######## clk_lock_rst_seq ########
$ cat src/rtl/clk_lock_rst_seq.sv
// PLL-lock driven reset sequencer: synchronizes LOCK, qualifies it for STABLE_CYCLES,
// filters lock loss, and drives a registered active-low system reset with READY.
module clk_lock_rst_seq #(
    parameter int SYNC_STAGES   = 2,
    parameter int STABLE_CYCLES = 1024,
    parameter int LOSS_FILTER   = 4,
    parameter int HOLD_CYCLES   = 16
) (
    input  logic       CLK,
    input  logic       RESET_N,
    input  logic       LOCK,
    input  logic       SW_RST_REQ,
    output logic       SYS_RESET_N,
    output logic       READY,
    output logic [7:0] LOCK_LOST_CNT,
    output logic [1:0] STATE
);

    // A parameter of 1 would give a zero-width counter; keep at least one bit.
    localparam int STABLE_W = (STABLE_CYCLES > 1) ? $clog2(STABLE_CYCLES) : 1;
    localparam int LOSS_W   = (LOSS_FILTER   > 1) ? $clog2(LOSS_FILTER)   : 1;
    localparam int HOLD_W   = (HOLD_CYCLES   > 1) ? $clog2(HOLD_CYCLES)   : 1;

    localparam logic [STABLE_W-1:0] STABLE_LAST = STABLE_W'(STABLE_CYCLES - 1);
    localparam logic [LOSS_W-1:0]   LOSS_LAST   = LOSS_W'(LOSS_FILTER - 1);
    localparam logic [HOLD_W-1:0]   HOLD_LAST   = HOLD_W'(HOLD_CYCLES - 1);

    typedef enum logic [1:0] {
        WAIT_LOCK = 2'd0,
        STABILIZE = 2'd1,
        RUN       = 2'd2,
        HOLD_RST  = 2'd3
    } state_t;

    logic [SYNC_STAGES-1:0] lock_sync;
    logic                   lock_s;

    state_t              state;
    logic                run_q;
    logic [STABLE_W-1:0] stable_cnt;
    logic [LOSS_W-1:0]   low_cnt;
    logic [HOLD_W-1:0]   hold_cnt;
    logic [7:0]          lost_cnt;

    // LOCK comes from the CCC domain; only the last synchronizer stage is trusted.
    always_ff @(posedge CLK or negedge RESET_N) begin
        if (!RESET_N) begin
            lock_sync <= '0;
        end else begin
            lock_sync <= {lock_sync[SYNC_STAGES-2:0], LOCK};
        end
    end

    assign lock_s = lock_sync[SYNC_STAGES-1];

    // run_q is loaded with the same decision as state, so outputs move on the STATE edge.
    always_ff @(posedge CLK or negedge RESET_N) begin
        if (!RESET_N) begin
            state      <= WAIT_LOCK;
            run_q      <= 1'b0;
            stable_cnt <= '0;
            low_cnt    <= '0;
            hold_cnt   <= '0;
            lost_cnt   <= '0;
        end else begin
            case (state)
                WAIT_LOCK: begin
                    if (lock_s) begin
                        state      <= STABILIZE;
                        stable_cnt <= '0;
                    end
                end
                STABILIZE: begin
                    if (!lock_s) begin
                        state <= WAIT_LOCK;
                    end else if (stable_cnt == STABLE_LAST) begin
                        state   <= RUN;
                        run_q   <= 1'b1;
                        low_cnt <= '0;
                    end else begin
                        stable_cnt <= stable_cnt + 1'b1;
                    end
                end
                RUN: begin
                    // A filtered loss wins over a coincident soft reset so it is still counted.
                    if (!lock_s && (low_cnt == LOSS_LAST)) begin
                        state    <= HOLD_RST;
                        run_q    <= 1'b0;
                        hold_cnt <= '0;
                        if (lost_cnt != 8'hFF) begin
                            lost_cnt <= lost_cnt + 8'd1;
                        end
                    end else if (SW_RST_REQ) begin
                        state    <= HOLD_RST;
                        run_q    <= 1'b0;
                        hold_cnt <= '0;
                    end else if (lock_s) begin
                        low_cnt <= '0;
                    end else begin
                        low_cnt <= low_cnt + 1'b1;
                    end
                end
                HOLD_RST: begin
                    if (hold_cnt == HOLD_LAST) begin
                        state <= WAIT_LOCK;
                    end else begin
                        hold_cnt <= hold_cnt + 1'b1;
                    end
                end
            endcase
        end
    end

    assign SYS_RESET_N   = run_q;
    assign READY         = run_q;
    assign LOCK_LOST_CNT = lost_cnt;
    assign STATE         = state;

endmodule
$ cat config.mk
export PLATFORM = sky130hd
export DESIGN_NAME = clk_lock_rst_seq
export DESIGN_NICKNAME = d
export VERILOG_FILES = /design/src/rtl/clk_lock_rst_seq.sv
export SDC_FILE = /design/constraint.sdc
export NUM_CORES = 1
export LEC_CHECK = 0
export CAP_MARGIN = 20
export CORE_MARGIN = 5
export CORE_UTILIZATION = 35
export CTS_CLUSTER_SIZE = 30
export DETAILED_ROUTE_END_ITERATION = 10
export DONT_BUFFER_PORTS = 1
export GPL_ROUTABILITY_DRIVEN = 0
export SLEW_MARGIN = 10
export SYNTH_ARGS = -nofsm -noshare
export SYNTH_HDL_FRONTEND = slang
export SYNTH_SLANG_ARGS = --single-unit
$ cat constraint.sdc
create_clock -name CLK -period 1.7 [get_ports CLK]
set_input_delay 0.34 -clock CLK [delete_from_list [all_inputs] [get_ports CLK]]
set_output_delay 0.34 -clock CLK [all_outputs]
set_load 0.01 [all_outputs]
Fig. 1: clk_lock_rst_seq, the clock network
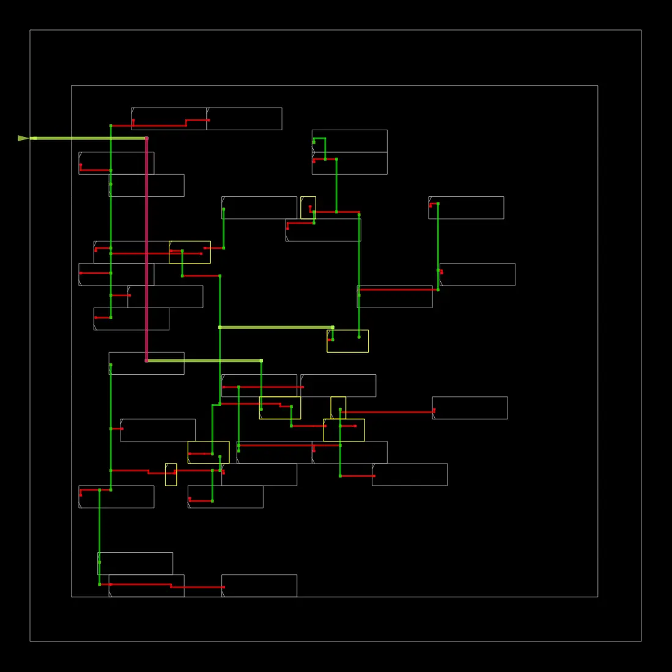
Flop Count: 29
CTS Buf Count: 5

Fig. 2: clk_lock_rst_seq, logic cells by family
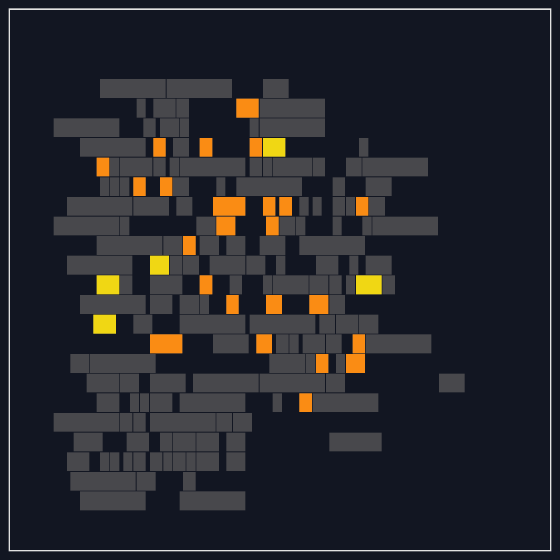
- yellow: non-inverting ao/oa cells (cells 5)
- orange: aoi and oai cells (cells 24)

==> flow_summary.yaml <==
# physical design summary
final_timing:
  setup_viol_count_final: 0
  period_needed_ps: 1590
placement:
  dpl.hpwl_um: 2230
route:
  routedWlPerCell_um: 13.9
global_routing:
  met1_usage: 0.158
  grt_max_degree: 30
logic_synthesis:
  ys_types: 38
power:
  p_sw_frac: 0.231
  p_sw_w: 0.000303
cells_and_area:
  largest_register_ffs: 10
min_path:
  min_from: "LOCK"
setup_path:
  crit_path_start_kind: "register"
  cpLargestDelayFamily: "simple AND/OR/NAND/NOR gates"
run_status:
  status: "finished, final reports clean"
floorplan:
  core_sq_um: 4030
[cells by family after synthesis]
group | after synthesis | synth area share
AND-OR/OR-AND | 29 | 0.128
buffers and inverters | 8 | 0.0230
XOR/XNOR | 9 | 0.0537
adder cells (fa/ha/maj) | 4 | 0.0341
AND/OR/NAND/NOR | 67 | 0.239
flip-flops | 29 | 0.494
multiplexers | 4 | 0.0281
[final cells by class]
cell class              instances  area [sq um]
fillers                       391          2300
flip-flops and latches         29           726
multi-input cells             113           717
repair buffers                 14           120
clock buffers                   6          72.6
well taps                      50          62.6
inverters                       5          18.8
clock inverters                 2          10.0

######## multicycle_ctrl_fsm ########
Fig. 3: multicycle_ctrl_fsm, logic cells by family
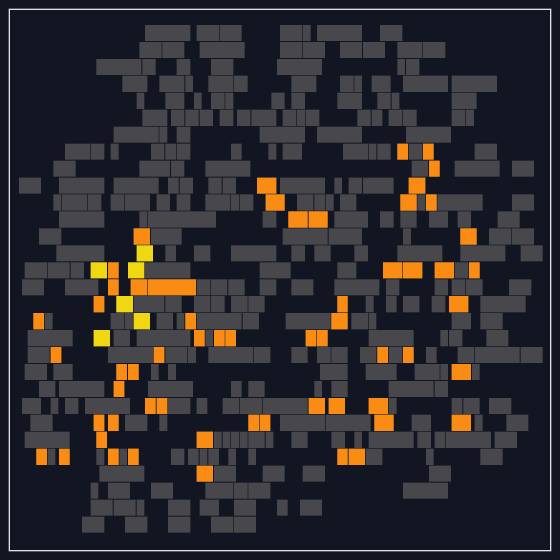
Fig. 4: multicycle_ctrl_fsm, wires at chosen ports, followed through buffers
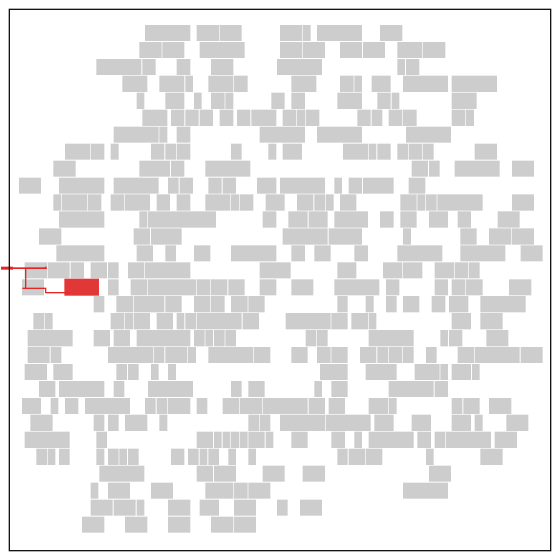
===== config.mk =====
export PLATFORM = sky130hd
export DESIGN_NAME = multicycle_ctrl_fsm
export DESIGN_NICKNAME = d
export VERILOG_FILES = /design/src/rtl/multicycle_ctrl_fsm_pkg.sv /design/src/rtl/multicycle_ctrl_fsm_instret_counter.sv /design/src/rtl/multicycle_ctrl_fsm.sv
export SDC_FILE = /design/constraint.sdc
export NUM_CORES = 1
export LEC_CHECK = 0
export CAP_MARGIN = 20
export CORE_UTILIZATION = 35
export CTS_CLUSTER_SIZE = 14
export DETAILED_ROUTE_END_ITERATION = 10
export PLACE_DENSITY = 0.58
export SETUP_SLACK_MARGIN = 0.02
export SYNTH_ARGS = -nofsm -noshare
export SYNTH_HDL_FRONTEND = slang
export SYNTH_SLANG_ARGS = --single-unit

===== constraint.sdc =====
create_clock -name clk -period 2.4 [get_ports clk]
set_clock_uncertainty 0.15 [all_clocks]
set_input_delay 0.24 -clock clk [delete_from_list [all_inputs] [get_ports clk]]
set_output_delay 0.24 -clock clk [all_outputs]
set_load 0.01 [all_outputs]

===== src/rtl/multicycle_ctrl_fsm_pkg.sv =====
// Shared definitions for the RV32I multi-cycle control sequencer:
// state encoding, opcode, ALU-op and funct3 constants.
// Optional feature macro: ILLEGAL_TRAP_EN (adds the TRAP state).
package rv_ctrl_pkg;

  // Sequencer phases. TRAP only exists when illegal-opcode trapping is built in.
  typedef enum logic [3:0] {
    ST_FETCH = 4'd0,
    ST_DECODE,
    ST_EXEC_ALU,
    ST_EXEC_ADDR,
    ST_EXEC_BR,
    ST_MEM,
    ST_WB_ALU,
`ifdef ILLEGAL_TRAP_EN
    ST_WB_LOAD,
    ST_TRAP
`else
    ST_WB_LOAD
`endif
  } state_e;

  // Supported major opcodes (instruction bits [6:0]).
  localparam logic [6:0] OP_R      = 7'b0110011;
  localparam logic [6:0] OP_I      = 7'b0010011;
  localparam logic [6:0] OP_LOAD   = 7'b0000011;
  localparam logic [6:0] OP_STORE  = 7'b0100011;
  localparam logic [6:0] OP_BRANCH = 7'b1100011;

  // ALU operation select driven to the ALU control decoder.
  localparam logic [1:0] ALUOP_ADD = 2'b00;
  localparam logic [1:0] ALUOP_SUB = 2'b01;
  localparam logic [1:0] ALUOP_R   = 2'b10;
  localparam logic [1:0] ALUOP_I   = 2'b11;

  // Branch conditions understood by the sequencer.
  localparam logic [2:0] F3_BEQ = 3'b000;
  localparam logic [2:0] F3_BNE = 3'b001;

endpackage


===== src/rtl/multicycle_ctrl_fsm_instret_counter.sv =====
// Retired-instruction counter: synchronous clear, increment enable,
// wraps modulo 2^W.
module instret_counter #(
  parameter int W = 32
) (
  input  logic         clk,
  input  logic         clr,
  input  logic         inc,
  output logic [W-1:0] cnt
);

  logic [W-1:0] cnt_q, cnt_d;

  // Next count: plain wrap-around increment, no saturation.
  always_comb begin
    cnt_d = cnt_q;
    if (inc) cnt_d = cnt_q + W'(1);
  end

  // Count register; clear wins over increment.
  always_ff @(posedge clk) begin
    if (clr) cnt_q <= '0;
    else     cnt_q <= cnt_d;
  end

  assign cnt = cnt_q;

endmodule


===== src/rtl/multicycle_ctrl_fsm.sv =====
// Multi-cycle control sequencer for the RV32I core. Steps the shared ALU,
// register file and unified memory port through fetch / decode / execute /
// memory / write-back, stalls on mem_ready and counts retired instructions.
// Optional feature macro: ILLEGAL_TRAP_EN -- unsupported opcodes park the
// sequencer in TRAP with illegal_instr high until reset. Without it they
// are dropped as uncounted NOPs.
module multicycle_ctrl_fsm
  import rv_ctrl_pkg::*;
#(
  parameter int INSTRET_W = 32
) (
  input  logic                 clk,
  input  logic                 rst,
  input  logic [6:0]           opcode,
  input  logic [2:0]           funct3,
  input  logic                 zero,
  input  logic                 mem_ready,
  output logic                 pc_write,
  output logic                 pc_branch,
  output logic                 ir_write,
  output logic                 addr_sel,
  output logic                 mem_read,
  output logic                 mem_write,
  output logic [1:0]           alu_op,
  output logic                 alu_src,
  output logic                 reg_write,
  output logic                 mem_to_reg,
`ifdef ILLEGAL_TRAP_EN
  output logic                 illegal_instr,
`endif
  output logic [INSTRET_W-1:0] instret
);

  state_e     state_q, state_d;
  logic [6:0] op_q, op_d;
  logic [2:0] f3_q, f3_d;
  logic       retire;

  // Next-state, decode latch and control decode. Outputs are Moore except
  // the FETCH/MEM completion pulses, which need mem_ready.
  always_comb begin
    state_d    = state_q;
    op_d       = op_q;
    f3_d       = f3_q;
    retire     = 1'b0;
    pc_write   = 1'b0;
    pc_branch  = 1'b0;
    ir_write   = 1'b0;
    addr_sel   = 1'b0;
    mem_read   = 1'b0;
    mem_write  = 1'b0;
    alu_op     = ALUOP_ADD;
    alu_src    = 1'b0;
    reg_write  = 1'b0;
    mem_to_reg = 1'b0;
`ifdef ILLEGAL_TRAP_EN
    illegal_instr = 1'b0;
`endif
    case (state_q)
      ST_FETCH: begin
        mem_read = 1'b1;
        if (mem_ready) begin
          ir_write = 1'b1;
          pc_write = 1'b1;
          state_d  = ST_DECODE;
        end
      end
      // Only this state looks at the live IR fields; later phases use the
      // latched copies so the IR may change underneath them.
      ST_DECODE: begin
        op_d = opcode;
        f3_d = funct3;
        case (opcode)
          OP_R, OP_I:         state_d = ST_EXEC_ALU;
          OP_LOAD, OP_STORE:  state_d = ST_EXEC_ADDR;
          OP_BRANCH:          state_d = ST_EXEC_BR;
`ifdef ILLEGAL_TRAP_EN
          default:            state_d = ST_TRAP;
`else
          default:            state_d = ST_FETCH;
`endif
        endcase
      end
      ST_EXEC_ALU: begin
        if (op_q == OP_I) begin
          alu_op  = ALUOP_I;
          alu_src = 1'b1;
        end else begin
          alu_op  = ALUOP_R;
          alu_src = 1'b0;
        end
        state_d = ST_WB_ALU;
      end
      ST_WB_ALU: begin
        reg_write = 1'b1;
        retire    = 1'b1;
        state_d   = ST_FETCH;
      end
      ST_EXEC_ADDR: begin
        alu_op  = ALUOP_ADD;
        alu_src = 1'b1;
        state_d = ST_MEM;
      end
      // Request held until the ready cycle; a store retires right here.
      ST_MEM: begin
        addr_sel = 1'b1;
        if (op_q == OP_STORE) mem_write = 1'b1;
        else                  mem_read  = 1'b1;
        if (mem_ready) begin
          if (op_q == OP_STORE) begin
            retire  = 1'b1;
            state_d = ST_FETCH;
          end else begin
            state_d = ST_WB_LOAD;
          end
        end
      end
      ST_WB_LOAD: begin
        reg_write  = 1'b1;
        mem_to_reg = 1'b1;
        retire     = 1'b1;
        state_d    = ST_FETCH;
      end
      // Branch resolves in one cycle from the ALU zero flag; unknown
      // funct3 values simply fall through without redirecting.
      ST_EXEC_BR: begin
        alu_op  = ALUOP_SUB;
        alu_src = 1'b0;
        case (f3_q)
          F3_BEQ:  pc_branch = zero;
          F3_BNE:  pc_branch = ~zero;
          default: pc_branch = 1'b0;
        endcase
        retire  = 1'b1;
        state_d = ST_FETCH;
      end
`ifdef ILLEGAL_TRAP_EN
      ST_TRAP: begin
        illegal_instr = 1'b1;
      end
`endif
      default: state_d = ST_FETCH;
    endcase

    // Reset aborts whatever is in flight: no enables, no retire.
    if (rst) begin
      retire     = 1'b0;
      pc_write   = 1'b0;
      pc_branch  = 1'b0;
      ir_write   = 1'b0;
      addr_sel   = 1'b0;
      mem_read   = 1'b0;
      mem_write  = 1'b0;
      alu_op     = ALUOP_ADD;
      alu_src    = 1'b0;
      reg_write  = 1'b0;
      mem_to_reg = 1'b0;
`ifdef ILLEGAL_TRAP_EN
      illegal_instr = 1'b0;
`endif
    end
  end

  // State and latched IR fields.
  always_ff @(posedge clk) begin
    if (rst) begin
      state_q <= ST_FETCH;
      op_q    <= '0;
      f3_q    <= '0;
    end else begin
      state_q <= state_d;
      op_q    <= op_d;
      f3_q    <= f3_d;
    end
  end

  instret_counter #(.W(INSTRET_W)) u_instret (
    .clk (clk),
    .clr (rst),
    .inc (retire),
    .cnt (instret)
  );

endmodule


==> flow_summary.yaml <==
# physical design summary
run_status:
  status: "finished, final reports clean"
setup_path:
  worstReg2RegEnd: "u_instret.cnt[3]"
  slowest_delay_ps: 580
  crit_path_start_kind: "register"
  endpoint_kind: "output pin"
logic_synthesis:
  netlist.top_cell.by_area: "dfxtp_1"
  synth_top_area_share: 0.359
  yosys-top-cells-area: "dfxtp_1 (36%), mux2_2 (6.7%), nor2b_1 (4.5%)"
  ys_types: 43
  adder_share: 0.00499
  netlist_logic_family_top: "simple AND/OR/NAND/NOR gates"
job:
  drv_cap: 0
cells_and_area:
  n_antenna_cell: 0
  fin_nets: 379
  fin_util: 0.492
placement:
  place_inst: 450
final_timing:
  worstMarginPinSlew_ps: 553
  setup_viol_count_final: 0
  hold_violations: 0
route:
  drcViolationCount: 0
min_path:
  hold_path.class: "in -> reg"
power:
  p_leak_nw: 1.22
floorplan:
  ios: 57
About Fig. 3:
- yellow: non-inverting ao/oa cells (cells 6; where middle left)
- orange: aoi and oai cells (cells 59)
logic share of the area: 0.443
fin cells: 461
Commonest Layout Cell: clkdlybuf4s50_1

About Fig. 4:
- red: ir_write (bits 1; direction output; end cells 1; buffers 1; wire 16.6 um)

-- routing by layer --
layer,global-route usage,vias to the layer above,part of all wire
li1,-,1254,-
met1,0.249,1204,0.45
met2,0.320,64,0.49
met3,0.0324,8,0.045
met4,0.0636,0,0.013
met5,0,-,0
-- where the power goes --
part | switching, W | total (W) | internal (W) | leakage [nW]
Clock | 0.000268 | 0.000608 | 0.000340 | 0.0585
Sequential | 0.00000856 | 0.000766 | 0.000757 | 0.364
Combinational | 0.0000831 | 0.000148 | 0.0000645 | 0.796
Total | 0.000359 | 0.00152 | 0.00116 | 1.22

######## imem_loader ########
### config.mk
export PLATFORM = sky130hd
export DESIGN_NAME = imem_loader
export DESIGN_NICKNAME = d
export VERILOG_FILES = /design/src/rtl/imem_loader_pkg.sv /design/src/rtl/imem_loader_byte_assembler.sv /design/src/rtl/imem_loader.sv
export SDC_FILE = /design/constraint.sdc
export NUM_CORES = 1
export LEC_CHECK = 0
export ABC_AREA = 1
export CAP_MARGIN = 20
export CORE_MARGIN = 1.5
export CORE_UTILIZATION = 40
export DETAILED_ROUTE_END_ITERATION = 8
export PLACE_DENSITY = 0.74
export SLEW_MARGIN = 30
export SYNTH_ARGS = -nofsm -noshare
export SYNTH_HDL_FRONTEND = slang
export SYNTH_SLANG_ARGS = --single-unit
### constraint.sdc
create_clock -name clk -period 4.26 [get_ports clk]
set_clock_uncertainty 0.1 [all_clocks]
set_input_delay 0.426 -clock clk [delete_from_list [all_inputs] [get_ports clk]]
set_output_delay 0.426 -clock clk [all_outputs]
set_load 0.02 [all_outputs]
### src/rtl/imem_loader_pkg.sv
// -----------------------------------------------------------------------------
// imem_loader_pkg
//   Shared definitions for the instruction-memory loader: the loader FSM state
//   encoding and the byte/word geometry of the incoming stream.
// -----------------------------------------------------------------------------
package imem_loader_pkg;

    // Stream bytes per 32-bit instruction word.
    localparam int BYTES_PER_WORD = 4;

    // Width of the byte-within-word counter.
    localparam int BYTE_IDX_W = $clog2(BYTES_PER_WORD);

    typedef enum logic [1:0] {
        IDLE  = 2'd0,
        RECV  = 2'd1,
        WRITE = 2'd2,
        DONE  = 2'd3
    } state_t;

endpackage

### src/rtl/imem_loader_byte_assembler.sv
// -----------------------------------------------------------------------------
// byte_assembler
//   Packs stream bytes into a 32-bit word, big-endian: the first byte ends up
//   in bits 31:24 and the last byte in bits 7:0.
//
// Ports
//   clk       : clock, rising edge
//   reset     : asynchronous, active-high reset
//   shift_en  : shift in_byte into the low end of the word this cycle
//   clear     : discard the partial word and restart at byte 0 (wins over shift)
//   in_byte   : byte to shift in
//   word      : current contents of the shift register
//   word_full : this cycle's shift is the last byte of a word; the complete
//               word is {word[23:0], in_byte}
// -----------------------------------------------------------------------------
module byte_assembler
    import imem_loader_pkg::*;
(
    input  logic        clk,
    input  logic        reset,
    input  logic        shift_en,
    input  logic        clear,
    input  logic [7:0]  in_byte,
    output logic [31:0] word,
    output logic        word_full
);

    localparam logic [BYTE_IDX_W-1:0] LAST_IDX = BYTE_IDX_W'(BYTES_PER_WORD - 1);

    logic [BYTE_IDX_W-1:0] byte_idx;

    // NOTE: state registers use non-blocking assignments so every flop samples
    // the pre-edge values of the others, independent of process ordering.
    always_ff @(posedge clk or posedge reset) begin
        if (reset) begin
            word     <= '0;
            byte_idx <= '0;
        end else if (clear) begin
            word     <= '0;
            byte_idx <= '0;
        end else if (shift_en) begin
            word     <= {word[23:0], in_byte};
            byte_idx <= byte_idx + BYTE_IDX_W'(1);
        end
    end

    // Flagged combinationally so the loader can latch the finished word on the
    // same edge that accepts the last byte (one-cycle write latency).
    assign word_full = shift_en && (byte_idx == LAST_IDX);

endmodule

### src/rtl/imem_loader.sv
// -----------------------------------------------------------------------------
// imem_loader
//   Loads a block of 32-bit instructions from a valid/ready byte stream into
//   instruction memory. A session is started from IDLE with a base word
//   address and a word count; every four accepted bytes form one big-endian
//   word that is written with a single-cycle wr_en strobe. busy holds the
//   processor in reset while a session runs; done pulses at normal completion.
//
// Ports
//   clk, reset   : clock (rising edge) and asynchronous active-high reset
//   start        : begin a session (sampled in IDLE only)
//   base_addr    : first word address, captured at start
//   word_count   : number of words, captured at start; 0 finishes immediately
//   abort        : cancel a running session, discarding any partial word
//   in_valid     : stream byte available
//   in_byte      : stream byte
//   in_ready     : loader accepts a byte this cycle
//   wr_en        : one-cycle instruction-memory write strobe
//   wr_addr      : write word address (holds its last value between writes)
//   wr_data      : write data (holds its last value between writes)
//   busy         : session in progress (RECV or WRITE)
//   done         : one-cycle pulse at normal session end
// -----------------------------------------------------------------------------
module imem_loader
    import imem_loader_pkg::*;
#(
    parameter int ADDR_W = 8
) (
    input  logic              clk,
    input  logic              reset,
    input  logic              start,
    input  logic [ADDR_W-1:0] base_addr,
    input  logic [ADDR_W-1:0] word_count,
    input  logic              abort,
    input  logic              in_valid,
    input  logic [7:0]        in_byte,
    output logic              in_ready,
    output logic              wr_en,
    output logic [ADDR_W-1:0] wr_addr,
    output logic [31:0]       wr_data,
    output logic              busy,
    output logic              done
);

    state_t            state;
    state_t            next_state;
    logic [ADDR_W-1:0] addr;
    logic [ADDR_W-1:0] words_left;

    logic              shift_en;
    logic              clear;
    logic [31:0]       word;
    logic              word_full;

    // A byte is taken only in RECV; an abort in the same cycle cancels it, so
    // an aborted 4th byte never reaches WRITE.
    assign shift_en = (state == RECV) && in_valid && !abort;

    // Restart byte assembly at the beginning of a session, after each word is
    // handed off, and whenever a session is aborted mid-word.
    assign clear = ((state == IDLE) && start) ||
                   (state == WRITE) ||
                   ((state == RECV) && abort);

    byte_assembler u_byte_assembler (
        .clk       (clk),
        .reset     (reset),
        .shift_en  (shift_en),
        .clear     (clear),
        .in_byte   (in_byte),
        .word      (word),
        .word_full (word_full)
    );

    // -------------------------------------------------------------------------
    // FSM
    // -------------------------------------------------------------------------
    always_ff @(posedge clk or posedge reset) begin
        if (reset) begin
            state <= IDLE;
        end else begin
            state <= next_state;
        end
    end

    // NOTE: next_state gets a default before the case so no path leaves it
    // unassigned, which would infer a latch.
    always_comb begin
        next_state = state;
        case (state)
            IDLE: begin
                if (start) begin
                    next_state = (word_count == '0) ? DONE : RECV;
                end
            end
            RECV: begin
                if (abort) begin
                    next_state = IDLE;
                end else if (word_full) begin
                    next_state = WRITE;
                end
            end
            WRITE: begin
                if (abort) begin
                    next_state = IDLE;
                end else if (words_left == ADDR_W'(1)) begin
                    next_state = DONE;
                end else begin
                    next_state = RECV;
                end
            end
            DONE:    next_state = IDLE;
            default: next_state = IDLE;
        endcase
    end

    // -------------------------------------------------------------------------
    // Registered outputs, decoded from the state being entered so that each
    // output is valid for exactly the cycle spent in that state.
    // -------------------------------------------------------------------------
    always_ff @(posedge clk or posedge reset) begin
        if (reset) begin
            in_ready <= 1'b0;
            wr_en    <= 1'b0;
            busy     <= 1'b0;
            done     <= 1'b0;
            wr_addr  <= '0;
            wr_data  <= '0;
        end else begin
            in_ready <= (next_state == RECV);
            wr_en    <= (next_state == WRITE);
            busy     <= (next_state == RECV) || (next_state == WRITE);
            done     <= (next_state == DONE);
            if (word_full) begin
                wr_addr <= addr;
                wr_data <= (word << 8) | 32'(in_byte);
            end
        end
    end

    // -------------------------------------------------------------------------
    // Session address / remaining-word bookkeeping
    // -------------------------------------------------------------------------
    always_ff @(posedge clk or posedge reset) begin
        if (reset) begin
            addr       <= '0;
            words_left <= '0;
        end else if ((state == IDLE) && start) begin
            addr       <= base_addr;
            words_left <= word_count;
        end else if ((state == WRITE) && !abort) begin
            // Address wraps modulo 2^ADDR_W.
            addr       <= addr + ADDR_W'(1);
            words_left <= words_left - ADDR_W'(1);
        end
    end

endmodule

Fig. 5: imem_loader, metal layers overlaid
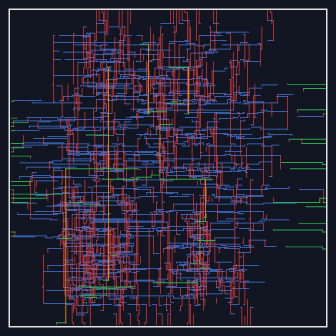
- red: M2 (wire length 3,710 um)
- blue: M1 (wire length 3,880 um)
- green: M3 (wire length 392 um)
- orange: M4 (wire length 201 um)
DR vias: 3,154
routed wire length: 8190 um

Fig. 6: imem_loader, the clock network
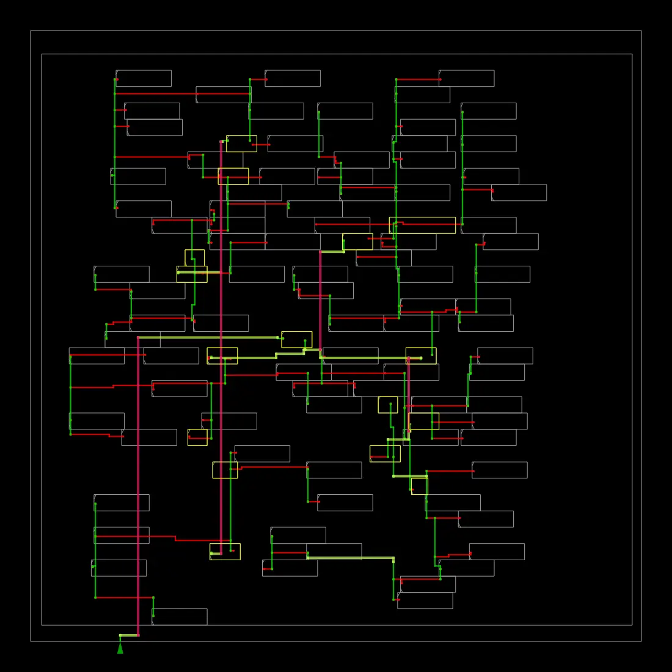
clk latency late pin: 360 ps
CTS Buf Count: 9
clk_buf instances: 10
Flop Count: 88
clk pwr: 0.000609 W

==> flow_summary.yaml <==
# physical design summary
route:
  dr.pass1.iters: 4
  ant_nets: 0
  routedWlPerCell_um: 12.1
clocking:
  cts-root-buf: "clkbuf_8"
  cts-resized-gates: 0
setup_path:
  cpLargestDelayFamily: "simple AND/OR/NAND/NOR gates"
  crit_path_start_kind: "input port"
  cp.arrival_ps: 2560
power:
  p_sw_w: 0.000540
  top_power_group: "registers"
cells_and_area:
  buffer_area_frac: 0.148
  n_all_inverters: 35
  fin_nets: 577
  sh_seq_area: 0.448
  clkCellAreaFrac: 0.0433
  area_delta_synth_final_pct: 25.7
  regArea_sq_um: 2200
global_routing:
  grt_use_met3: 0.0335
  grt_max_degree: 66
logic_synthesis:
  ys.warnings.count: 0
  syn_nets: 508
  ys_types: 25
  syn_area_sq_um: 3910
final_timing:
  setup_viol_count_final: 0
  finalMaxSlewViolations: 0
run_status:
  status: "finished, final reports clean"
floorplan:
  dieHeight_um: 102
Fig. 7: imem_loader, wires at chosen ports, followed through buffers
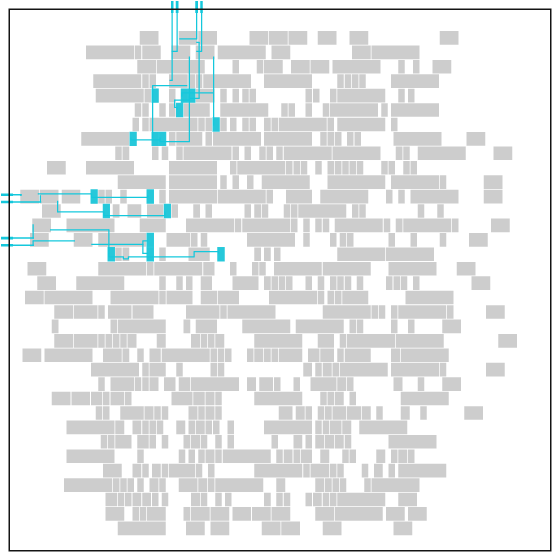
- cyan: in_byte (bits 8; direction input; end cells 16; buffers 8; wire 247 um)

-- through the flow --
step	instances	instance area, sq um	worst slack [ps]	utilization	hold WS (ps)
floorplan	472	3910	1460	-	342
global route	675	4910	1630	0.524	411
global placement	659	4690	1520	0.501	354
CTS	675	4910	1820	0.524	382
finish	675	4910	1860	0.524	374
detailed placement	659	4700	1440	0.501	358
-- flip-flops by register name, summed over array words and instances (netlist names) --
signal,cells
addr,8
in_ready,1
wr_en,1
done,1
state,2
wr_addr,8
u_byte_assembler.byte_idx,2
u_byte_assembler.word,24
busy,1
words_left,8
wr_data,32

######## spi_txn_arbiter ########
Fig. 8: spi_txn_arbiter, wires at chosen ports, followed through buffers
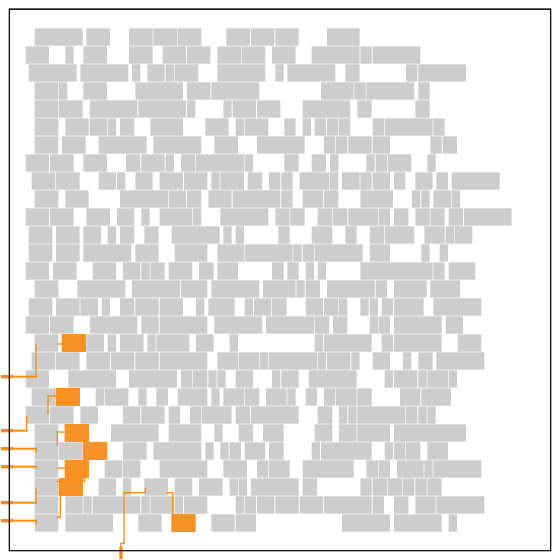
Fig. 9: spi_txn_arbiter, metal layers overlaid
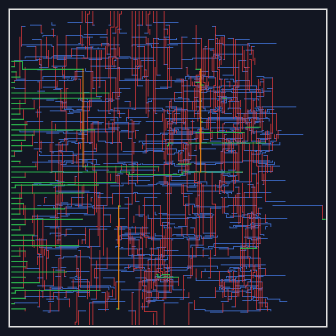
Fig. 10: spi_txn_arbiter, logic cells by family
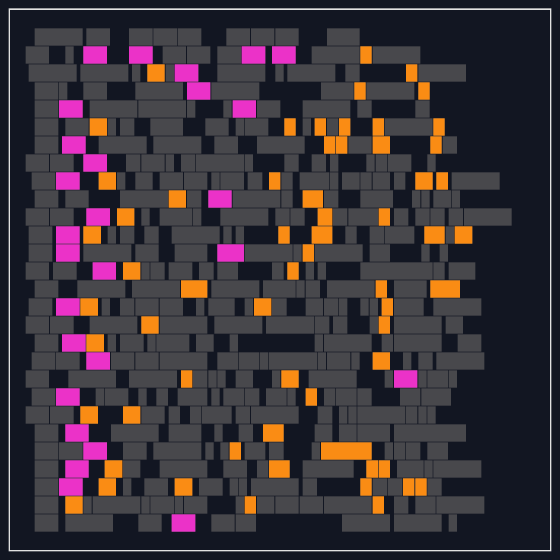
## config.mk

```make
export PLATFORM = sky130hd
export DESIGN_NAME = spi_txn_arbiter
export DESIGN_NICKNAME = d
export VERILOG_FILES = /design/src/rtl/spi_pkg.sv /design/src/rtl/spi_pulse_gen.sv /design/src/rtl/spi_txn_arbiter.sv
export SDC_FILE = /design/constraint.sdc
export NUM_CORES = 1
export LEC_CHECK = 0
export CORE_MARGIN = 2
export CORE_UTILIZATION = 48
export DETAILED_ROUTE_END_ITERATION = 8
export PLACE_DENSITY = 0.79
export SLEW_MARGIN = 10
export SYNTH_ARGS = -nofsm -noshare
export SYNTH_HDL_FRONTEND = slang
export SYNTH_HIERARCHICAL = 1
export SYNTH_SLANG_ARGS = --single-unit
```

## constraint.sdc

```tcl
create_clock -name clk -period 2.6 [get_ports clk]
set_input_delay 0.26 -clock clk [delete_from_list [all_inputs] [get_ports clk]]
set_output_delay 0.26 -clock clk [all_outputs]
set_load 0.02 [all_outputs]
```

## src/rtl/spi_pkg.sv

```systemverilog
// Shared definitions for the SPI transaction arbiter: state encoding, frame
// layout and default timing parameters.
package spi_pkg;

   typedef enum logic [2:0] {
      ST_IDLE    = 3'd0,
      ST_LOAD    = 3'd1,
      ST_RUN     = 3'd2,
      ST_CAPTURE = 3'd3,
      ST_GAP     = 3'd4
   } state_e;

   localparam int RW_BIT   = 15;
   localparam int ADDR_MSB = 14;
   localparam int ADDR_LSB = 8;
   localparam int DATA_MSB = 7;
   localparam int DATA_LSB = 0;

   localparam int DEF_CLK_DIV        = 25;
   localparam int DEF_GAP_CYCLES     = 8;
   localparam int DEF_TIMEOUT_PULSES = 24;

   // Reads carry an all-zero data field so the engine shifts out a clean byte.
   function automatic logic [15:0] packFrame(input logic       rw,
                                             input logic [6:0] addr,
                                             input logic [7:0] wdata);
      logic [15:0] frame;
      frame                    = '0;
      frame[RW_BIT]            = rw;
      frame[ADDR_MSB:ADDR_LSB] = addr;
      frame[DATA_MSB:DATA_LSB] = rw ? 8'h00 : wdata;
      return frame;
   endfunction

endpackage

```

## src/rtl/spi_pulse_gen.sv

```systemverilog
// SCLK pulse generator: one-cycle pulse every CLK_DIV clocks while enabled,
// divider forced back to zero whenever clear is high.
module spi_pulse_gen import spi_pkg::*; #(
   parameter int CLK_DIV = DEF_CLK_DIV
) (
   input  logic clk,
   input  logic reset,
   input  logic enable,
   input  logic clear,
   output logic pulse
);

   localparam logic [7:0] DIV_LAST = 8'(CLK_DIV - 1);

   logic [7:0] divCnt_q;
   logic [7:0] divCnt_d;

   always_comb begin
      divCnt_d = divCnt_q;
      if (clear) begin
         divCnt_d = '0;
      end else if (enable) begin
         divCnt_d = (divCnt_q == DIV_LAST) ? 8'd0 : divCnt_q + 8'd1;
      end
   end

   always_ff @(posedge clk) begin
      if (reset) begin
         divCnt_q <= '0;
      end else begin
         divCnt_q <= divCnt_d;
      end
   end

   assign pulse = enable & ~clear & (divCnt_q == DIV_LAST);

endmodule

```

## src/rtl/spi_txn_arbiter.sv

```systemverilog
// Two-requester round-robin arbiter that frames register transactions for a
// shared SPI shift engine and reports completion, read data and timeouts.
module spi_txn_arbiter import spi_pkg::*; #(
   parameter int CLK_DIV        = DEF_CLK_DIV,
   parameter int GAP_CYCLES     = DEF_GAP_CYCLES,
   parameter int TIMEOUT_PULSES = DEF_TIMEOUT_PULSES
) (
   input  logic        clk,
   input  logic        reset,
   input  logic        req0,
   input  logic        req1,
   input  logic        rw0,
   input  logic        rw1,
   input  logic [6:0]  addr0,
   input  logic [6:0]  addr1,
   input  logic [7:0]  wdata0,
   input  logic [7:0]  wdata1,
   output logic        ack0,
   output logic        ack1,
   output logic [7:0]  rdata,
   output logic        err,
   output logic        busy,
   output logic [15:0] spi_tx_data,
   output logic        spi_transmit,
   output logic        spi_sclk_pulse,
   output logic        spi_write,
   output logic        spi_read,
   input  logic        spi_tx_done,
   input  logic [7:0]  spi_rx_data
);

   localparam logic [15:0] GAP_LAST    = 16'(GAP_CYCLES - 1);
   localparam logic [4:0]  TIMEOUT_IDX = 5'(TIMEOUT_PULSES);

   state_e      state_q, state_d;
   logic        grantId_q, grantId_d;
   logic        lastServed_q, lastServed_d;
   logic        rw_q, rw_d;
   logic [6:0]  addr_q, addr_d;
   logic [7:0]  wdata_q, wdata_d;
   logic [4:0]  pulseIdx_q, pulseIdx_d;
   logic [15:0] gapCnt_q, gapCnt_d;
   logic        timeout_q, timeout_d;
   logic [7:0]  rdata_q, rdata_d;
   logic        grantPick;
   logic        inRun;
   logic        pulse;

   assign inRun = (state_q == ST_RUN);

   spi_pulse_gen #(.CLK_DIV(CLK_DIV)) u_pulseGen (
      .clk    (clk),
      .reset  (reset),
      .enable (inRun),
      .clear  (~inRun),
      .pulse  (pulse)
   );

   always_comb begin
      state_d      = state_q;
      grantId_d    = grantId_q;
      lastServed_d = lastServed_q;
      rw_d         = rw_q;
      addr_d       = addr_q;
      wdata_d      = wdata_q;
      pulseIdx_d   = pulseIdx_q;
      gapCnt_d     = gapCnt_q;
      timeout_d    = timeout_q;
      rdata_d      = rdata_q;
      grantPick    = (req0 & req1) ? ~lastServed_q : req1;

      case (state_q)
         ST_IDLE: begin
            pulseIdx_d = '0;
            if (req0 | req1) begin
               grantId_d    = grantPick;
               lastServed_d = grantPick;
               rw_d         = grantPick ? rw1 : rw0;
               addr_d       = grantPick ? addr1 : addr0;
               wdata_d      = grantPick ? wdata1 : wdata0;
               state_d      = ST_LOAD;
            end
         end
         ST_LOAD: begin
            pulseIdx_d = '0;
            timeout_d  = 1'b0;
            state_d    = ST_RUN;
         end
         ST_RUN: begin
            if (pulse) begin
               pulseIdx_d = pulseIdx_q + 5'd1;
            end
            // A real completion wins over a timeout detected in the same cycle.
            if (spi_tx_done) begin
               timeout_d = 1'b0;
               state_d   = ST_CAPTURE;
               if (rw_q) begin
                  rdata_d = spi_rx_data;
               end
            end else if (pulseIdx_q == TIMEOUT_IDX) begin
               timeout_d = 1'b1;
               state_d   = ST_CAPTURE;
            end
         end
         ST_CAPTURE: begin
            gapCnt_d = '0;
            state_d  = ST_GAP;
         end
         ST_GAP: begin
            if (gapCnt_q == GAP_LAST) begin
               state_d = ST_IDLE;
            end else begin
               gapCnt_d = gapCnt_q + 16'd1;
            end
         end
         default: begin
            state_d = ST_IDLE;
         end
      endcase
   end

   always_ff @(posedge clk) begin
      if (reset) begin
         state_q      <= ST_IDLE;
         grantId_q    <= 1'b0;
         lastServed_q <= 1'b1;
         rw_q         <= 1'b0;
         addr_q       <= '0;
         wdata_q      <= '0;
         pulseIdx_q   <= '0;
         gapCnt_q     <= '0;
         timeout_q    <= 1'b0;
         rdata_q      <= '0;
      end else begin
         state_q      <= state_d;
         grantId_q    <= grantId_d;
         lastServed_q <= lastServed_d;
         rw_q         <= rw_d;
         addr_q       <= addr_d;
         wdata_q      <= wdata_d;
         pulseIdx_q   <= pulseIdx_d;
         gapCnt_q     <= gapCnt_d;
         timeout_q    <= timeout_d;
         rdata_q      <= rdata_d;
      end
   end

   assign ack0           = (state_q == ST_CAPTURE) & ~grantId_q;
   assign ack1           = (state_q == ST_CAPTURE) & grantId_q;
   assign err            = (state_q == ST_CAPTURE) & timeout_q;
   assign rdata          = rdata_q;
   assign busy           = (state_q != ST_IDLE);
   assign spi_tx_data    = packFrame(rw_q, addr_q, wdata_q);
   assign spi_transmit   = ~inRun;
   assign spi_sclk_pulse = pulse;
   // Shift-out covers indices 1..15; shift-in only the data byte, 8..15.
   assign spi_write      = pulse & (pulseIdx_q != 5'd0) & ~pulseIdx_q[4];
   assign spi_read       = pulse & rw_q & (pulseIdx_q[4:3] == 2'b01);

endmodule

```

==> flow_summary.yaml <==
# physical design summary
logic_synthesis:
  synthTopCellsByCount: "dfxtp_1 (59), nor2_1 (50), mux2i_1 (26), a21oi_1 (20), nand2_1 (19)"
  async_reset_ff_frac: 0
cells_and_area:
  sh_seq_area: 0.300
  largest-register: "gapCnt_q"
floorplan:
  core_sq_um: 5890
setup_path:
  cp_num_buf_inv: 1
  critPathSlowestCell: "clkdlybuf4s50_1"
  endpoint_kind: "output pin"
  reg2reg_slack_ps: 530
global_routing:
  busiest_layer: "met2"
  grt_first_pass_wirelength_um: 10900
  overflow: 0
  first_global_vias: 2471
  grt_max_degree: 44
  antenna_found_initial: 0
final_timing:
  worstMarginPinSlew_ps: 555
  max_slew_margin: 0.630
clocking:
  insertion_delay_ps: 330
  clock_path_buffers: 2
  clk_pin_slew_ps: 60
run_status:
  status: "finished, final reports clean"
Notes on Fig. 8 above:
- orange: addr0 (bits 7; direction input; end cells 7; buffers 7; wire 71.5 um)
io pins: 77
PortBufs: 76

Notes on Fig. 9 above:
- orange: M4 (wire length 78.2 um)
- green: M3 (wire length 493 um)
- blue: M1 (wire length 2,730 um)
- red: M2 (wire length 3,090 um)

Notes on Fig. 10 above:
- magenta: mux cells (cells 27)
- orange: aoi and oai cells (cells 62)
Commonest Layout Cell: clkdlybuf4s50_1
fin cells: 487
logic share of the area: 0.404

placed cells by master (no fill, tap or decap), drive strengths merged, types with 5 or more instances in the layout:
cell type	Yosys	layout
nor2	53	53
or3	9	9
nand3	9	9
a21oi	21	21
nor2b	10	10
mux2i	26	26
ha	5	5
xor2	5	5
o21ai	11	11
nand2	20	20
nand4	7	7
and2	6	6
inv	8	8
dfxtp	59	59
buf	11	8
clkbuf	7	11
nor3	7	7
a211oi	18	18
clkdlybuf4s50	0	74

######## dp_sequencer_flat ########
Fig. 11: dp_sequencer_flat, the clock network
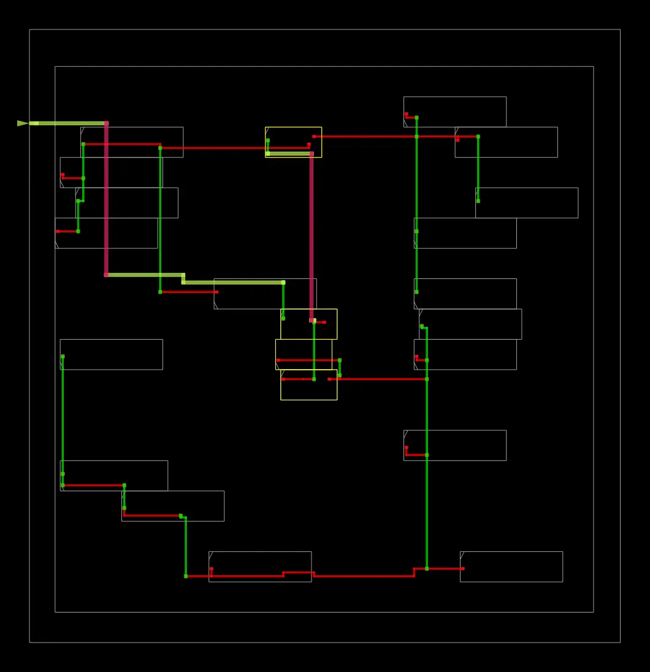
Fig. 12: dp_sequencer_flat, clock wires, drivers and flops
Scale bar: 20 um.
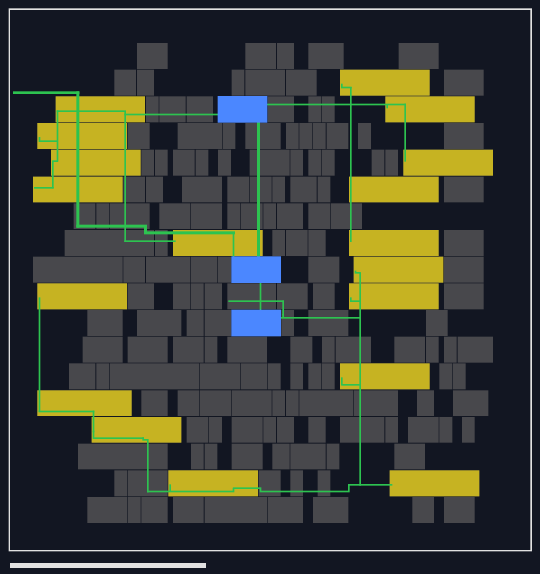
**config.mk**
```make
export PLATFORM = sky130hd
export DESIGN_NAME = dp_sequencer_flat
export DESIGN_NICKNAME = d
export VERILOG_FILES = /design/src/rtl/dp_sequencer_if.sv /design/src/rtl/dp_sequencer.sv /design/src/flat_wrapper.sv
export SDC_FILE = /design/constraint.sdc
export NUM_CORES = 1
export LEC_CHECK = 0
export ABC_AREA = 1
export CAP_MARGIN = 20
export CORE_AREA = 2 2 51 53
export CTS_BUF_LIST = sky130_fd_sc_hd__clkbuf_8
export DETAILED_ROUTE_END_ITERATION = 10
export DIE_AREA = 0 0 53 55
export GPL_TIMING_DRIVEN = 0
export PLACE_DENSITY_LB_ADDON = 0.05
export REMOVE_ABC_BUFFERS = 1
export SETUP_SLACK_MARGIN = 0.1
export SYNTH_ARGS = -nofsm -noshare
export SYNTH_HDL_FRONTEND = slang
export SYNTH_SLANG_ARGS = --single-unit
```
**constraint.sdc**
```tcl
create_clock -name clock -period 1.2 [get_ports clock]
set_input_delay 0.3 -clock clock [delete_from_list [all_inputs] [get_ports clock]]
set_output_delay 0.3 -clock clock [all_outputs]
set_load 0.05 [all_outputs]
```
**src/rtl/dp_sequencer_if.sv**
```systemverilog
// rtl/dp_sequencer_if.sv - command handshake and datapath strobe bundle for dp_sequencer
interface dp_sequencer_if #(
    parameter int CNT_W = 4
);
    logic             start;
    logic [2:0]       opcode;
    logic [CNT_W-1:0] count;
    logic             RAin;
    logic             RBin;
    logic             RZin;
    logic             RAout;
    logic             RBout;
    logic             RZout;
    logic             busy;
    logic             done;
    logic             err;

    modport slave (
        input  start, opcode, count,
        output RAin, RBin, RZin, RAout, RBout, RZout, busy, done, err
    );

    modport master (
        output start, opcode, count,
        input  RAin, RBin, RZin, RAout, RBout, RZout, busy, done, err
    );
endinterface

```
**src/rtl/dp_sequencer.sv**
```systemverilog
// rtl/dp_sequencer.sv - command sequencer driving RA/RB/RZ load enables and bus selects
module dp_sequencer #(
    parameter int CNT_W = 4
) (
    input  logic          clock,
    input  logic          clear,
    dp_sequencer_if.slave ctl
);
    typedef enum logic [1:0] {IDLE, STEP1, STEP2, DONE} state_t;

    localparam logic [2:0] OP_NOP  = 3'd0;
    localparam logic [2:0] OP_LDA  = 3'd1;
    localparam logic [2:0] OP_MVAB = 3'd2;
    localparam logic [2:0] OP_ADDA = 3'd3;
    localparam logic [2:0] OP_ADDB = 3'd4;
    localparam logic [2:0] OP_MVZB = 3'd5;
    localparam logic [2:0] OP_ACCN = 3'd6;
    localparam logic [2:0] OP_RSVD = 3'd7;

    // strobe vector order: {RAin, RBin, RZin, RAout, RBout, RZout}
    localparam logic [5:0] S_NONE = 6'b000_000;
    localparam logic [5:0] S_LDA  = 6'b100_000;
    localparam logic [5:0] S_MVAB = 6'b010_100;
    localparam logic [5:0] S_ADDA = 6'b001_100;
    localparam logic [5:0] S_ADDB = 6'b001_010;
    localparam logic [5:0] S_MVZB = 6'b010_001;

    state_t           state_q, state_d;
    logic [2:0]       op_q, op_d;
    logic [CNT_W-1:0] cnt_q, cnt_d;
    logic [5:0]       strb_q, strb_d;
    logic             busy_q, busy_d;
    logic             done_q, done_d;
    logic             err_q, err_d;

    always_ff @(posedge clock or negedge clear) begin
        if (!clear) begin
            state_q <= IDLE;
            op_q    <= '0;
            cnt_q   <= '0;
            strb_q  <= S_NONE;
            busy_q  <= 1'b0;
            done_q  <= 1'b0;
            err_q   <= 1'b0;
        end else begin
            state_q <= state_d;
            op_q    <= op_d;
            cnt_q   <= cnt_d;
            strb_q  <= strb_d;
            busy_q  <= busy_d;
            done_q  <= done_d;
            err_q   <= err_d;
        end
    end

    // Outputs are computed for the next state and registered alongside it.
    always_comb begin
        state_d = state_q;
        op_d    = op_q;
        cnt_d   = cnt_q;
        strb_d  = S_NONE;
        busy_d  = 1'b0;
        done_d  = 1'b0;
        err_d   = 1'b0;
        case (state_q)
            IDLE: begin
                if (ctl.start) begin
                    op_d   = ctl.opcode;
                    cnt_d  = ctl.count;
                    busy_d = 1'b1;
                    if (ctl.opcode == OP_NOP || ctl.opcode == OP_RSVD ||
                        (ctl.opcode == OP_ACCN && ctl.count == '0)) begin
                        state_d = DONE;
                        done_d  = 1'b1;
                        err_d   = (ctl.opcode == OP_RSVD);
                    end else begin
                        state_d = STEP1;
                        case (ctl.opcode)
                            OP_LDA:  strb_d = S_LDA;
                            OP_MVAB: strb_d = S_MVAB;
                            OP_ADDA: strb_d = S_ADDA;
                            OP_ADDB: strb_d = S_ADDB;
                            OP_MVZB: strb_d = S_MVZB;
                            OP_ACCN: strb_d = S_ADDB;
                            default: strb_d = S_NONE;
                        endcase
                    end
                end
            end
            STEP1: begin
                busy_d = 1'b1;
                if (op_q == OP_ACCN) begin
                    state_d = STEP2;
                    strb_d  = S_MVZB;
                end else begin
                    state_d = DONE;
                    done_d  = 1'b1;
                end
            end
            STEP2: begin
                busy_d = 1'b1;
                if (cnt_q != '0) begin
                    cnt_d = cnt_q - CNT_W'(1);
                end
                // cnt_q still holds the iteration just finished
                if (cnt_q > CNT_W'(1)) begin
                    state_d = STEP1;
                    strb_d  = S_ADDB;
                end else begin
                    state_d = DONE;
                    done_d  = 1'b1;
                end
            end
            DONE: begin
                state_d = IDLE;
            end
            default: begin
                state_d = IDLE;
            end
        endcase
    end

    assign {ctl.RAin, ctl.RBin, ctl.RZin, ctl.RAout, ctl.RBout, ctl.RZout} = strb_q;
    assign ctl.busy = busy_q;
    assign ctl.done = done_q;
    assign ctl.err  = err_q;
endmodule

```
**src/flat_wrapper.sv**
```systemverilog
// flat-port wrapper written by rule: the top's interface ports become plain ports
module dp_sequencer_flat 
#(
    parameter int CNT_W = 4
)
  (clock, clear, ctl_start, ctl_opcode, ctl_count, ctl_RAin, ctl_RBin, ctl_RZin, ctl_RAout, ctl_RBout, ctl_RZout, ctl_busy, ctl_done, ctl_err);
  dp_sequencer_if #(.CNT_W(CNT_W)) ctl_i ();
  input  logic clock;
  input  logic clear;
  input wire logic [$bits(ctl_i.start)-1:0] ctl_start;
  input wire logic [$bits(ctl_i.opcode)-1:0] ctl_opcode;
  input wire logic [$bits(ctl_i.count)-1:0] ctl_count;
  output wire logic [$bits(ctl_i.RAin)-1:0] ctl_RAin;
  output wire logic [$bits(ctl_i.RBin)-1:0] ctl_RBin;
  output wire logic [$bits(ctl_i.RZin)-1:0] ctl_RZin;
  output wire logic [$bits(ctl_i.RAout)-1:0] ctl_RAout;
  output wire logic [$bits(ctl_i.RBout)-1:0] ctl_RBout;
  output wire logic [$bits(ctl_i.RZout)-1:0] ctl_RZout;
  output wire logic [$bits(ctl_i.busy)-1:0] ctl_busy;
  output wire logic [$bits(ctl_i.done)-1:0] ctl_done;
  output wire logic [$bits(ctl_i.err)-1:0] ctl_err;
  assign ctl_i.start = ctl_start;
  assign ctl_i.opcode = ctl_opcode;
  assign ctl_i.count = ctl_count;
  assign ctl_RAin = ctl_i.RAin;
  assign ctl_RBin = ctl_i.RBin;
  assign ctl_RZin = ctl_i.RZin;
  assign ctl_RAout = ctl_i.RAout;
  assign ctl_RBout = ctl_i.RBout;
  assign ctl_RZout = ctl_i.RZout;
  assign ctl_busy = ctl_i.busy;
  assign ctl_done = ctl_i.done;
  assign ctl_err = ctl_i.err;
  dp_sequencer #(.CNT_W(CNT_W)) u_core (.clock(clock), .clear(clear), .ctl(ctl_i));
endmodule
```
==> flow_summary.yaml <==
# physical design summary
run_status:
  status: "complete, but fails checks"
  violations: "negative setup slack"
setup_path:
  path_max_fanout: 4
final_timing:
  fmax_ghz: 0.748
  setup_viol_count_final: 15
  worst_slack_ps: -138
cells_and_area:
  n_clock_buffer: 4
  largest_class: "logic gates"
  instances_no_fill: 203
  drive_above_1_share: 0.462
logic_synthesis:
  edf_count: 0
  ys.flop_type: "dfrtp_1"
  netlist_logic_family_top: "simple AND/OR/NAND/NOR gates"
power:
  p_sw_frac: 0.447
  p_sw_w: 0.00191
clocking:
  htree_levels: 1
## Picture notes: Fig. 11
Flop Count: 18
CTS Buf Count: 3
clk_skew: 4.53 ps

## Picture notes: Fig. 12
- green: clock wires (length 258 um)
- yellow: flip-flops (count 18)
- blue: clock-net drivers (count 3)
- routed clock nets: 4
clk latency late pin: 260 ps
Clk network pwr share: 0.118
clk pwr: 0.000502 W

## routing by layer
metal | routed length (um) | track usage | vias to the layer above
li1 | - | - | 503
met1 | 1160 | 0.235 | 491
met2 | 1350 | 0.360 | 30
met3 | 116 | 0.0323 | 10
met4 | 78 | 0.115 | 0
met5 | 0 | 0 | -
## critical path: stages, from the launching register on
cell	delay [ps]
dfrtp_1	410
inv_4	110
ha_4	180
inv_4	40
o21ai_2	180
nand2_4	90
buf_6	120
nand2_2	40
nand2_1	50

######## dmem_dump_unit ########
Fig. 13: dmem_dump_unit, logic cells by family
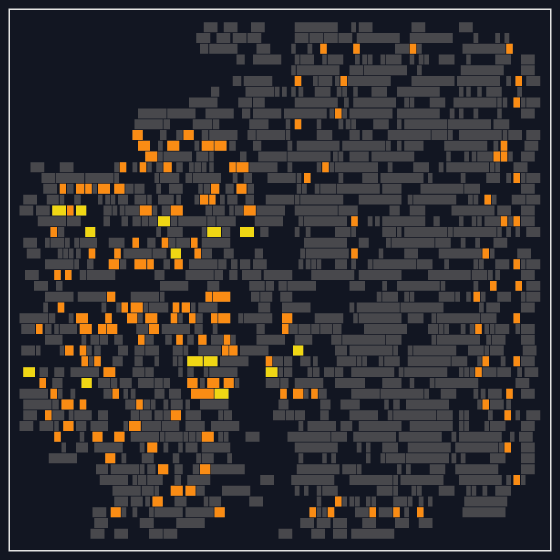
`src/rtl/riscv_mem_pkg.sv`:
```
// Shared memory-system constants for the multi-cycle RISC-V CPU, plus the
// dump engine's FSM state type.
//   ADDR_W     : DMemory word-address width
//   DATA_W     : data word width
//   DMEM_DEPTH : DMemory depth in words
package riscv_mem_pkg;

    localparam int ADDR_W     = 10;
    localparam int DATA_W     = 32;
    localparam int DMEM_DEPTH = 1 << ADDR_W;

    typedef enum logic [1:0] {
        ST_IDLE  = 2'd0,
        ST_RUN   = 2'd1,
        ST_DRAIN = 2'd2
    } dump_state_e;

endpackage

```
`src/rtl/dmem_dump_unit_fifo.sv`:
```
// dump_skid_fifo: two-entry FIFO holding {address, data} pairs returned by
// DMemory while the stream consumer stalls.
//   clk, rst_n : clock, synchronous active-low reset (empties the FIFO)
//   push_i     : write wdata_i (ignored when full)
//   pop_i      : drop the head entry (ignored when empty)
//   wdata_i    : entry to write
//   rdata_o    : head entry
//   full_o     : two entries held
//   empty_o    : no entries held
//   count_o    : number of entries held, 0..2
module dump_skid_fifo #(
    parameter int WIDTH = 42
) (
    input  logic             clk,
    input  logic             rst_n,
    input  logic             push_i,
    input  logic             pop_i,
    input  logic [WIDTH-1:0] wdata_i,
    output logic [WIDTH-1:0] rdata_o,
    output logic             full_o,
    output logic             empty_o,
    output logic [1:0]       count_o
);

    logic [WIDTH-1:0] mem_q [2];
    logic             wr_ptr_q;
    logic             rd_ptr_q;
    logic [1:0]       cnt_q;
    logic             do_push;
    logic             do_pop;

    assign full_o  = (cnt_q == 2'd2);
    assign empty_o = (cnt_q == 2'd0);
    assign count_o = cnt_q;
    assign rdata_o = mem_q[rd_ptr_q];

    assign do_push = push_i && !full_o;
    assign do_pop  = pop_i && !empty_o;

    always_ff @(posedge clk) begin
        if (!rst_n) begin
            mem_q[0] <= '0;
            mem_q[1] <= '0;
            wr_ptr_q <= 1'b0;
            rd_ptr_q <= 1'b0;
            cnt_q    <= 2'd0;
        end else begin
            if (do_push) begin
                mem_q[wr_ptr_q] <= wdata_i;
                wr_ptr_q        <= ~wr_ptr_q;
            end
            if (do_pop) begin
                rd_ptr_q <= ~rd_ptr_q;
            end
            case ({do_push, do_pop})
                2'b10:   cnt_q <= cnt_q + 2'd1;
                2'b01:   cnt_q <= cnt_q - 2'd1;
                default: cnt_q <= cnt_q;
            endcase
        end
    end

endmodule

```
`src/rtl/dmem_dump_unit.sv`:
```
// dmem_dump_unit: walks a contiguous word range of DMemory through its
// synchronous read port and streams every word, tagged with its address,
// over a valid/ready interface.
//   clk, rst_n          : clock, synchronous active-low reset
//   start               : dump request (sampled only when idle)
//   first_addr          : first word address of the range
//   word_count          : number of words, 0..2^ADDR_W
//   mem_rd_en, mem_addr : read strobe/address to DMemory
//   mem_rdata           : read data, valid the cycle after mem_rd_en
//   out_valid/out_ready : stream handshake
//   out_data, out_addr  : streamed word and its address
//   out_last            : final word of the range
//   busy                : dump in progress
//   done                : one-cycle pulse once the final word is accepted
module dmem_dump_unit #(
    parameter int ADDR_W = riscv_mem_pkg::ADDR_W,
    parameter int DATA_W = riscv_mem_pkg::DATA_W
) (
    input  logic              clk,
    input  logic              rst_n,
    input  logic              start,
    input  logic [ADDR_W-1:0] first_addr,
    input  logic [ADDR_W:0]   word_count,
    output logic              mem_rd_en,
    output logic [ADDR_W-1:0] mem_addr,
    input  logic [DATA_W-1:0] mem_rdata,
    output logic              out_valid,
    input  logic              out_ready,
    output logic [DATA_W-1:0] out_data,
    output logic [ADDR_W-1:0] out_addr,
    output logic              out_last,
    output logic              busy,
    output logic              done
);
    import riscv_mem_pkg::*;

    localparam int              FW      = DATA_W + ADDR_W;
    localparam logic [ADDR_W:0] CNT_ONE = (ADDR_W + 1)'(1);

    dump_state_e       state_q;
    logic [ADDR_W-1:0] iss_ptr_q;
    logic [ADDR_W:0]   iss_rem_q;
    logic [ADDR_W:0]   acc_rem_q;
    logic              mem_rd_en_q;
    logic [ADDR_W-1:0] mem_addr_q;
    logic              rvalid_q;    // mem_rdata carries a word this cycle
    logic [ADDR_W-1:0] raddr_q;     // address of that word
    logic              done_q;

    logic              fifo_full;
    logic              fifo_empty;
    logic [1:0]        fifo_cnt;
    logic [FW-1:0]     fifo_head;
    logic              bypass;
    logic              hs;
    logic              push;
    logic              pop;
    logic [1:0]        occ_nxt;
    logic [2:0]        commit_nxt;
    logic              can_issue;

    // Returning data flows straight to the stream when the FIFO is empty, so
    // a word is offered in the same cycle it comes back from memory. It is
    // only written into the FIFO if the consumer does not take it at once;
    // out_data/out_addr therefore stay put across a stall.
    assign bypass    = fifo_empty && rvalid_q;
    assign out_valid = !fifo_empty || rvalid_q;
    assign hs        = out_valid && out_ready;
    assign pop       = hs && !fifo_empty;
    assign push      = rvalid_q && !(bypass && out_ready) && !fifo_full;

    assign out_data = !fifo_empty ? fifo_head[DATA_W-1:0]
                                  : (rvalid_q ? mem_rdata : '0);
    assign out_addr = !fifo_empty ? fifo_head[FW-1:DATA_W]
                                  : (rvalid_q ? raddr_q : '0);
    assign out_last = out_valid && (acc_rem_q == CNT_ONE);

    // Words buffered next cycle plus the read issued this cycle (its data
    // arrives next cycle). A new read is only allowed if every committed
    // word still fits in the two FIFO slots.
    always_comb begin
        occ_nxt = fifo_cnt;
        if (push && !pop) begin
            occ_nxt = fifo_cnt + 2'd1;
        end else if (pop && !push) begin
            occ_nxt = fifo_cnt - 2'd1;
        end
    end

    assign commit_nxt = {1'b0, occ_nxt} + {2'b00, mem_rd_en_q};
    assign can_issue  = (iss_rem_q != '0) && (commit_nxt < 3'd2);

    always_ff @(posedge clk) begin
        if (!rst_n) begin
            state_q     <= ST_IDLE;
            iss_ptr_q   <= '0;
            iss_rem_q   <= '0;
            acc_rem_q   <= '0;
            mem_rd_en_q <= 1'b0;
            mem_addr_q  <= '0;
            rvalid_q    <= 1'b0;
            raddr_q     <= '0;
            done_q      <= 1'b0;
        end else begin
            done_q      <= 1'b0;
            mem_rd_en_q <= 1'b0;
            rvalid_q    <= mem_rd_en_q;
            raddr_q     <= mem_addr_q;
            if (hs) begin
                acc_rem_q <= acc_rem_q - 1'b1;
            end
            case (state_q)
                ST_IDLE: begin
                    if (start) begin
                        if (word_count == '0) begin
                            done_q <= 1'b1;
                        end else begin
                            // First read goes out straight away.
                            mem_rd_en_q <= 1'b1;
                            mem_addr_q  <= first_addr;
                            iss_ptr_q   <= first_addr + 1'b1;
                            iss_rem_q   <= word_count - 1'b1;
                            acc_rem_q   <= word_count;
                            state_q     <= (word_count == CNT_ONE) ? ST_DRAIN : ST_RUN;
                        end
                    end
                end
                ST_RUN: begin
                    if (can_issue) begin
                        mem_rd_en_q <= 1'b1;
                        mem_addr_q  <= iss_ptr_q;
                        iss_ptr_q   <= iss_ptr_q + 1'b1;   // wraps at top of memory
                        iss_rem_q   <= iss_rem_q - 1'b1;
                        if (iss_rem_q == CNT_ONE) begin
                            state_q <= ST_DRAIN;
                        end
                    end
                end
                ST_DRAIN: begin
                    if (hs && (acc_rem_q == CNT_ONE)) begin
                        state_q <= ST_IDLE;
                        done_q  <= 1'b1;
                    end
                end
                default: state_q <= ST_IDLE;
            endcase
        end
    end

    assign mem_rd_en = mem_rd_en_q;
    assign mem_addr  = mem_addr_q;
    assign busy      = (state_q != ST_IDLE);
    assign done      = done_q;

    dump_skid_fifo #(
        .WIDTH (FW)
    ) u_fifo (
        .clk     (clk),
        .rst_n   (rst_n),
        .push_i  (push),
        .pop_i   (pop),
        .wdata_i ({raddr_q, mem_rdata}),
        .rdata_o (fifo_head),
        .full_o  (fifo_full),
        .empty_o (fifo_empty),
        .count_o (fifo_cnt)
    );

endmodule

```
`config.mk`:
```
export PLATFORM = sky130hd
export DESIGN_NAME = dmem_dump_unit
export DESIGN_NICKNAME = d
export VERILOG_FILES = /design/src/rtl/riscv_mem_pkg.sv /design/src/rtl/dmem_dump_unit_fifo.sv /design/src/rtl/dmem_dump_unit.sv
export SDC_FILE = /design/constraint.sdc
export NUM_CORES = 1
export LEC_CHECK = 0
export CAP_MARGIN = 10
export CORE_MARGIN = 2
export CORE_UTILIZATION = 45
export CTS_BUF_LIST = sky130_fd_sc_hd__clkbuf_4 sky130_fd_sc_hd__clkbuf_8
export DETAILED_ROUTE_END_ITERATION = 16
export PLACE_DENSITY = 0.68
export SLEW_MARGIN = 20
export SYNTH_ARGS = -nofsm -noshare
export SYNTH_HDL_FRONTEND = slang
export SYNTH_HIERARCHICAL = 1
export SYNTH_SLANG_ARGS = --single-unit
export TNS_END_PERCENT = 20
```
`constraint.sdc`:
```
create_clock -name clk -period 4.5 [get_ports clk]
set_clock_uncertainty 0.05 [all_clocks]
set_input_delay 1.35 -clock clk [delete_from_list [all_inputs] [get_ports clk]]
set_output_delay 1.35 -clock clk [all_outputs]
set_load 0.02 [all_outputs]
```
==> flow_summary.yaml <==
# physical design summary
global_routing:
  grt_max_degree: 47
clocking:
  ctsHoldBuffers: 0
final_timing:
  holdWs_ps: 416
  tns_ps: 0
  worstMarginPinSlew_ps: 918
floorplan:
  core_sq_um: 17200
logic_synthesis:
  ys.warnings.count: 6
  ys_cells: 877
cells_and_area:
  nFillCells: 1586
  logic_gates: 613
  drive_above_1_share: 0.118
  most-common-layout-cells: "nand2_1 (133), nor2_1 (120), clkdlybuf4s50_1 (112), edfxtp_1 (84), dfxtp_1 (61)"
min_path:
  whs_path_depth: 2
power:
  internal_power_w: 0.00276
  pg_comb_w: 0.00171
run_status:
  status: "finished, final reports clean"
route:
  maxUsedRoutingLayer: "met4"
  via_per_inst: 5.37
## Picture notes: Fig. 13
- yellow: non-inverting ao/oa cells (cells 14)
- orange: aoi and oai cells (cells 145)
logic share of the area: 0.376
Commonest Layout Cell: nand2_1
fin cells: 1,206

[cell families (layout without fill, tap and decap cells)]
family	Yosys count	count (layout)	synth area share
AND/OR/NAND/NOR	376	376	0.218
AND-OR/OR-AND	159	159	0.130
flip-flops	146	146	0.478
buffers and inverters	118	222	0.0671
multiplexers	51	51	0.0720
XOR/XNOR	19	19	0.0211
adder cells (fa/ha/maj)	8	8	0.0127
[worst reg2reg max path: stages (launching register included)]
cell and delay (ps):
dfxtp_1 410, nor2_2 140, buf_4 400, nor2b_1 140, a21oi_1 270, mux2i_1 310, and3_1 440, buf_4 250
nor3_1 60, a311oi_1 240

######## vedic_seq_mul ########
`src/rtl/vedic_pkg.sv`:
```
// Shared definitions for the sequential vedic multiplier: FSM state encoding
// and the default operand width.
package vedic_pkg;

    typedef enum logic [1:0] {
        IDLE = 2'd0,
        CALC = 2'd1,
        DONE = 2'd2
    } state_t;

    localparam int WIDTH_DEFAULT = 8;

endpackage

```
`src/rtl/vedic_2x2.sv`:
```
// 2x2-bit vedic (urdhva tiryagbhyam) multiplier: vertical and crosswise
// partial products combined with two half adders.
module vedic_2x2 (
    input  logic [1:0] a_i,
    input  logic [1:0] b_i,
    output logic [3:0] p_o
);

    logic cross_lo;
    logic cross_hi;
    logic vert_hi;
    logic carry1;

    assign cross_lo = a_i[1] & b_i[0];
    assign cross_hi = a_i[0] & b_i[1];
    assign vert_hi  = a_i[1] & b_i[1];
    assign carry1   = cross_lo & cross_hi;

    assign p_o[0] = a_i[0] & b_i[0];
    assign p_o[1] = cross_lo ^ cross_hi;
    assign p_o[2] = vert_hi ^ carry1;
    assign p_o[3] = vert_hi & carry1;

endmodule

```
`src/rtl/vedic_seq_mul.sv`:
```
// Sequential unsigned multiplier: one 2x2 digit product per cycle, shifted and
// accumulated over N*N cycles, with valid/ready handshakes on both sides.
module vedic_seq_mul
    import vedic_pkg::*;
#(
    parameter int WIDTH = WIDTH_DEFAULT
) (
    input  logic                 clk,
    input  logic                 rst,
    input  logic                 in_valid,
    output logic                 in_ready,
    input  logic [WIDTH-1:0]     a,
    input  logic [WIDTH-1:0]     b,
    output logic                 out_valid,
    input  logic                 out_ready,
    output logic [2*WIDTH-1:0]   product
);

    // state | meaning
    // IDLE  | waiting for an operand pair, in_ready high
    // CALC  | accumulating one digit product per edge, idx 0..N*N-1
    // DONE  | product valid, held until out_ready

    localparam int N    = WIDTH / 2;
    localparam int PW   = 2 * WIDTH;
    localparam int IDXW = (N * N > 1) ? $clog2(N * N) : 1;
    localparam logic [IDXW-1:0] LAST_IDX = IDXW'(N * N - 1);

    state_t            state_q, state_d;
    logic [IDXW-1:0]   idx_q, idx_d;
    logic [PW-1:0]     acc_q, acc_d;
    logic [PW-1:0]     prod_q, prod_d;
    logic [WIDTH-1:0]  a_q, a_d;
    logic [WIDTH-1:0]  b_q, b_d;

    logic [IDXW-1:0]   i_idx;
    logic [IDXW-1:0]   j_idx;
    logic [1:0]        dig_a;
    logic [1:0]        dig_b;
    logic [3:0]        dig_p;
    logic [PW-1:0]     term;
    logic [PW-1:0]     sum;

    // Digit i of a pairs with digit j of b; the weight of the product is 4^(i+j).
    assign i_idx = IDXW'(idx_q % N);
    assign j_idx = IDXW'(idx_q / N);
    assign dig_a = 2'(a_q >> (2 * i_idx));
    assign dig_b = 2'(b_q >> (2 * j_idx));

    vedic_2x2 u_digit_mul (
        .a_i (dig_a),
        .b_i (dig_b),
        .p_o (dig_p)
    );

    assign term = PW'(dig_p) << (2 * (i_idx + j_idx));
    assign sum  = acc_q + term;

    always_comb begin
        state_d = state_q;
        idx_d   = idx_q;
        acc_d   = acc_q;
        prod_d  = prod_q;
        a_d     = a_q;
        b_d     = b_q;
        case (state_q)
            IDLE: begin
                if (in_valid) begin
                    a_d     = a;
                    b_d     = b;
                    acc_d   = '0;
                    idx_d   = '0;
                    state_d = CALC;
                end
            end
            CALC: begin
                acc_d = sum;
                if (idx_q == LAST_IDX) begin
                    prod_d  = sum;
                    idx_d   = '0;
                    state_d = DONE;
                end else begin
                    idx_d = idx_q + IDXW'(1);
                end
            end
            DONE: begin
                if (out_ready) begin
                    state_d = IDLE;
                end
            end
            default: state_d = IDLE;
        endcase
    end

    always_ff @(posedge clk) begin
        if (rst) begin
            state_q <= IDLE;
            idx_q   <= '0;
            acc_q   <= '0;
            prod_q  <= '0;
            a_q     <= '0;
            b_q     <= '0;
        end else begin
            state_q <= state_d;
            idx_q   <= idx_d;
            acc_q   <= acc_d;
            prod_q  <= prod_d;
            a_q     <= a_d;
            b_q     <= b_d;
        end
    end

    assign in_ready  = (state_q == IDLE);
    assign out_valid = (state_q == DONE);
    assign product   = prod_q;

endmodule

```
`config.mk`:
```
export PLATFORM = sky130hd
export DESIGN_NAME = vedic_seq_mul
export DESIGN_NICKNAME = d
export VERILOG_FILES = /design/src/rtl/vedic_pkg.sv /design/src/rtl/vedic_2x2.sv /design/src/rtl/vedic_seq_mul.sv
export SDC_FILE = /design/constraint.sdc
export NUM_CORES = 1
export LEC_CHECK = 0
export ABC_AREA = 1
export CAP_MARGIN = 20
export CORE_ASPECT_RATIO = 1.25
export CORE_UTILIZATION = 25
export DETAILED_ROUTE_END_ITERATION = 12
export PLACE_DENSITY = 0.43
export SYNTH_ARGS = -nofsm -noshare
export SYNTH_HDL_FRONTEND = slang
export SYNTH_SLANG_ARGS = --single-unit
```
`constraint.sdc`:
```
create_clock -name clk -period 5.1 [get_ports clk]
set_input_delay 1.53 -clock clk [delete_from_list [all_inputs] [get_ports clk]]
set_output_delay 1.53 -clock clk [all_outputs]
set_load 0.01 [all_outputs]
```
Fig. 14: vedic_seq_mul, clock wires, drivers and flops
Scale bar: 20 um.
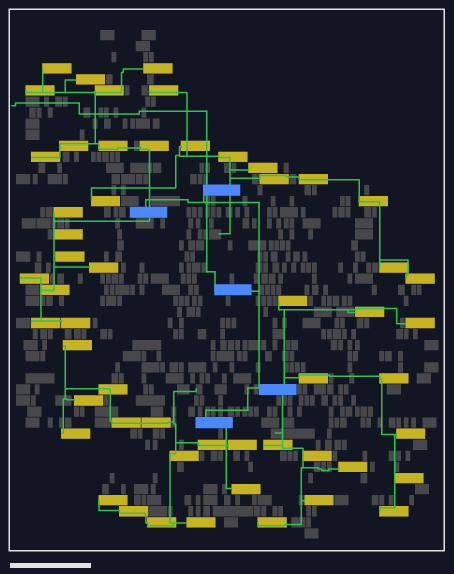
- yellow: flip-flops (count 54)
- green: clock wires (length 935 um)
- blue: clock-net drivers (count 5)
- routed clock nets: 6
clk latency late pin: 300 ps
clk_skew: 7.23 ps
Clk network pwr share: 0.437
clk pwr: 0.000408 W

Fig. 15: vedic_seq_mul, metal layers overlaid
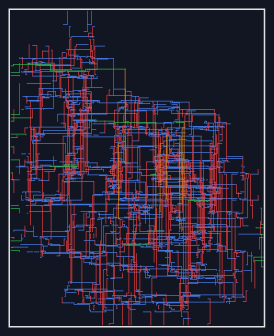
- orange: M4 (wire length 278 um)
- green: M3 (wire length 239 um)
- red: M2 (wire length 4,620 um)
- blue: M1 (wire length 4,170 um)

[critical path: stages (launching register included)]
cell	delay, ps
dfxtp_1	570
ha_1	210
inv_1	50
fa_1	570
inv_1	140
nor2_1	120
inv_1	50
nor2_1	110
ha_1	180
inv_1	50
fa_1	400
inv_1	90
nand3_1	60
nand2_1	140
a21oi_1	100
xnor2_1	250
nand2_1	80
a21oi_1	140
[registers in the layout, summed over array words and instances, names as in the netlist]
register	cells
a_q	8
acc_q	16
b_q	8
idx_q	4
product	16
state_q	2
==> flow_summary.yaml <==
# physical design summary
run_status:
  status: "finished, final reports clean"
route:
  dr.pass1.iters: 4
floorplan:
  initCoreUtil: 0.257
logic_synthesis:
  numSynthFlops: 54
  mux_area_frac: 0
  ys_chip_area_sq_um: 3410
  syn_nets: 576
  synthTopCellsByCount: "nand2_1 (188), inv_1 (74), nor2_1 (63), dfxtp_1 (54), a21oi_1 (47)"
job:
  drv_cap: 0
setup_path:
  critPathKind: "reg -> reg"
  path_max_fanout: 9
cells_and_area:
  layout.sequential_cells: 54
placement:
  gp_congestion: 0.852
  dpl.hpwl_um: 6980
power:
  power.density_nw_per_um2: 229
  ir_drop_v: 0.000106
min_path:
  hold_path.class: "reg -> reg"
global_routing:
  antenna_found_initial: 0
clocking:
  cts-resized-gates: 0
  cts_setup_buffers: 0
final_timing:
  finalClockPeriodUsage: 0.661
  rsz0062_at_grt: "no"

######## unified_mem_arbiter_flat ########
`config.mk`:
```
export PLATFORM = sky130hd
export DESIGN_NAME = unified_mem_arbiter_flat
export DESIGN_NICKNAME = d
export VERILOG_FILES = /design/src/rtl/unified_mem_arbiter_pkg.sv /design/src/rtl/unified_mem_arbiter_if.sv /design/src/rtl/unified_mem_arbiter_counter.sv /design/src/rtl/unified_mem_arbiter.sv /design/src/flat_wrapper.sv
export SDC_FILE = /design/constraint.sdc
export NUM_CORES = 1
export LEC_CHECK = 0
export ABC_AREA = 0
export CORE_MARGIN = 2
export CORE_UTILIZATION = 37
export DETAILED_ROUTE_END_ITERATION = 12
export PLACE_DENSITY = 0.82
export SLEW_MARGIN = 10
export SYNTH_ARGS = -nofsm -noshare
export SYNTH_HDL_FRONTEND = slang
export SYNTH_SLANG_ARGS = --single-unit
```
`constraint.sdc`:
```
create_clock -name clk -period 1.72 [get_ports clk]
set_clock_uncertainty 0.05 [all_clocks]
set_input_delay 0.344 -clock clk [delete_from_list [all_inputs] [get_ports clk]]
set_output_delay 0.344 -clock clk [all_outputs]
set_load 0.01 [all_outputs]
```
`src/rtl/unified_mem_arbiter_pkg.sv`:
```
// Shared types and constants for the unified memory arbiter.
// Word width, FSM state encoding and port selectors.
package unified_mem_arbiter_pkg;

  localparam int WORD_SIZE = 16;

  typedef enum logic [1:0] {
    IDLE   = 2'b00,
    I_WAIT = 2'b01,
    D_WAIT = 2'b10
  } state_t;

  localparam logic PORT_I = 1'b0;
  localparam logic PORT_D = 1'b1;

endpackage

```
`src/rtl/unified_mem_arbiter_if.sv`:
```
// Core-side and memory-side bus of the unified memory arbiter.
// slave: arbiter view; master: core + memory view.
interface unified_mem_arbiter_if;
  import unified_mem_arbiter_pkg::*;

  logic                 i_req;
  logic [WORD_SIZE-1:0] i_addr;
  logic [WORD_SIZE-1:0] i_data;
  logic                 i_ready;
  logic                 d_read;
  logic                 d_write;
  logic [WORD_SIZE-1:0] d_addr;
  logic [WORD_SIZE-1:0] d_wdata;
  logic [WORD_SIZE-1:0] d_rdata;
  logic                 d_ready;
  logic                 m_read;
  logic                 m_write;
  logic [WORD_SIZE-1:0] m_addr;
  logic [WORD_SIZE-1:0] m_wdata;
  logic [WORD_SIZE-1:0] m_rdata;
  logic                 stall_if;
  logic                 stall_mem;
  logic                 protocol_err;

  modport slave (
    input  i_req, i_addr,
    input  d_read, d_write, d_addr, d_wdata,
    input  m_rdata,
    output i_data, i_ready,
    output d_rdata, d_ready,
    output m_read, m_write, m_addr, m_wdata,
    output stall_if, stall_mem, protocol_err
  );

  modport master (
    output i_req, i_addr,
    output d_read, d_write, d_addr, d_wdata,
    output m_rdata,
    input  i_data, i_ready,
    input  d_rdata, d_ready,
    input  m_read, m_write, m_addr, m_wdata,
    input  stall_if, stall_mem, protocol_err
  );

endinterface

```
`src/rtl/unified_mem_arbiter_counter.sv`:
```
// Memory latency down-counter; saturates at zero.
// done flags the last wait cycle of an access.
module mem_latency_counter #(
  parameter int W = 2
) (
  input  logic         clk,
  input  logic         reset_n,
  input  logic         load,
  input  logic [W-1:0] load_val,
  input  logic         dec,
  output logic         done
);

  logic [W-1:0] cnt_q;

  // load wins over decrement; stop at zero
  always_ff @(posedge clk or negedge reset_n) begin
    if (!reset_n) begin
      cnt_q <= '0;
    end else if (load) begin
      cnt_q <= load_val;
    end else if (dec && cnt_q != '0) begin
      cnt_q <= cnt_q - 1'b1;
    end
  end

  assign done = (cnt_q == '0);

endmodule

```
`src/rtl/unified_mem_arbiter.sv`:
```
// Single-ported memory shared by fetch and data ports.
// Data has priority; a ready cycle hands the slot to the other port.
module unified_mem_arbiter
  import unified_mem_arbiter_pkg::*;
#(
  parameter int MEM_LATENCY = 2
) (
  input  logic                  clk,
  input  logic                  reset_n,
  unified_mem_arbiter_if.slave  bus
);

  localparam int CW = $clog2(MEM_LATENCY + 1);
  localparam logic [CW-1:0] LAT = CW'(MEM_LATENCY);

  state_t state_q, state_d;

  logic                 wr_q;
  logic                 i_ready_q, d_ready_q;
  logic                 m_read_q, m_write_q;
  logic                 err_q;
  logic [WORD_SIZE-1:0] i_data_q, d_rdata_q;
  logic [WORD_SIZE-1:0] m_addr_q, m_wdata_q;

  logic d_elig, i_elig;
  logic grant_d, grant_i, grant;
  logic sel;
  logic cnt_done, finish;

  // a port whose ready is high this cycle has its request consumed
  assign d_elig  = (bus.d_read | bus.d_write) & ~d_ready_q;
  assign i_elig  = bus.i_req & ~i_ready_q;
  assign grant_d = (state_q == IDLE) & d_elig;
  assign grant_i = (state_q == IDLE) & ~d_elig & i_elig;
  assign grant   = grant_d | grant_i;
  assign sel     = grant_d ? PORT_D : PORT_I;
  assign finish  = (state_q != IDLE) & cnt_done;

  mem_latency_counter #(
    .W (CW)
  ) u_cnt (
    .clk      (clk),
    .reset_n  (reset_n),
    .load     (grant),
    .load_val (LAT),
    .dec      (state_q != IDLE),
    .done     (cnt_done)
  );

  // state register
  always_ff @(posedge clk or negedge reset_n) begin
    if (!reset_n) begin
      state_q <= IDLE;
    end else begin
      state_q <= state_d;
    end
  end

  // next-state: grant from IDLE, return when latency expires
  always_comb begin
    state_d = state_q;
    unique case (state_q)
      IDLE: begin
        unique case (1'b1)
          grant_d: state_d = D_WAIT;
          grant_i: state_d = I_WAIT;
          default: state_d = IDLE;
        endcase
      end
      I_WAIT, D_WAIT: begin
        if (cnt_done) state_d = IDLE;
      end
      default: state_d = IDLE;
    endcase
  end

  // command, capture and ready registers
  always_ff @(posedge clk or negedge reset_n) begin
    if (!reset_n) begin
      wr_q      <= 1'b0;
      m_read_q  <= 1'b0;
      m_write_q <= 1'b0;
      m_addr_q  <= '0;
      m_wdata_q <= '0;
      i_ready_q <= 1'b0;
      d_ready_q <= 1'b0;
      i_data_q  <= '0;
      d_rdata_q <= '0;
      err_q     <= 1'b0;
    end else begin
      m_read_q  <= grant & ~(grant_d & bus.d_write);
      m_write_q <= grant_d & bus.d_write;
      i_ready_q <= finish & (state_q == I_WAIT);
      d_ready_q <= finish & (state_q == D_WAIT);
      if (grant) begin
        m_addr_q <= (sel == PORT_D) ? bus.d_addr : bus.i_addr;
      end
      if (grant_d) begin
        m_wdata_q <= bus.d_wdata;
        wr_q      <= bus.d_write;
        if (bus.d_read & bus.d_write) err_q <= 1'b1;
      end
      if (finish && state_q == I_WAIT) begin
        i_data_q <= bus.m_rdata;
      end
      if (finish && state_q == D_WAIT && !wr_q) begin
        d_rdata_q <= bus.m_rdata;
      end
    end
  end

  assign bus.i_data       = i_data_q;
  assign bus.i_ready      = i_ready_q;
  assign bus.d_rdata      = d_rdata_q;
  assign bus.d_ready      = d_ready_q;
  assign bus.m_read       = m_read_q;
  assign bus.m_write      = m_write_q;
  assign bus.m_addr       = m_addr_q;
  assign bus.m_wdata      = m_wdata_q;
  assign bus.protocol_err = err_q;
  assign bus.stall_if     = bus.i_req & ~i_ready_q;
  assign bus.stall_mem    = (bus.d_read | bus.d_write) & ~d_ready_q;

endmodule
```
`src/flat_wrapper.sv`:
```
// flat-port wrapper written by rule: the top's interface ports become plain ports
module unified_mem_arbiter_flat import unified_mem_arbiter_pkg::*;
#(
  parameter int MEM_LATENCY = 2
)
  (clk, reset_n, bus_i_req, bus_i_addr, bus_d_read, bus_d_write, bus_d_addr, bus_d_wdata, bus_m_rdata, bus_i_data, bus_i_ready, bus_d_rdata, bus_d_ready, bus_m_read, bus_m_write, bus_m_addr, bus_m_wdata, bus_stall_if, bus_stall_mem, bus_protocol_err);
  unified_mem_arbiter_if bus_i ();
  input  logic clk;
  input  logic reset_n;
  input wire logic [$bits(bus_i.i_req)-1:0] bus_i_req;
  input wire logic [$bits(bus_i.i_addr)-1:0] bus_i_addr;
  input wire logic [$bits(bus_i.d_read)-1:0] bus_d_read;
  input wire logic [$bits(bus_i.d_write)-1:0] bus_d_write;
  input wire logic [$bits(bus_i.d_addr)-1:0] bus_d_addr;
  input wire logic [$bits(bus_i.d_wdata)-1:0] bus_d_wdata;
  input wire logic [$bits(bus_i.m_rdata)-1:0] bus_m_rdata;
  output wire logic [$bits(bus_i.i_data)-1:0] bus_i_data;
  output wire logic [$bits(bus_i.i_ready)-1:0] bus_i_ready;
  output wire logic [$bits(bus_i.d_rdata)-1:0] bus_d_rdata;
  output wire logic [$bits(bus_i.d_ready)-1:0] bus_d_ready;
  output wire logic [$bits(bus_i.m_read)-1:0] bus_m_read;
  output wire logic [$bits(bus_i.m_write)-1:0] bus_m_write;
  output wire logic [$bits(bus_i.m_addr)-1:0] bus_m_addr;
  output wire logic [$bits(bus_i.m_wdata)-1:0] bus_m_wdata;
  output wire logic [$bits(bus_i.stall_if)-1:0] bus_stall_if;
  output wire logic [$bits(bus_i.stall_mem)-1:0] bus_stall_mem;
  output wire logic [$bits(bus_i.protocol_err)-1:0] bus_protocol_err;
  assign bus_i.i_req = bus_i_req;
  assign bus_i.i_addr = bus_i_addr;
  assign bus_i.d_read = bus_d_read;
  assign bus_i.d_write = bus_d_write;
  assign bus_i.d_addr = bus_d_addr;
  assign bus_i.d_wdata = bus_d_wdata;
  assign bus_i.m_rdata = bus_m_rdata;
  assign bus_i_data = bus_i.i_data;
  assign bus_i_ready = bus_i.i_ready;
  assign bus_d_rdata = bus_i.d_rdata;
  assign bus_d_ready = bus_i.d_ready;
  assign bus_m_read = bus_i.m_read;
  assign bus_m_write = bus_i.m_write;
  assign bus_m_addr = bus_i.m_addr;
  assign bus_m_wdata = bus_i.m_wdata;
  assign bus_stall_if = bus_i.stall_if;
  assign bus_stall_mem = bus_i.stall_mem;
  assign bus_protocol_err = bus_i.protocol_err;
  unified_mem_arbiter #(.MEM_LATENCY(MEM_LATENCY)) u_core (.clk(clk), .reset_n(reset_n), .bus(bus_i));
endmodule
```
Fig. 16: unified_mem_arbiter_flat, the clock network
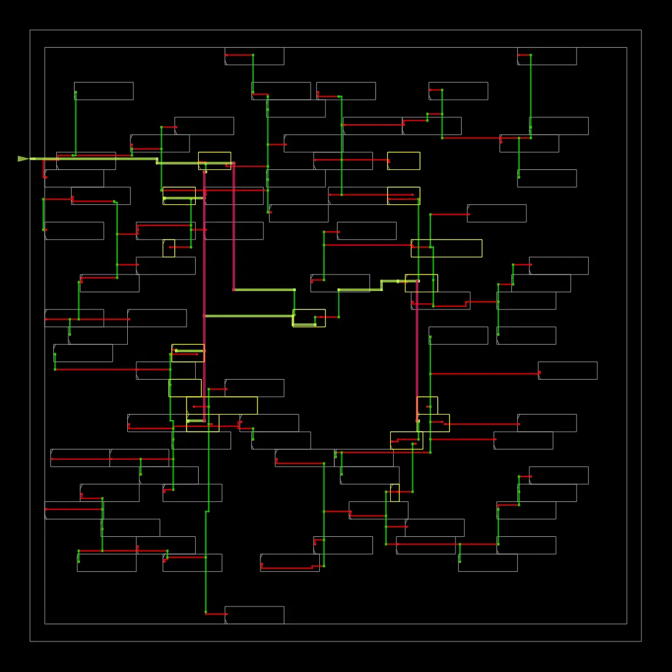
Flop Count: 74
Clock Sinks: 74
CTS Buf Count: 9
clk latency late pin: 340 ps

==> flow_summary.yaml <==
# physical design summary
run_status:
  status: "finished, final reports clean"
final_timing:
  max_slew_margin: 0.742
  holdWs_ps: 370
  worst_slack_ps: 26.0
route:
  maxUsedRoutingLayer: "met4"
  routedWlPerCell_um: 16.1
global_routing:
  gr-usage-met2: 0.289
  busiest_layer: "met2"
logic_synthesis:
  ys_types: 31
  edf_count: 0
  ys.flop_type: "dfrtp_1"
floorplan:
  nWellTaps: 105
  dieHeight_um: 95.2
  initCoreUtil: 0.378
setup_path:
  cp_num_buf_inv: 2
  reg2reg_slack_ps: 30
cells_and_area:
  clkCellAreaFrac: 0.0455
[cells by family (layout without fill, tap and decap cells)]
kind of cell    after synthesis  count (layout)  share of synthesized area
flops                        74              74                      0.602
mux                          49              49                      0.192
compound gates               41              41                      0.105
simple gates                 29              29                     0.0496
buf+inv                      19             183                     0.0325
fa+ha+maj                     4               4                     0.0163
xor+xnor                      1               1                    0.00285
[repair_timing]
action / CTS / global route
setup buffers: 0 / 3
hold buffers: 1 / 0
gates resized: 6 / 13
endpoints found under the setup margin: 18 / 35
cloned: 0 / 1
pin swaps: 0 / 0
endpoints found under the hold margin: 74 / 0

######## demo_cmd_gen ########
### src/rtl/demo_cmd_gen.sv
// demo_cmd_gen: handshaked burst command generator for the graphics engine.
// Patterns (latched at start): 0 LFSR (XNOR taps, lock-up recovery),
// 1 increment, 2 constant, 3 walking-one. A beat is any cycle with
// o_cmd_valid && i_cmd_ready. The command register advances only on a beat.
// Handshake: o_cmd_valid is held high with o_command stable until
// i_cmd_ready is seen; the beat completes on that rising clock edge.
// Optional: define DEMO_CMD_STATS_EN to compile the saturating accepted-beat
// counter on o_cmd_count; otherwise o_cmd_count is tied to zero.
module demo_cmd_gen #(
   parameter int               CMD_W   = 52,
   parameter int               TAP_A   = 51,
   parameter int               TAP_B   = 48,
   parameter logic [CMD_W-1:0] SEED    = CMD_W'(1),
   parameter int               BURST_W = 8
) (
   input  logic               clk,
   input  logic               rst_,
   input  logic [1:0]         i_mode,
   input  logic               i_start,
   input  logic [BURST_W-1:0] i_burst_len,
   input  logic               i_seed_load,
   input  logic [CMD_W-1:0]   i_seed,
   input  logic               i_stop,
   output logic               o_cmd_valid,
   input  logic               i_cmd_ready,
   output logic [CMD_W-1:0]   o_command,
   output logic               o_busy,
   output logic               o_done,
   output logic [15:0]        o_cmd_count,
   output logic [1:0]         o_state
);

   typedef enum logic [1:0] {
      ST_IDLE = 2'd0,
      ST_RUN  = 2'd1,
      ST_DONE = 2'd2
   } state_t;

   state_t             r_state;
   state_t             w_state_nxt;
   logic [CMD_W-1:0]   r_command;
   logic [CMD_W-1:0]   w_cmd_nxt;
   logic [1:0]         r_mode;
   logic [BURST_W-1:0] r_burst_cnt;
   logic               w_idle;
   logic               w_beat;
   logic               w_final;

   assign w_idle  = (r_state == ST_IDLE);
   assign w_beat  = (r_state == ST_RUN) && i_cmd_ready;
   // A zero counter means continuous mode, so it never reaches the final beat.
   assign w_final = w_beat && (r_burst_cnt == BURST_W'(1));

   // State register.
   always_ff @(posedge clk or negedge rst_) begin
      if (!rst_) begin
         r_state <= ST_IDLE;
      end else begin
         r_state <= w_state_nxt;
      end
   end

   // Next-state logic: stop and the final beat both end the burst.
   always_comb begin
      w_state_nxt = r_state;
      case (r_state)
         ST_IDLE: if (i_start) w_state_nxt = ST_RUN;
         ST_RUN:  if (w_final || i_stop) w_state_nxt = ST_DONE;
         ST_DONE: w_state_nxt = ST_IDLE;
         default: w_state_nxt = ST_IDLE;
      endcase
   end

   // Pattern advance, computed straight from the current command register.
   always_comb begin
      w_cmd_nxt = r_command;
      case (r_mode)
         2'd0: begin
            if (&r_command) begin
               w_cmd_nxt = SEED;
            end else begin
               w_cmd_nxt = {r_command[CMD_W-2:0], r_command[TAP_A] ~^ r_command[TAP_B]};
            end
         end
         2'd1: w_cmd_nxt = r_command + CMD_W'(1);
         2'd2: w_cmd_nxt = r_command;
         default: begin
            if (r_command == '0) begin
               w_cmd_nxt = CMD_W'(1);
            end else begin
               w_cmd_nxt = {r_command[CMD_W-2:0], r_command[CMD_W-1]};
            end
         end
      endcase
   end

   // Command register, latched mode and burst counter.
   always_ff @(posedge clk or negedge rst_) begin
      if (!rst_) begin
         r_command   <= SEED;
         r_mode      <= 2'd0;
         r_burst_cnt <= '0;
      end else if (w_idle) begin
         if (i_seed_load) r_command <= i_seed;
         if (i_start) begin
            r_mode      <= i_mode;
            r_burst_cnt <= i_burst_len;
         end
      end else if (w_beat) begin
         r_command <= w_cmd_nxt;
         if (r_burst_cnt != '0) r_burst_cnt <= r_burst_cnt - BURST_W'(1);
      end
   end

`ifdef DEMO_CMD_STATS_EN
   logic [15:0] r_cmd_count;

   // Accepted-beat counter: cleared on start, saturates at all ones.
   always_ff @(posedge clk or negedge rst_) begin
      if (!rst_) begin
         r_cmd_count <= 16'd0;
      end else if (w_idle && i_start) begin
         r_cmd_count <= 16'd0;
      end else if (w_beat && (r_cmd_count != 16'hFFFF)) begin
         r_cmd_count <= r_cmd_count + 16'd1;
      end
   end

   assign o_cmd_count = r_cmd_count;
`else
   assign o_cmd_count = 16'd0;
`endif

   assign o_cmd_valid = (r_state == ST_RUN);
   assign o_busy      = (r_state == ST_RUN);
   assign o_done      = (r_state == ST_DONE);
   assign o_command   = r_command;
   assign o_state     = r_state;

endmodule
### config.mk
export PLATFORM = sky130hd
export DESIGN_NAME = demo_cmd_gen
export DESIGN_NICKNAME = d
export VERILOG_FILES = /design/src/rtl/demo_cmd_gen.sv
export SDC_FILE = /design/constraint.sdc
export NUM_CORES = 1
export LEC_CHECK = 0
export CORE_ASPECT_RATIO = 1.1
export CORE_UTILIZATION = 53
export DETAILED_ROUTE_END_ITERATION = 7
export PLACE_DENSITY = 0.93
export SYNTH_ARGS = -nofsm -noshare
export SYNTH_HDL_FRONTEND = slang
export SYNTH_SLANG_ARGS = --single-unit
### constraint.sdc
create_clock -name clk -period 6.4 [get_ports clk]
set_input_delay 1.28 -clock clk [delete_from_list [all_inputs] [get_ports clk]]
set_output_delay 1.28 -clock clk [all_outputs]
set_load 0.01 [all_outputs]
==> flow_summary.yaml <==
# physical design summary
power:
  p_sw_w: 0.00147
  p_total_w: 0.00294
setup_path:
  crit_chain: "ha_1 > and4_1 > nand4_1 > nor4b_4 > o31ai_4 > buf_4 > a221oi_2 > nor3_1"
  crit_path_start_kind: "register"
  crit_required_ps: 6650
floorplan:
  die_w_um: 95.3
  num_rows: 37
global_routing:
  grt_first_pass_wirelength_um: 25900
cells_and_area:
  clkCellAreaFrac: 0.0273
  logic_gates: 497
  fin_util: 0.681
  sh_seq_area: 0.253
  most-common-layout-cells: "clkdlybuf4s50_1 (123), nor3_1 (73), dfrtp_1 (63), nor2_1 (48), o21ai_0 (45)"
min_path:
  hold_path.class: "reg -> reg"
  min_from: "r_burst_cnt[7]"
clocking:
  cts-root-buf: "clkbuf_8"
  cts_tree: "done"
logic_synthesis:
  synthTopCellsByCount: "nor3_1 (73), dfrtp_1 (63), nor2_1 (48), o21ai_0 (45), clkbuf_1 (38)"
  ys_cells: 634
run_status:
  status: "finished, final reports clean"
final_timing:
  finalMaxSlewViolations: 0
route:
  routedWlPerCell_um: 19.0
cells by family after synthesis:
| family | after synthesis | share of synthesized area |
|---|---|---|
| AND/OR/NAND/NOR | 285 | 0.301 |
| AND-OR/OR-AND | 160 | 0.226 |
| buffers and inverters | 88 | 0.0898 |
| flip-flops | 64 | 0.316 |
| XOR/XNOR | 29 | 0.0501 |
| adder cells (fa/ha/maj) | 5 | 0.0123 |
| multiplexers | 2 | 0.00444 |
| other | 1 | 0.000739 |
registers in the layout, summed over array words and instances (netlist names):
name and cells:
r_mode 2, o_command 52, r_burst_cnt 8, o_state 2
Fig. 17: demo_cmd_gen, the clock network
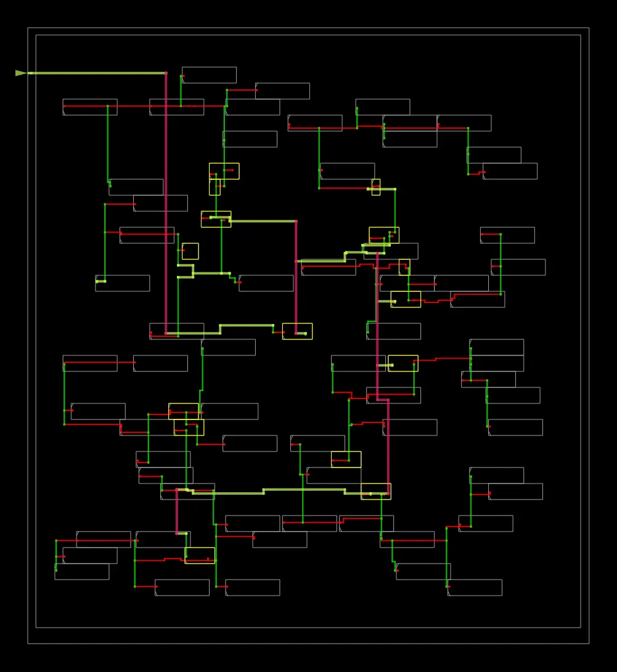
clk pwr: 0.000320 W
clk_skew: 10.0 ps
clk_buf instances: 12
clk latency late pin: 350 ps
CTS Buf Count: 9

Fig. 18: demo_cmd_gen, wires at chosen ports, followed through buffers
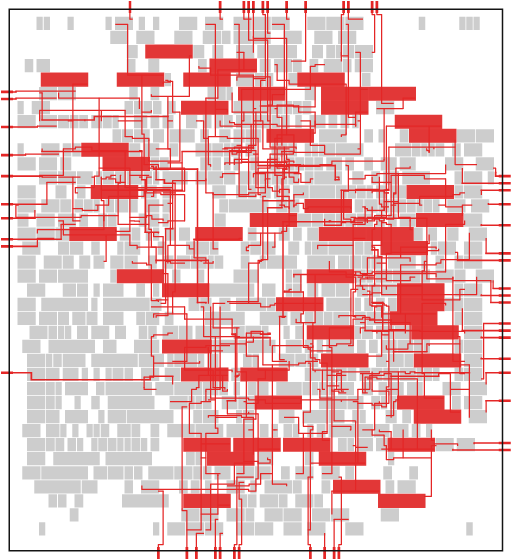
- red: o_command (bits 52; direction output; end cells 52; buffers 52; wire 4,120 um)
io pins: 141
PortBufs: 124


######## ppu_line_packer ########
Fig. 19: ppu_line_packer, clock wires, drivers and flops
Scale bar: 50 um.
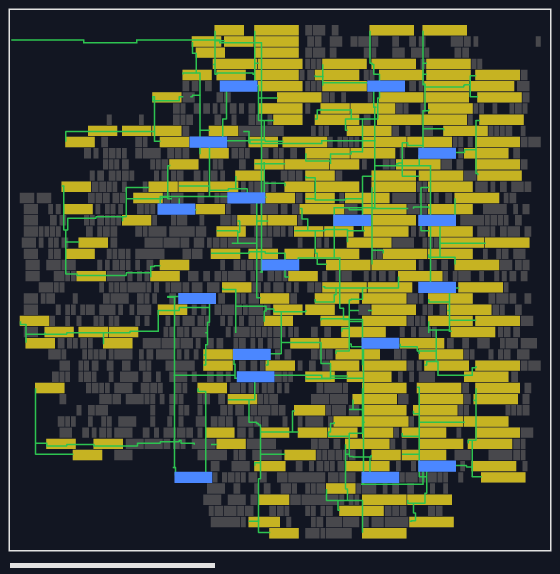
Fig. 20: ppu_line_packer, metal layers overlaid
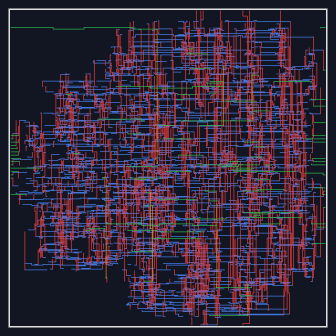
## src/rtl/ppu_line_packer.sv

```systemverilog
// Packs PPU colour indices into 16-bit shade words and queues framebuffer writes.
// Optional FRAME_DOUBLE_BUF_EN: per-word bank bit toggled on each VBLANK entry.
module ppu_line_packer #(
    parameter int H_PIXELS   = 160,
    parameter int V_LINES    = 144,
    parameter int FIFO_DEPTH = 4,
    parameter int ADDR_W     = 12
) (
    input  logic              clk,
    input  logic              rst,
    input  logic [1:0]        px_in,
    input  logic              px_valid,
    input  logic [1:0]        ppu_mode,
    input  logic [7:0]        bgp,
    output logic              fb_wr_en,
    output logic [ADDR_W-1:0] fb_wr_addr,
    output logic [15:0]       fb_wr_data,
    input  logic              fb_wr_ready,
    output logic              fb_bank,
    output logic              frame_done,
    output logic              overflow_err
);

    localparam int PW = $clog2(FIFO_DEPTH);
`ifdef FRAME_DOUBLE_BUF_EN
    localparam int EW = ADDR_W + 17;
`else
    localparam int EW = ADDR_W + 16;
`endif
    localparam logic [7:0]    COL_LAST = 8'(H_PIXELS - 1);
    localparam logic [7:0]    LINE_END = 8'(V_LINES);
    localparam logic [PW:0]   DEPTH_V  = (PW + 1)'(FIFO_DEPTH);
    localparam logic [1:0]    M_VBLANK = 2'd1;
    localparam logic [1:0]    M_SCAN   = 2'd2;
    localparam logic [1:0]    M_DRAW   = 2'd3;

    typedef enum logic [1:0] {
        WAIT_DRAW = 2'd0,
        ACTIVE    = 2'd1,
        LINE_DONE = 2'd2
    } state_t;

    state_t state_q, state_d;

    logic [1:0]        mode_q;
    logic [7:0]        line;
    logic [7:0]        col;
    logic [2:0]        cnt;
    logic [15:0]       pack;
    logic [ADDR_W-1:0] word_addr;
    logic              out_vld;
    logic [15:0]       out_word;
    logic [ADDR_W-1:0] out_addr;
    logic              bank_q;

    logic [1:0] shade;
    logic       draw_start;
    logic       vblank_edge;
    logic       shift_en;
    logic       line_inc;
    logic       enter_active;

    assign shade       = bgp[{px_in, 1'b1} -: 2];
    assign draw_start  = (mode_q == M_SCAN) && (ppu_mode == M_DRAW);
    assign vblank_edge = (mode_q != M_VBLANK) && (ppu_mode == M_VBLANK);

    always_ff @(posedge clk) begin
        if (rst) state_q <= WAIT_DRAW;
        else     state_q <= state_d;
    end

    always_comb begin
        state_d      = state_q;
        shift_en     = 1'b0;
        line_inc     = 1'b0;
        enter_active = 1'b0;
        unique case (state_q)
            WAIT_DRAW: begin
                if (!vblank_edge && draw_start && line < LINE_END) begin
                    state_d      = ACTIVE;
                    enter_active = 1'b1;
                end
            end
            ACTIVE: begin
                if (vblank_edge) begin
                    state_d = WAIT_DRAW;
                end else if (ppu_mode != M_DRAW) begin
                    state_d  = WAIT_DRAW;
                    line_inc = 1'b1;
                end else if (px_valid) begin
                    shift_en = 1'b1;
                    if (col == COL_LAST) state_d = LINE_DONE;
                end
            end
            LINE_DONE: begin
                if (vblank_edge) begin
                    state_d = WAIT_DRAW;
                end else if (ppu_mode != M_DRAW) begin
                    state_d  = WAIT_DRAW;
                    line_inc = 1'b1;
                end
            end
            default: state_d = WAIT_DRAW;
        endcase
    end

    // Completed word is staged one cycle before it enters the FIFO.
    always_ff @(posedge clk) begin
        if (rst) begin
            mode_q     <= 2'd0;
            line       <= 8'd0;
            col        <= 8'd0;
            cnt        <= 3'd0;
            pack       <= 16'd0;
            word_addr  <= '0;
            out_vld    <= 1'b0;
            out_word   <= 16'd0;
            out_addr   <= '0;
            frame_done <= 1'b0;
            bank_q     <= 1'b0;
        end else begin
            mode_q     <= ppu_mode;
            frame_done <= vblank_edge;
            out_vld    <= shift_en && (cnt == 3'd7);
            if (vblank_edge) begin
                line   <= 8'd0;
                bank_q <= ~bank_q;
            end else if (line_inc && line < LINE_END) begin
                line <= line + 8'd1;
            end
            if (enter_active) begin
                col       <= 8'd0;
                cnt       <= 3'd0;
                word_addr <= ADDR_W'(line) * ADDR_W'(20);
            end
            if (shift_en) begin
                pack <= {pack[13:0], shade};
                col  <= col + 8'd1;
                cnt  <= cnt + 3'd1;
                if (cnt == 3'd7) begin
                    out_word  <= {pack[13:0], shade};
                    out_addr  <= word_addr;
                    word_addr <= word_addr + ADDR_W'(1);
                end
            end
        end
    end

    logic [EW-1:0] mem [FIFO_DEPTH];
    logic [PW:0]   wp, rp;
    logic [EW-1:0] head;
    logic [EW-1:0] entry;
    logic          empty, full, pop, push_ok;

`ifdef FRAME_DOUBLE_BUF_EN
    assign entry = {bank_q, out_addr, out_word};
`else
    assign entry = {out_addr, out_word};
`endif

    assign empty   = (wp == rp);
    assign full    = ((wp - rp) == DEPTH_V);
    assign pop     = !empty && fb_wr_ready;
    assign push_ok = out_vld && (!full || pop);
    assign head    = mem[rp[PW-1:0]];

    always_ff @(posedge clk) begin
        if (push_ok) mem[wp[PW-1:0]] <= entry;
    end

    always_ff @(posedge clk) begin
        if (rst) begin
            wp           <= '0;
            rp           <= '0;
            overflow_err <= 1'b0;
        end else begin
            if (push_ok) wp <= wp + 1'b1;
            if (pop)     rp <= rp + 1'b1;
            if (out_vld && full && !pop) overflow_err <= 1'b1;
        end
    end

    assign fb_wr_en   = !empty;
    assign fb_wr_addr = empty ? '0 : head[ADDR_W+15:16];
    assign fb_wr_data = empty ? 16'd0 : head[15:0];
`ifdef FRAME_DOUBLE_BUF_EN
    assign fb_bank = empty ? bank_q : head[EW-1];
`else
    assign fb_bank = 1'b0;
`endif

endmodule

```

## config.mk

```make
export PLATFORM = sky130hd
export DESIGN_NAME = ppu_line_packer
export DESIGN_NICKNAME = d
export VERILOG_FILES = /design/src/rtl/ppu_line_packer.sv
export SDC_FILE = /design/constraint.sdc
export NUM_CORES = 1
export LEC_CHECK = 0
export ABC_AREA = 1
export CORE_MARGIN = 2
export CORE_UTILIZATION = 54
export DETAILED_ROUTE_END_ITERATION = 10
export HOLD_SLACK_MARGIN = 0.05
export PLACE_DENSITY = 0.77
export SETUP_SLACK_MARGIN = 0.1
export SLEW_MARGIN = 25
export SYNTH_ARGS = -nofsm -noshare
export SYNTH_HDL_FRONTEND = slang
export SYNTH_SLANG_ARGS = --single-unit
```

## constraint.sdc

```tcl
create_clock -name clk -period 2.51 [get_ports clk]
set_input_delay 0.6275 -clock clk [delete_from_list [all_inputs] [get_ports clk]]
set_output_delay 0.6275 -clock clk [all_outputs]
set_load 0.01 [all_outputs]
```

==> flow_summary.yaml <==
# physical design summary
run_status:
  status: "finished, final reports clean"
cells_and_area:
  comb_area_frac: 0.319
  largest_class: "registers"
  nNonClkBuffers: 73
  largest_register_ffs: 112
global_routing:
  grt_use_met3: 0.0451
  antenna_found_initial: 0
logic_synthesis:
  adder_share: 0.0408
  yosysMostFrequentCell: "nor2_1"
  postSynthSeqShare: 0.585
  ys_sh_simple: 0.181
  avgSynthCellArea_sq_um: 9.30
power:
  ir_drop_v: 0.000549
  pg_comb_w: 0.000892
  combPwrFrac: 0.125
  p_leak_nw: 4.06
route:
  wl_met3_um: 852
  route.layer.met1.wl_um: 8090
  vias: 6560
setup_path:
  slowest_delay_ps: 330
  path_max_fanout: 7
final_timing:
  holdWs_ps: 461
  hold_violations: 0
  fmax_ghz: 0.412
placement:
  place_inst: 1189
  gp_congestion: 0.814
clocking:
  ctsHoldBuffers: 0
min_path:
  hold_path.class: "reg -> reg"
floorplan:
  die-area_sq_um: 17300
## Picture notes: Fig. 19
- yellow: flip-flops (count 200)
- green: clock wires (length 1,960 um)
- blue: clock-net drivers (count 17)
- routed clock nets: 18
clk pwr: 0.00276 W
clk_skew: 8.23 ps
clk latency late pin: 440 ps
Clk network pwr share: 0.386

## Picture notes: Fig. 20
- blue: M1 (wire length 8,090 um)
- orange: M4 (wire length 235 um)
- red: M2 (wire length 8,970 um)
- green: M3 (wire length 852 um)

## cell usage in the layout (no fill, tap or decap), types with 17 or more instances in the layout
cell type and instances:
nand3_1 48, dfxtp_1 82, clkdlybuf4s50_1 17, nor2_1 168
inv_1 72, a21oi_1 63, a21oi_2 26, edfxtp_1 112
clkbuf_16 17, nand2_1 124, o21ai_1 23, buf_2 26
buf_4 18, ha_1 25, o21ai_0 83
## worst paths after layout
kind	from	endpoint	slack (ps)	cells past startpoint
max	rp[1]	fb_wr_data[5]	80	7
min	overflow_err	overflow_err	460	2
max reg2reg	rp[1]	mem[1][12]	530	11
min reg2reg	overflow_err	overflow_err	460	2

######## mux_rr_arb ########
Fig. 21: mux_rr_arb, clock wires, drivers and flops
Scale bar: 20 um.
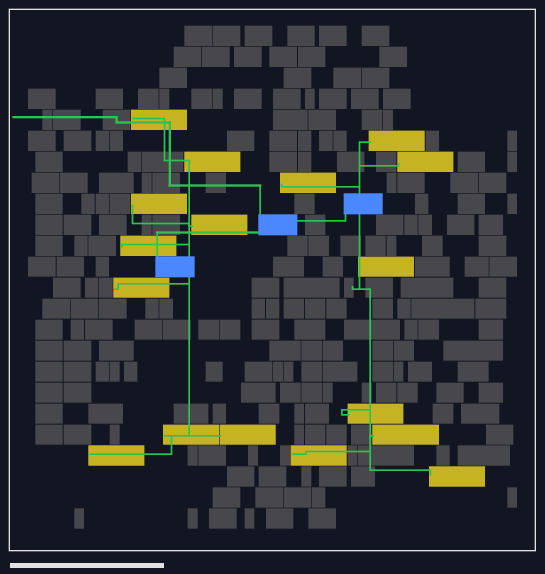
Fig. 22: mux_rr_arb, the clock network
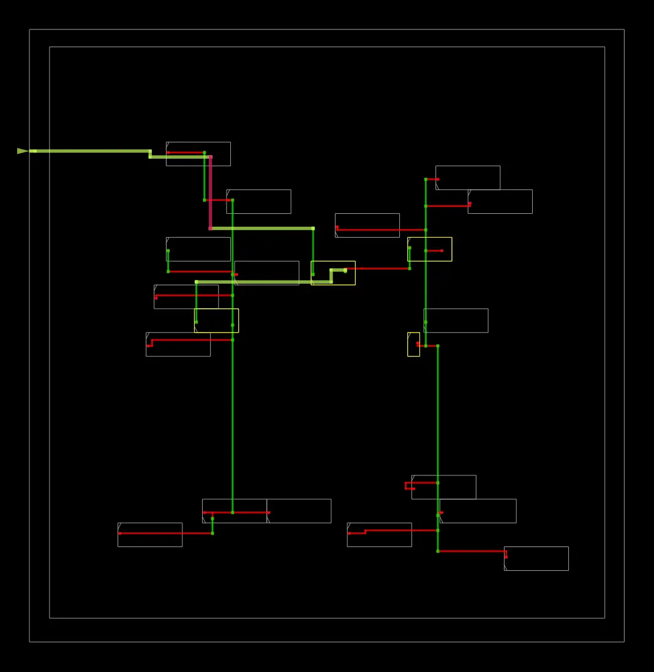
Fig. 23: mux_rr_arb, metal layers overlaid
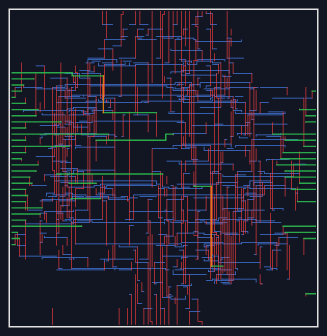
File: src/rtl/mux_rr_arb.sv
// Round-robin merge of NUM_CH valid/ready channels onto one registered output stream.
// Optional tag check (drop of words whose tag field disagrees with the grant) enabled by MUX_TAG_CHECK_EN.
module mux_rr_arb #(
    parameter int NUM_CH = 4,
    parameter int DATA_W = 12,
    parameter int CNT_W  = 8
) (
    input  logic                         clk,
    input  logic                         reset,
    input  logic [NUM_CH-1:0]            in_valid,
    input  logic [NUM_CH*DATA_W-1:0]     in_data,
    output logic [NUM_CH-1:0]            in_ready,
    output logic                         out_valid,
    output logic [DATA_W-1:0]            out_data,
    output logic [$clog2(NUM_CH)-1:0]    out_ch,
    input  logic                         out_ready,
    output logic [CNT_W-1:0]             drop_cnt
);
    localparam int TAG_W = $clog2(NUM_CH);

    logic [TAG_W-1:0]  ptr_q, ptr_d;
    logic              out_valid_q, out_valid_d;
    logic [DATA_W-1:0] out_data_q, out_data_d;
    logic [TAG_W-1:0]  out_ch_q, out_ch_d;

    logic              ld;
    logic              any_req;
    logic              take;
    logic              tag_ok;
    logic [TAG_W-1:0]  gnt;
    logic [TAG_W-1:0]  idx;
    logic [DATA_W-1:0] word;

    // Descending scan so the channel closest to ptr (k=0) is the last writer and wins.
    always_comb begin
        any_req = 1'b0;
        gnt     = '0;
        idx     = '0;
        for (int k = NUM_CH - 1; k >= 0; k--) begin
            idx = ptr_q + TAG_W'(k);
            if (in_valid[idx]) begin
                any_req = 1'b1;
                gnt     = idx;
            end
        end
    end

    assign ld   = !out_valid_q || out_ready;
    assign take = any_req && ld && !reset;
    assign word = in_data[int'(gnt)*DATA_W +: DATA_W];

    always_comb begin
        in_ready = '0;
        if (take) begin
            in_ready[gnt] = 1'b1;
        end
    end

`ifdef MUX_TAG_CHECK_EN
    logic [CNT_W-1:0] drop_cnt_q, drop_cnt_d;

    function automatic logic [CNT_W-1:0] sat_inc(input logic [CNT_W-1:0] c);
        return (&c) ? c : c + 1'b1;
    endfunction

    assign tag_ok = (word[DATA_W-1 -: TAG_W] == gnt);

    always_comb begin
        drop_cnt_d = drop_cnt_q;
        if (take && !tag_ok) begin
            drop_cnt_d = sat_inc(drop_cnt_q);
        end
    end

    always_ff @(posedge clk) begin
        if (reset) begin
            drop_cnt_q <= '0;
        end else begin
            drop_cnt_q <= drop_cnt_d;
        end
    end

    assign drop_cnt = drop_cnt_q;
`else
    assign tag_ok   = 1'b1;
    assign drop_cnt = '0;
`endif

    // A dropped word still advances the pointer, exactly like a forwarded one.
    always_comb begin
        ptr_d       = take ? gnt + 1'b1 : ptr_q;
        out_valid_d = out_valid_q;
        out_data_d  = out_data_q;
        out_ch_d    = out_ch_q;
        if (ld) begin
            out_valid_d = take && tag_ok;
            if (take && tag_ok) begin
                out_data_d = word;
                out_ch_d   = gnt;
            end
        end
    end

    always_ff @(posedge clk) begin
        if (reset) begin
            ptr_q       <= '0;
            out_valid_q <= 1'b0;
            out_data_q  <= '0;
            out_ch_q    <= '0;
        end else begin
            ptr_q       <= ptr_d;
            out_valid_q <= out_valid_d;
            out_data_q  <= out_data_d;
            out_ch_q    <= out_ch_d;
        end
    end

    assign out_valid = out_valid_q;
    assign out_data  = out_data_q;
    assign out_ch    = out_ch_q;

endmodule

File: config.mk
export PLATFORM = sky130hd
export DESIGN_NAME = mux_rr_arb
export DESIGN_NICKNAME = d
export VERILOG_FILES = /design/src/rtl/mux_rr_arb.sv
export SDC_FILE = /design/constraint.sdc
export NUM_CORES = 1
export LEC_CHECK = 0
export CAP_MARGIN = 20
export CORE_AREA = 2 2 66 68
export DETAILED_ROUTE_END_ITERATION = 16
export DIE_AREA = 0 0 68 70
export PLACE_DENSITY = 0.73
export SLEW_MARGIN = 10
export SYNTH_ARGS = -nofsm -noshare
export SYNTH_HDL_FRONTEND = slang
export SYNTH_SLANG_ARGS = --single-unit
File: constraint.sdc
create_clock -name clk -period 1.7 [get_ports clk]
set_input_delay 0.17 -clock clk [delete_from_list [all_inputs] [get_ports clk]]
set_output_delay 0.17 -clock clk [all_outputs]
set_load 0.01 [all_outputs]
==> flow_summary.yaml <==
# physical design summary
global_routing:
  grt_use_met3: 0.0531
cells_and_area:
  largest_register_ffs: 12
  comb_area_frac: 0.380
  n_antenna_cell: 0
  drive_above_1_share: 0.268
logic_synthesis:
  yosysMostFrequentCell: "dfxtp_1"
  adder_share: 0
  synth-compound-area-share: 0.318
  edf_count: 0
power:
  p_seq_w: 0.000491
  p_sw_w: 0.000456
final_timing:
  rsz0062_at_grt: "yes"
  finalClockPeriodUsage: 0.990
route:
  route.layer.met1.wl_um: 1590
  wl_met3_um: 331
min_path:
  min_from: "out_ready"
run_status:
  status: "finished, final reports clean"
setup_path:
  worstReg2RegStart: "ptr_q[1]"
  endpoint_kind: "output pin"
  crit_path_start_kind: "register"
  path_max_fanout: 6
floorplan:
  num_rows: 24
## Picture notes: Fig. 21
- green: clock wires (length 267 um)
- blue: clock-net drivers (count 3)
- yellow: flip-flops (count 17)
- routed clock nets: 4
Clk network pwr share: 0.206
clk_skew: 2.08 ps

## Picture notes: Fig. 22
clk latency late pin: 250 ps
Flop Count: 17
Clock Sinks: 17
clk pwr: 0.000307 W

## Picture notes: Fig. 23
- orange: M4 (wire length 25.8 um)
- green: M3 (wire length 331 um)
- blue: M1 (wire length 1,590 um)
- red: M2 (wire length 1,960 um)
Global Route Usage Sum: 0.172
drt wl/cell: 13.6 um
DR vias: 1,391

==> path summary, 6_finish.rpt <==
check / endpoint / slack, ps
max: in_ready[2] / 20
max reg2reg: out_data[3] / 80
min: out_valid / 320
min reg2reg: out_ch[0] / 450
==> stage by stage <==
step           hold WS, ps  power, W  setup TNS (ps)  std cells
3_5_place_dp           446   0.00114           -5430        277
6_report               321   0.00149               0        287
5_1_grt                325   0.00158            -120        287
3_3_place_gp           433   0.00113           -4740        277
2_1_floorplan          239  0.000807               0        146
4_1_cts                319   0.00149               0        286

######## ipml_fifo_burst_reader ########
Fig. 24: ipml_fifo_burst_reader, logic cells by family
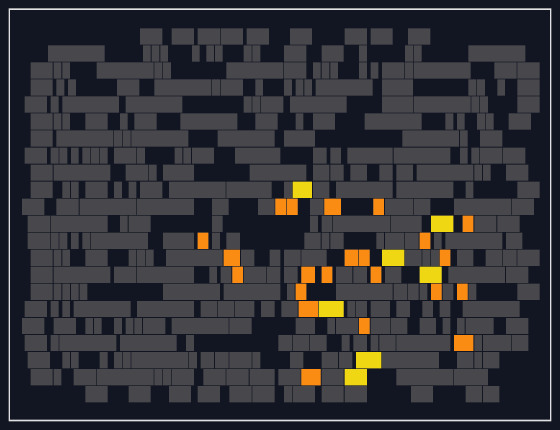
Fig. 25: ipml_fifo_burst_reader, clock wires, drivers and flops
Scale bar: 20 um.
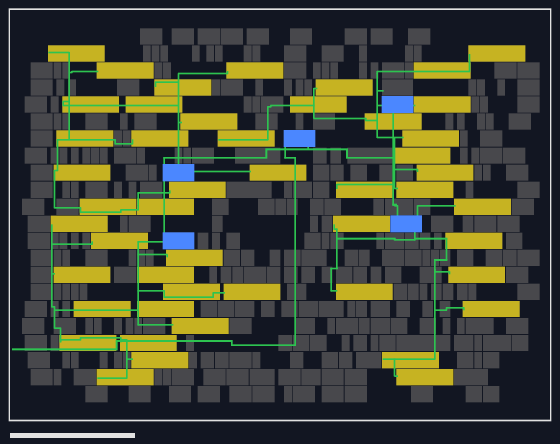
[src/rtl/ipml_fifo_burst_reader.sv]
// Burst reader: pops a fixed number of words from a prefetch FIFO into a one-deep
// registered output stage. Define IPML_BURST_READER_TIMEOUT_EN to add the starvation timeout.
module ipml_fifo_burst_reader #(
  parameter int c_DATA_WIDTH     = 32,
  parameter int c_LEN_WIDTH      = 12,
  parameter int c_TIMEOUT_CYCLES = 255
) (
  input  logic                    rd_clk,
  input  logic                    rd_rst,
  input  logic                    start,
  input  logic [c_LEN_WIDTH-1:0]  burst_len,
  input  logic [c_DATA_WIDTH-1:0] fifo_rd_data,
  input  logic                    fifo_rd_vld,
  output logic                    fifo_rd_en,
  output logic [c_DATA_WIDTH-1:0] out_data,
  output logic                    out_vld,
  output logic                    out_last,
  input  logic                    out_rdy,
  output logic                    busy,
  output logic                    done,
  output logic                    aborted
);

  // state | meaning
  // IDLE  | waiting for start
  // RUN   | popping words and presenting them downstream
  // DONE  | one-cycle completion pulse (aborted also high after a timeout)
  typedef enum logic [1:0] {
    IDLE = 2'd0,
    RUN  = 2'd1,
    DONE = 2'd2
  } state_t;

  if (c_TIMEOUT_CYCLES < 1 || c_TIMEOUT_CYCLES > 65535) begin : g_bad_timeout
    $error("c_TIMEOUT_CYCLES out of range 1..65535");
  end

  state_t                 state;
  state_t                 state_nxt;
  logic [c_LEN_WIDTH-1:0] remaining;
  logic                   pop;
  logic                   accept;
  logic                   timeout_hit;

  assign pop    = fifo_rd_en & fifo_rd_vld;
  assign accept = out_vld & out_rdy;

`ifdef IPML_BURST_READER_TIMEOUT_EN
  logic [15:0] to_cnt;
  logic        starve;
  logic        abort_q;

  assign starve      = fifo_rd_en & ~fifo_rd_vld;
  assign timeout_hit = starve & (to_cnt == 16'(c_TIMEOUT_CYCLES - 1));

  always_ff @(posedge rd_clk or posedge rd_rst) begin
    if (rd_rst) begin
      to_cnt <= '0;
    end else if (state != RUN || pop || timeout_hit) begin
      to_cnt <= '0;
    end else if (starve) begin
      to_cnt <= to_cnt + 16'd1;
    end
  end

  // Registered so it lines up with the DONE cycle that the timeout causes.
  always_ff @(posedge rd_clk or posedge rd_rst) begin
    if (rd_rst) begin
      abort_q <= 1'b0;
    end else begin
      abort_q <= timeout_hit;
    end
  end

  assign aborted = abort_q;
`else
  assign timeout_hit = 1'b0;
  assign aborted     = 1'b0;
`endif

  always_ff @(posedge rd_clk or posedge rd_rst) begin
    if (rd_rst) begin
      state <= IDLE;
    end else begin
      state <= state_nxt;
    end
  end

  always_comb begin
    state_nxt = state;
    case (state)
      IDLE: begin
        if (start) begin
          state_nxt = (burst_len == '0) ? DONE : RUN;
        end
      end
      RUN: begin
        if ((accept && out_last) || timeout_hit) begin
          state_nxt = DONE;
        end
      end
      DONE:    state_nxt = IDLE;
      default: state_nxt = IDLE;
    endcase
  end

  // fifo_rd_en looks straight through to out_rdy so a full stage can refill on the accept cycle.
  always_comb begin
    busy       = (state != IDLE);
    done       = (state == DONE);
    fifo_rd_en = (state == RUN) && (remaining != '0) && (!out_vld || out_rdy);
  end

  always_ff @(posedge rd_clk or posedge rd_rst) begin
    if (rd_rst) begin
      remaining <= '0;
    end else if (state == IDLE && start) begin
      remaining <= burst_len;
    end else if (timeout_hit) begin
      remaining <= '0;
    end else if (pop) begin
      remaining <= remaining - c_LEN_WIDTH'(1);
    end
  end

  always_ff @(posedge rd_clk or posedge rd_rst) begin
    if (rd_rst) begin
      out_data <= '0;
      out_vld  <= 1'b0;
      out_last <= 1'b0;
    end else if (timeout_hit) begin
      out_vld  <= 1'b0;
      out_last <= 1'b0;
    end else if (pop) begin
      out_data <= fifo_rd_data;
      out_vld  <= 1'b1;
      out_last <= (remaining == c_LEN_WIDTH'(1));
    end else if (accept) begin
      out_vld  <= 1'b0;
      out_last <= 1'b0;
    end
  end

endmodule

[config.mk]
export PLATFORM = sky130hd
export DESIGN_NAME = ipml_fifo_burst_reader
export DESIGN_NICKNAME = d
export VERILOG_FILES = /design/src/rtl/ipml_fifo_burst_reader.sv
export SDC_FILE = /design/constraint.sdc
export NUM_CORES = 1
export LEC_CHECK = 0
export CORE_ASPECT_RATIO = 0.75
export CORE_MARGIN = 1.5
export CORE_UTILIZATION = 43
export DETAILED_ROUTE_END_ITERATION = 16
export GPL_ROUTABILITY_DRIVEN = 0
export HOLD_SLACK_MARGIN = 0.02
export PLACE_DENSITY = 0.77
export SYNTH_ARGS = -nofsm -noshare
export SYNTH_HDL_FRONTEND = slang
export SYNTH_SLANG_ARGS = --single-unit
[constraint.sdc]
create_clock -name rd_clk -period 2.15 [get_ports rd_clk]
set_clock_uncertainty 0.15 [all_clocks]
set_input_delay 0.3225 -clock rd_clk [delete_from_list [all_inputs] [get_ports rd_clk]]
set_output_delay 0.3225 -clock rd_clk [all_outputs]
set_load 0.02 [all_outputs]
==> flow_summary.yaml <==
# physical design summary
run_status:
  status: "finished, final reports clean"
clocking:
  clk_pin_slew_ps: 90
  cts_tree: "done"
global_routing:
  grt_use_met3: 0.0766
  first_global_vias: 2183
setup_path:
  endpoint_kind: "output pin"
  cp.arrival_ps: 1620
  crit_path_start_kind: "register"
final_timing:
  fmax_ghz: 0.478
  finalMaxSlewViolations: 0
route:
  route.layer.met1.wl_um: 2650
power:
  p_seq_w: 0.00128
  pwr-share-seq: 0.403
  clkPwrFrac: 0.173
logic_synthesis:
  ys_chip_area_sq_um: 2230
cells_and_area:
  n_clock_buffer: 6
  layout.sequential_cells: 48
  n_antenna_cell: 0
## Picture notes: Fig. 24
- orange: aoi and oai cells (cells 22)
- yellow: non-inverting ao/oa cells (cells 7)
Commonest Layout Cell: nand2_1
logic share of the area: 0.275

## Picture notes: Fig. 25
- blue: clock-net drivers (count 5)
- green: clock wires (length 579 um)
- yellow: flip-flops (count 48)
- flops lie: spread over the die
- routed clock nets: 6
clk pwr: 0.000549 W
clk latency late pin: 290 ps

## through the flow
step | area [sq um] | TNS, ps
2_1_floorplan | 2230 | 0
3_3_place_gp | 3350 | -55.1
3_5_place_dp | 3350 | -391
4_1_cts | 3450 | 0
5_1_grt | 3480 | -1.89
6_report | 3480 | 0
## registers in the layout, indices dropped and copies added (netlist names)
signal and cells:
remaining 12, out_data 32, out_last 1, out_vld 1
state 2
## worst register-to-register path, stage by stage (launching register included)
cell and delay, ps:
dfrtp_1 410, inv_2 70, ha_2 160, nor4b_4 230, nand3_2 130, buf_4 170, nand2_2 90, buf_6 140
o21ai_1 80, a221o_1 310


## Gallery

Clock wires, drivers and flops.
shot_01.png
Scale bar: 20 um.
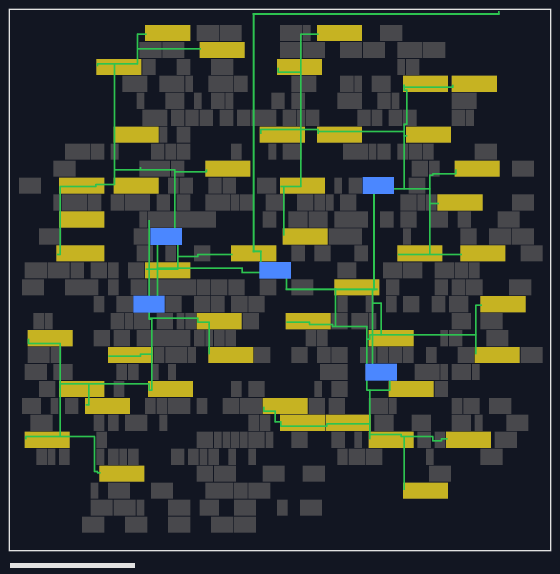
shot_02.png
Scale bar: 20 um.
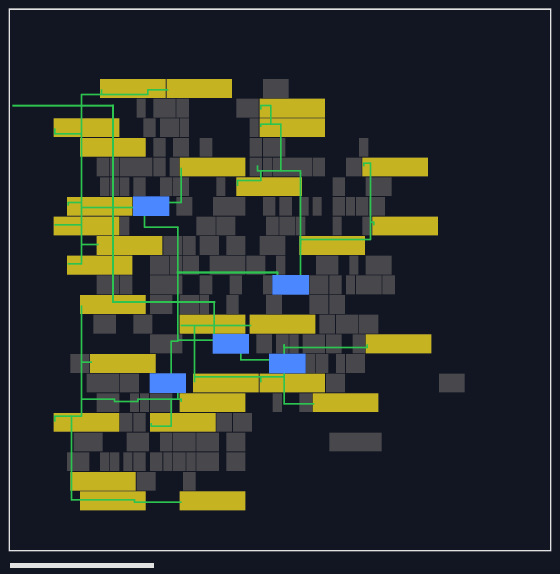
shot_03.png
Scale bar: 20 um.
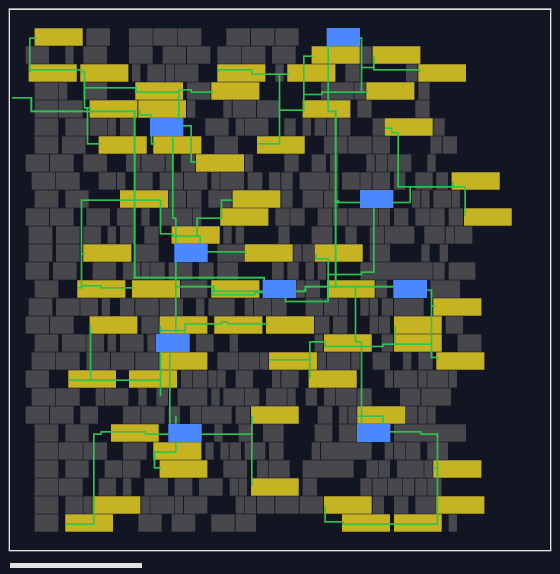
shot_04.png
Scale bar: 20 um.
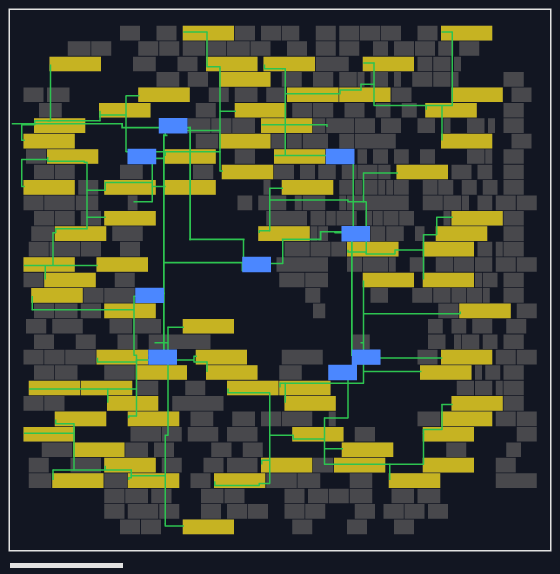
shot_05.png
Scale bar: 50 um.
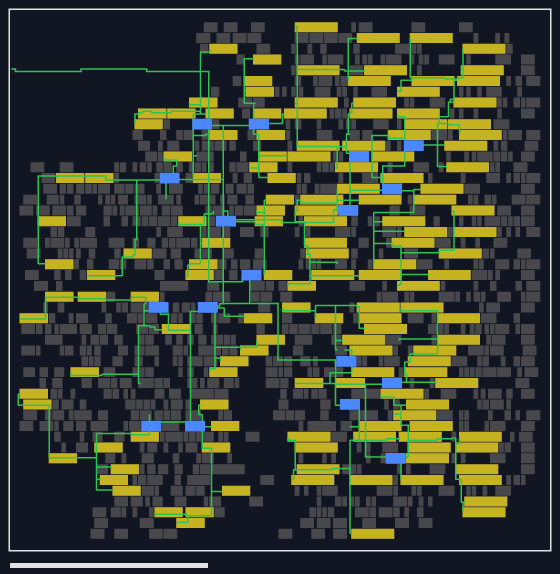
shot_06.png
Scale bar: 20 um.
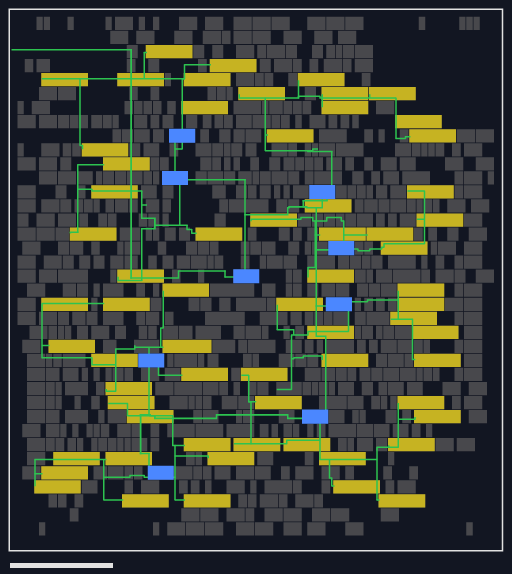
shot_01.png is multicycle_ctrl_fsm.
shot_04.png is unified_mem_arbiter_flat.
shot_05.png is dmem_dump_unit.
shot_06.png is demo_cmd_gen.
shot_02.png is clk_lock_rst_seq.
shot_03.png is spi_txn_arbiter.

Key to shot_03.png:
- green: clock wires (length 725 um)
- yellow: flip-flops (count 59)
- blue: clock-net drivers (count 9)
- flops lie: spread over the die
- routed clock nets: 10


==> layout pictures side by side <==
The clock network.
picture 1
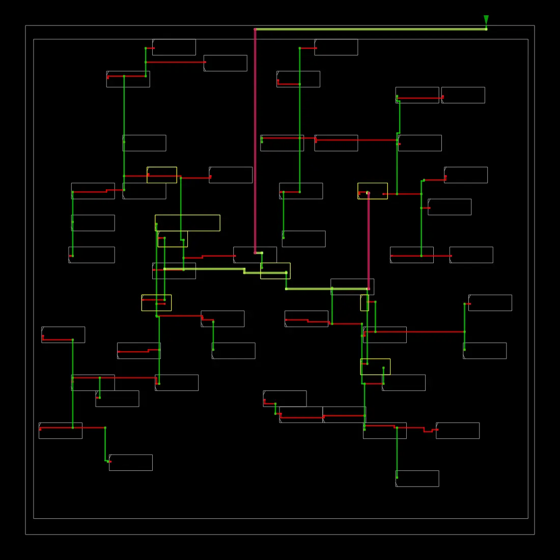
picture 2
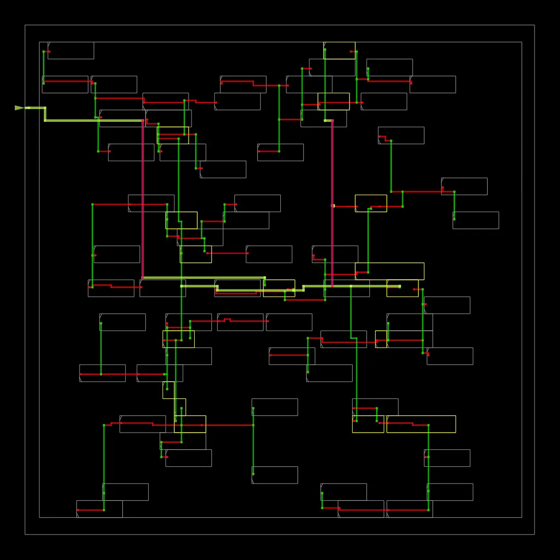
picture 3
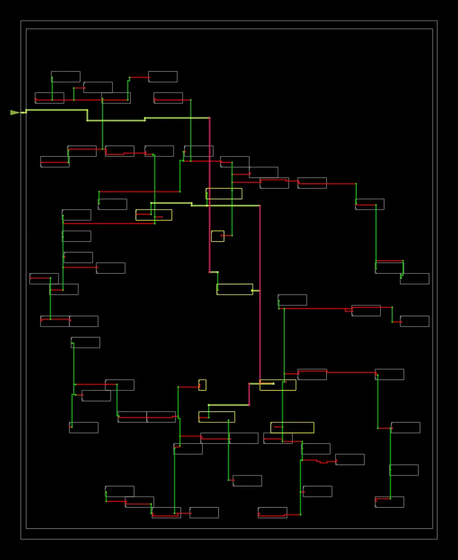
picture 4
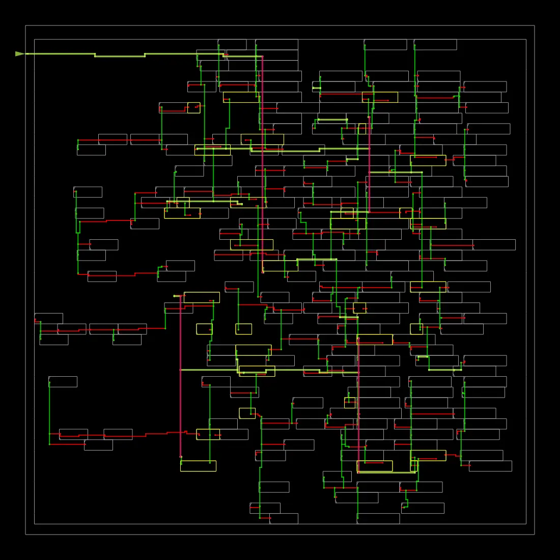
picture 5
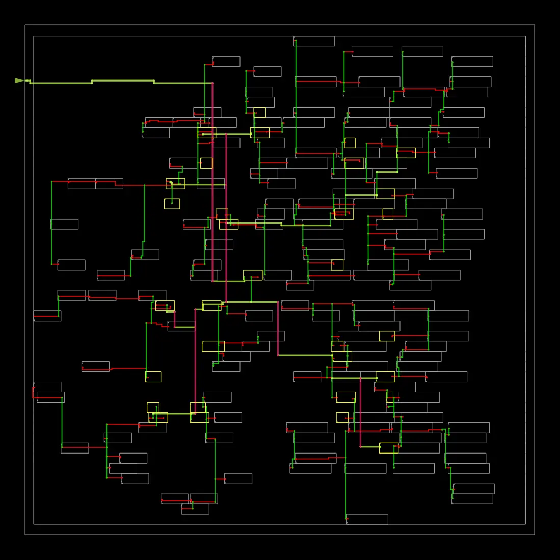
- picture 3 = vedic_seq_mul
- picture 5 = dmem_dump_unit
- picture 4 = ppu_line_packer
- picture 1 = multicycle_ctrl_fsm
- picture 2 = spi_txn_arbiter

No activity file was given, so power comes from the tool's default toggle rates.
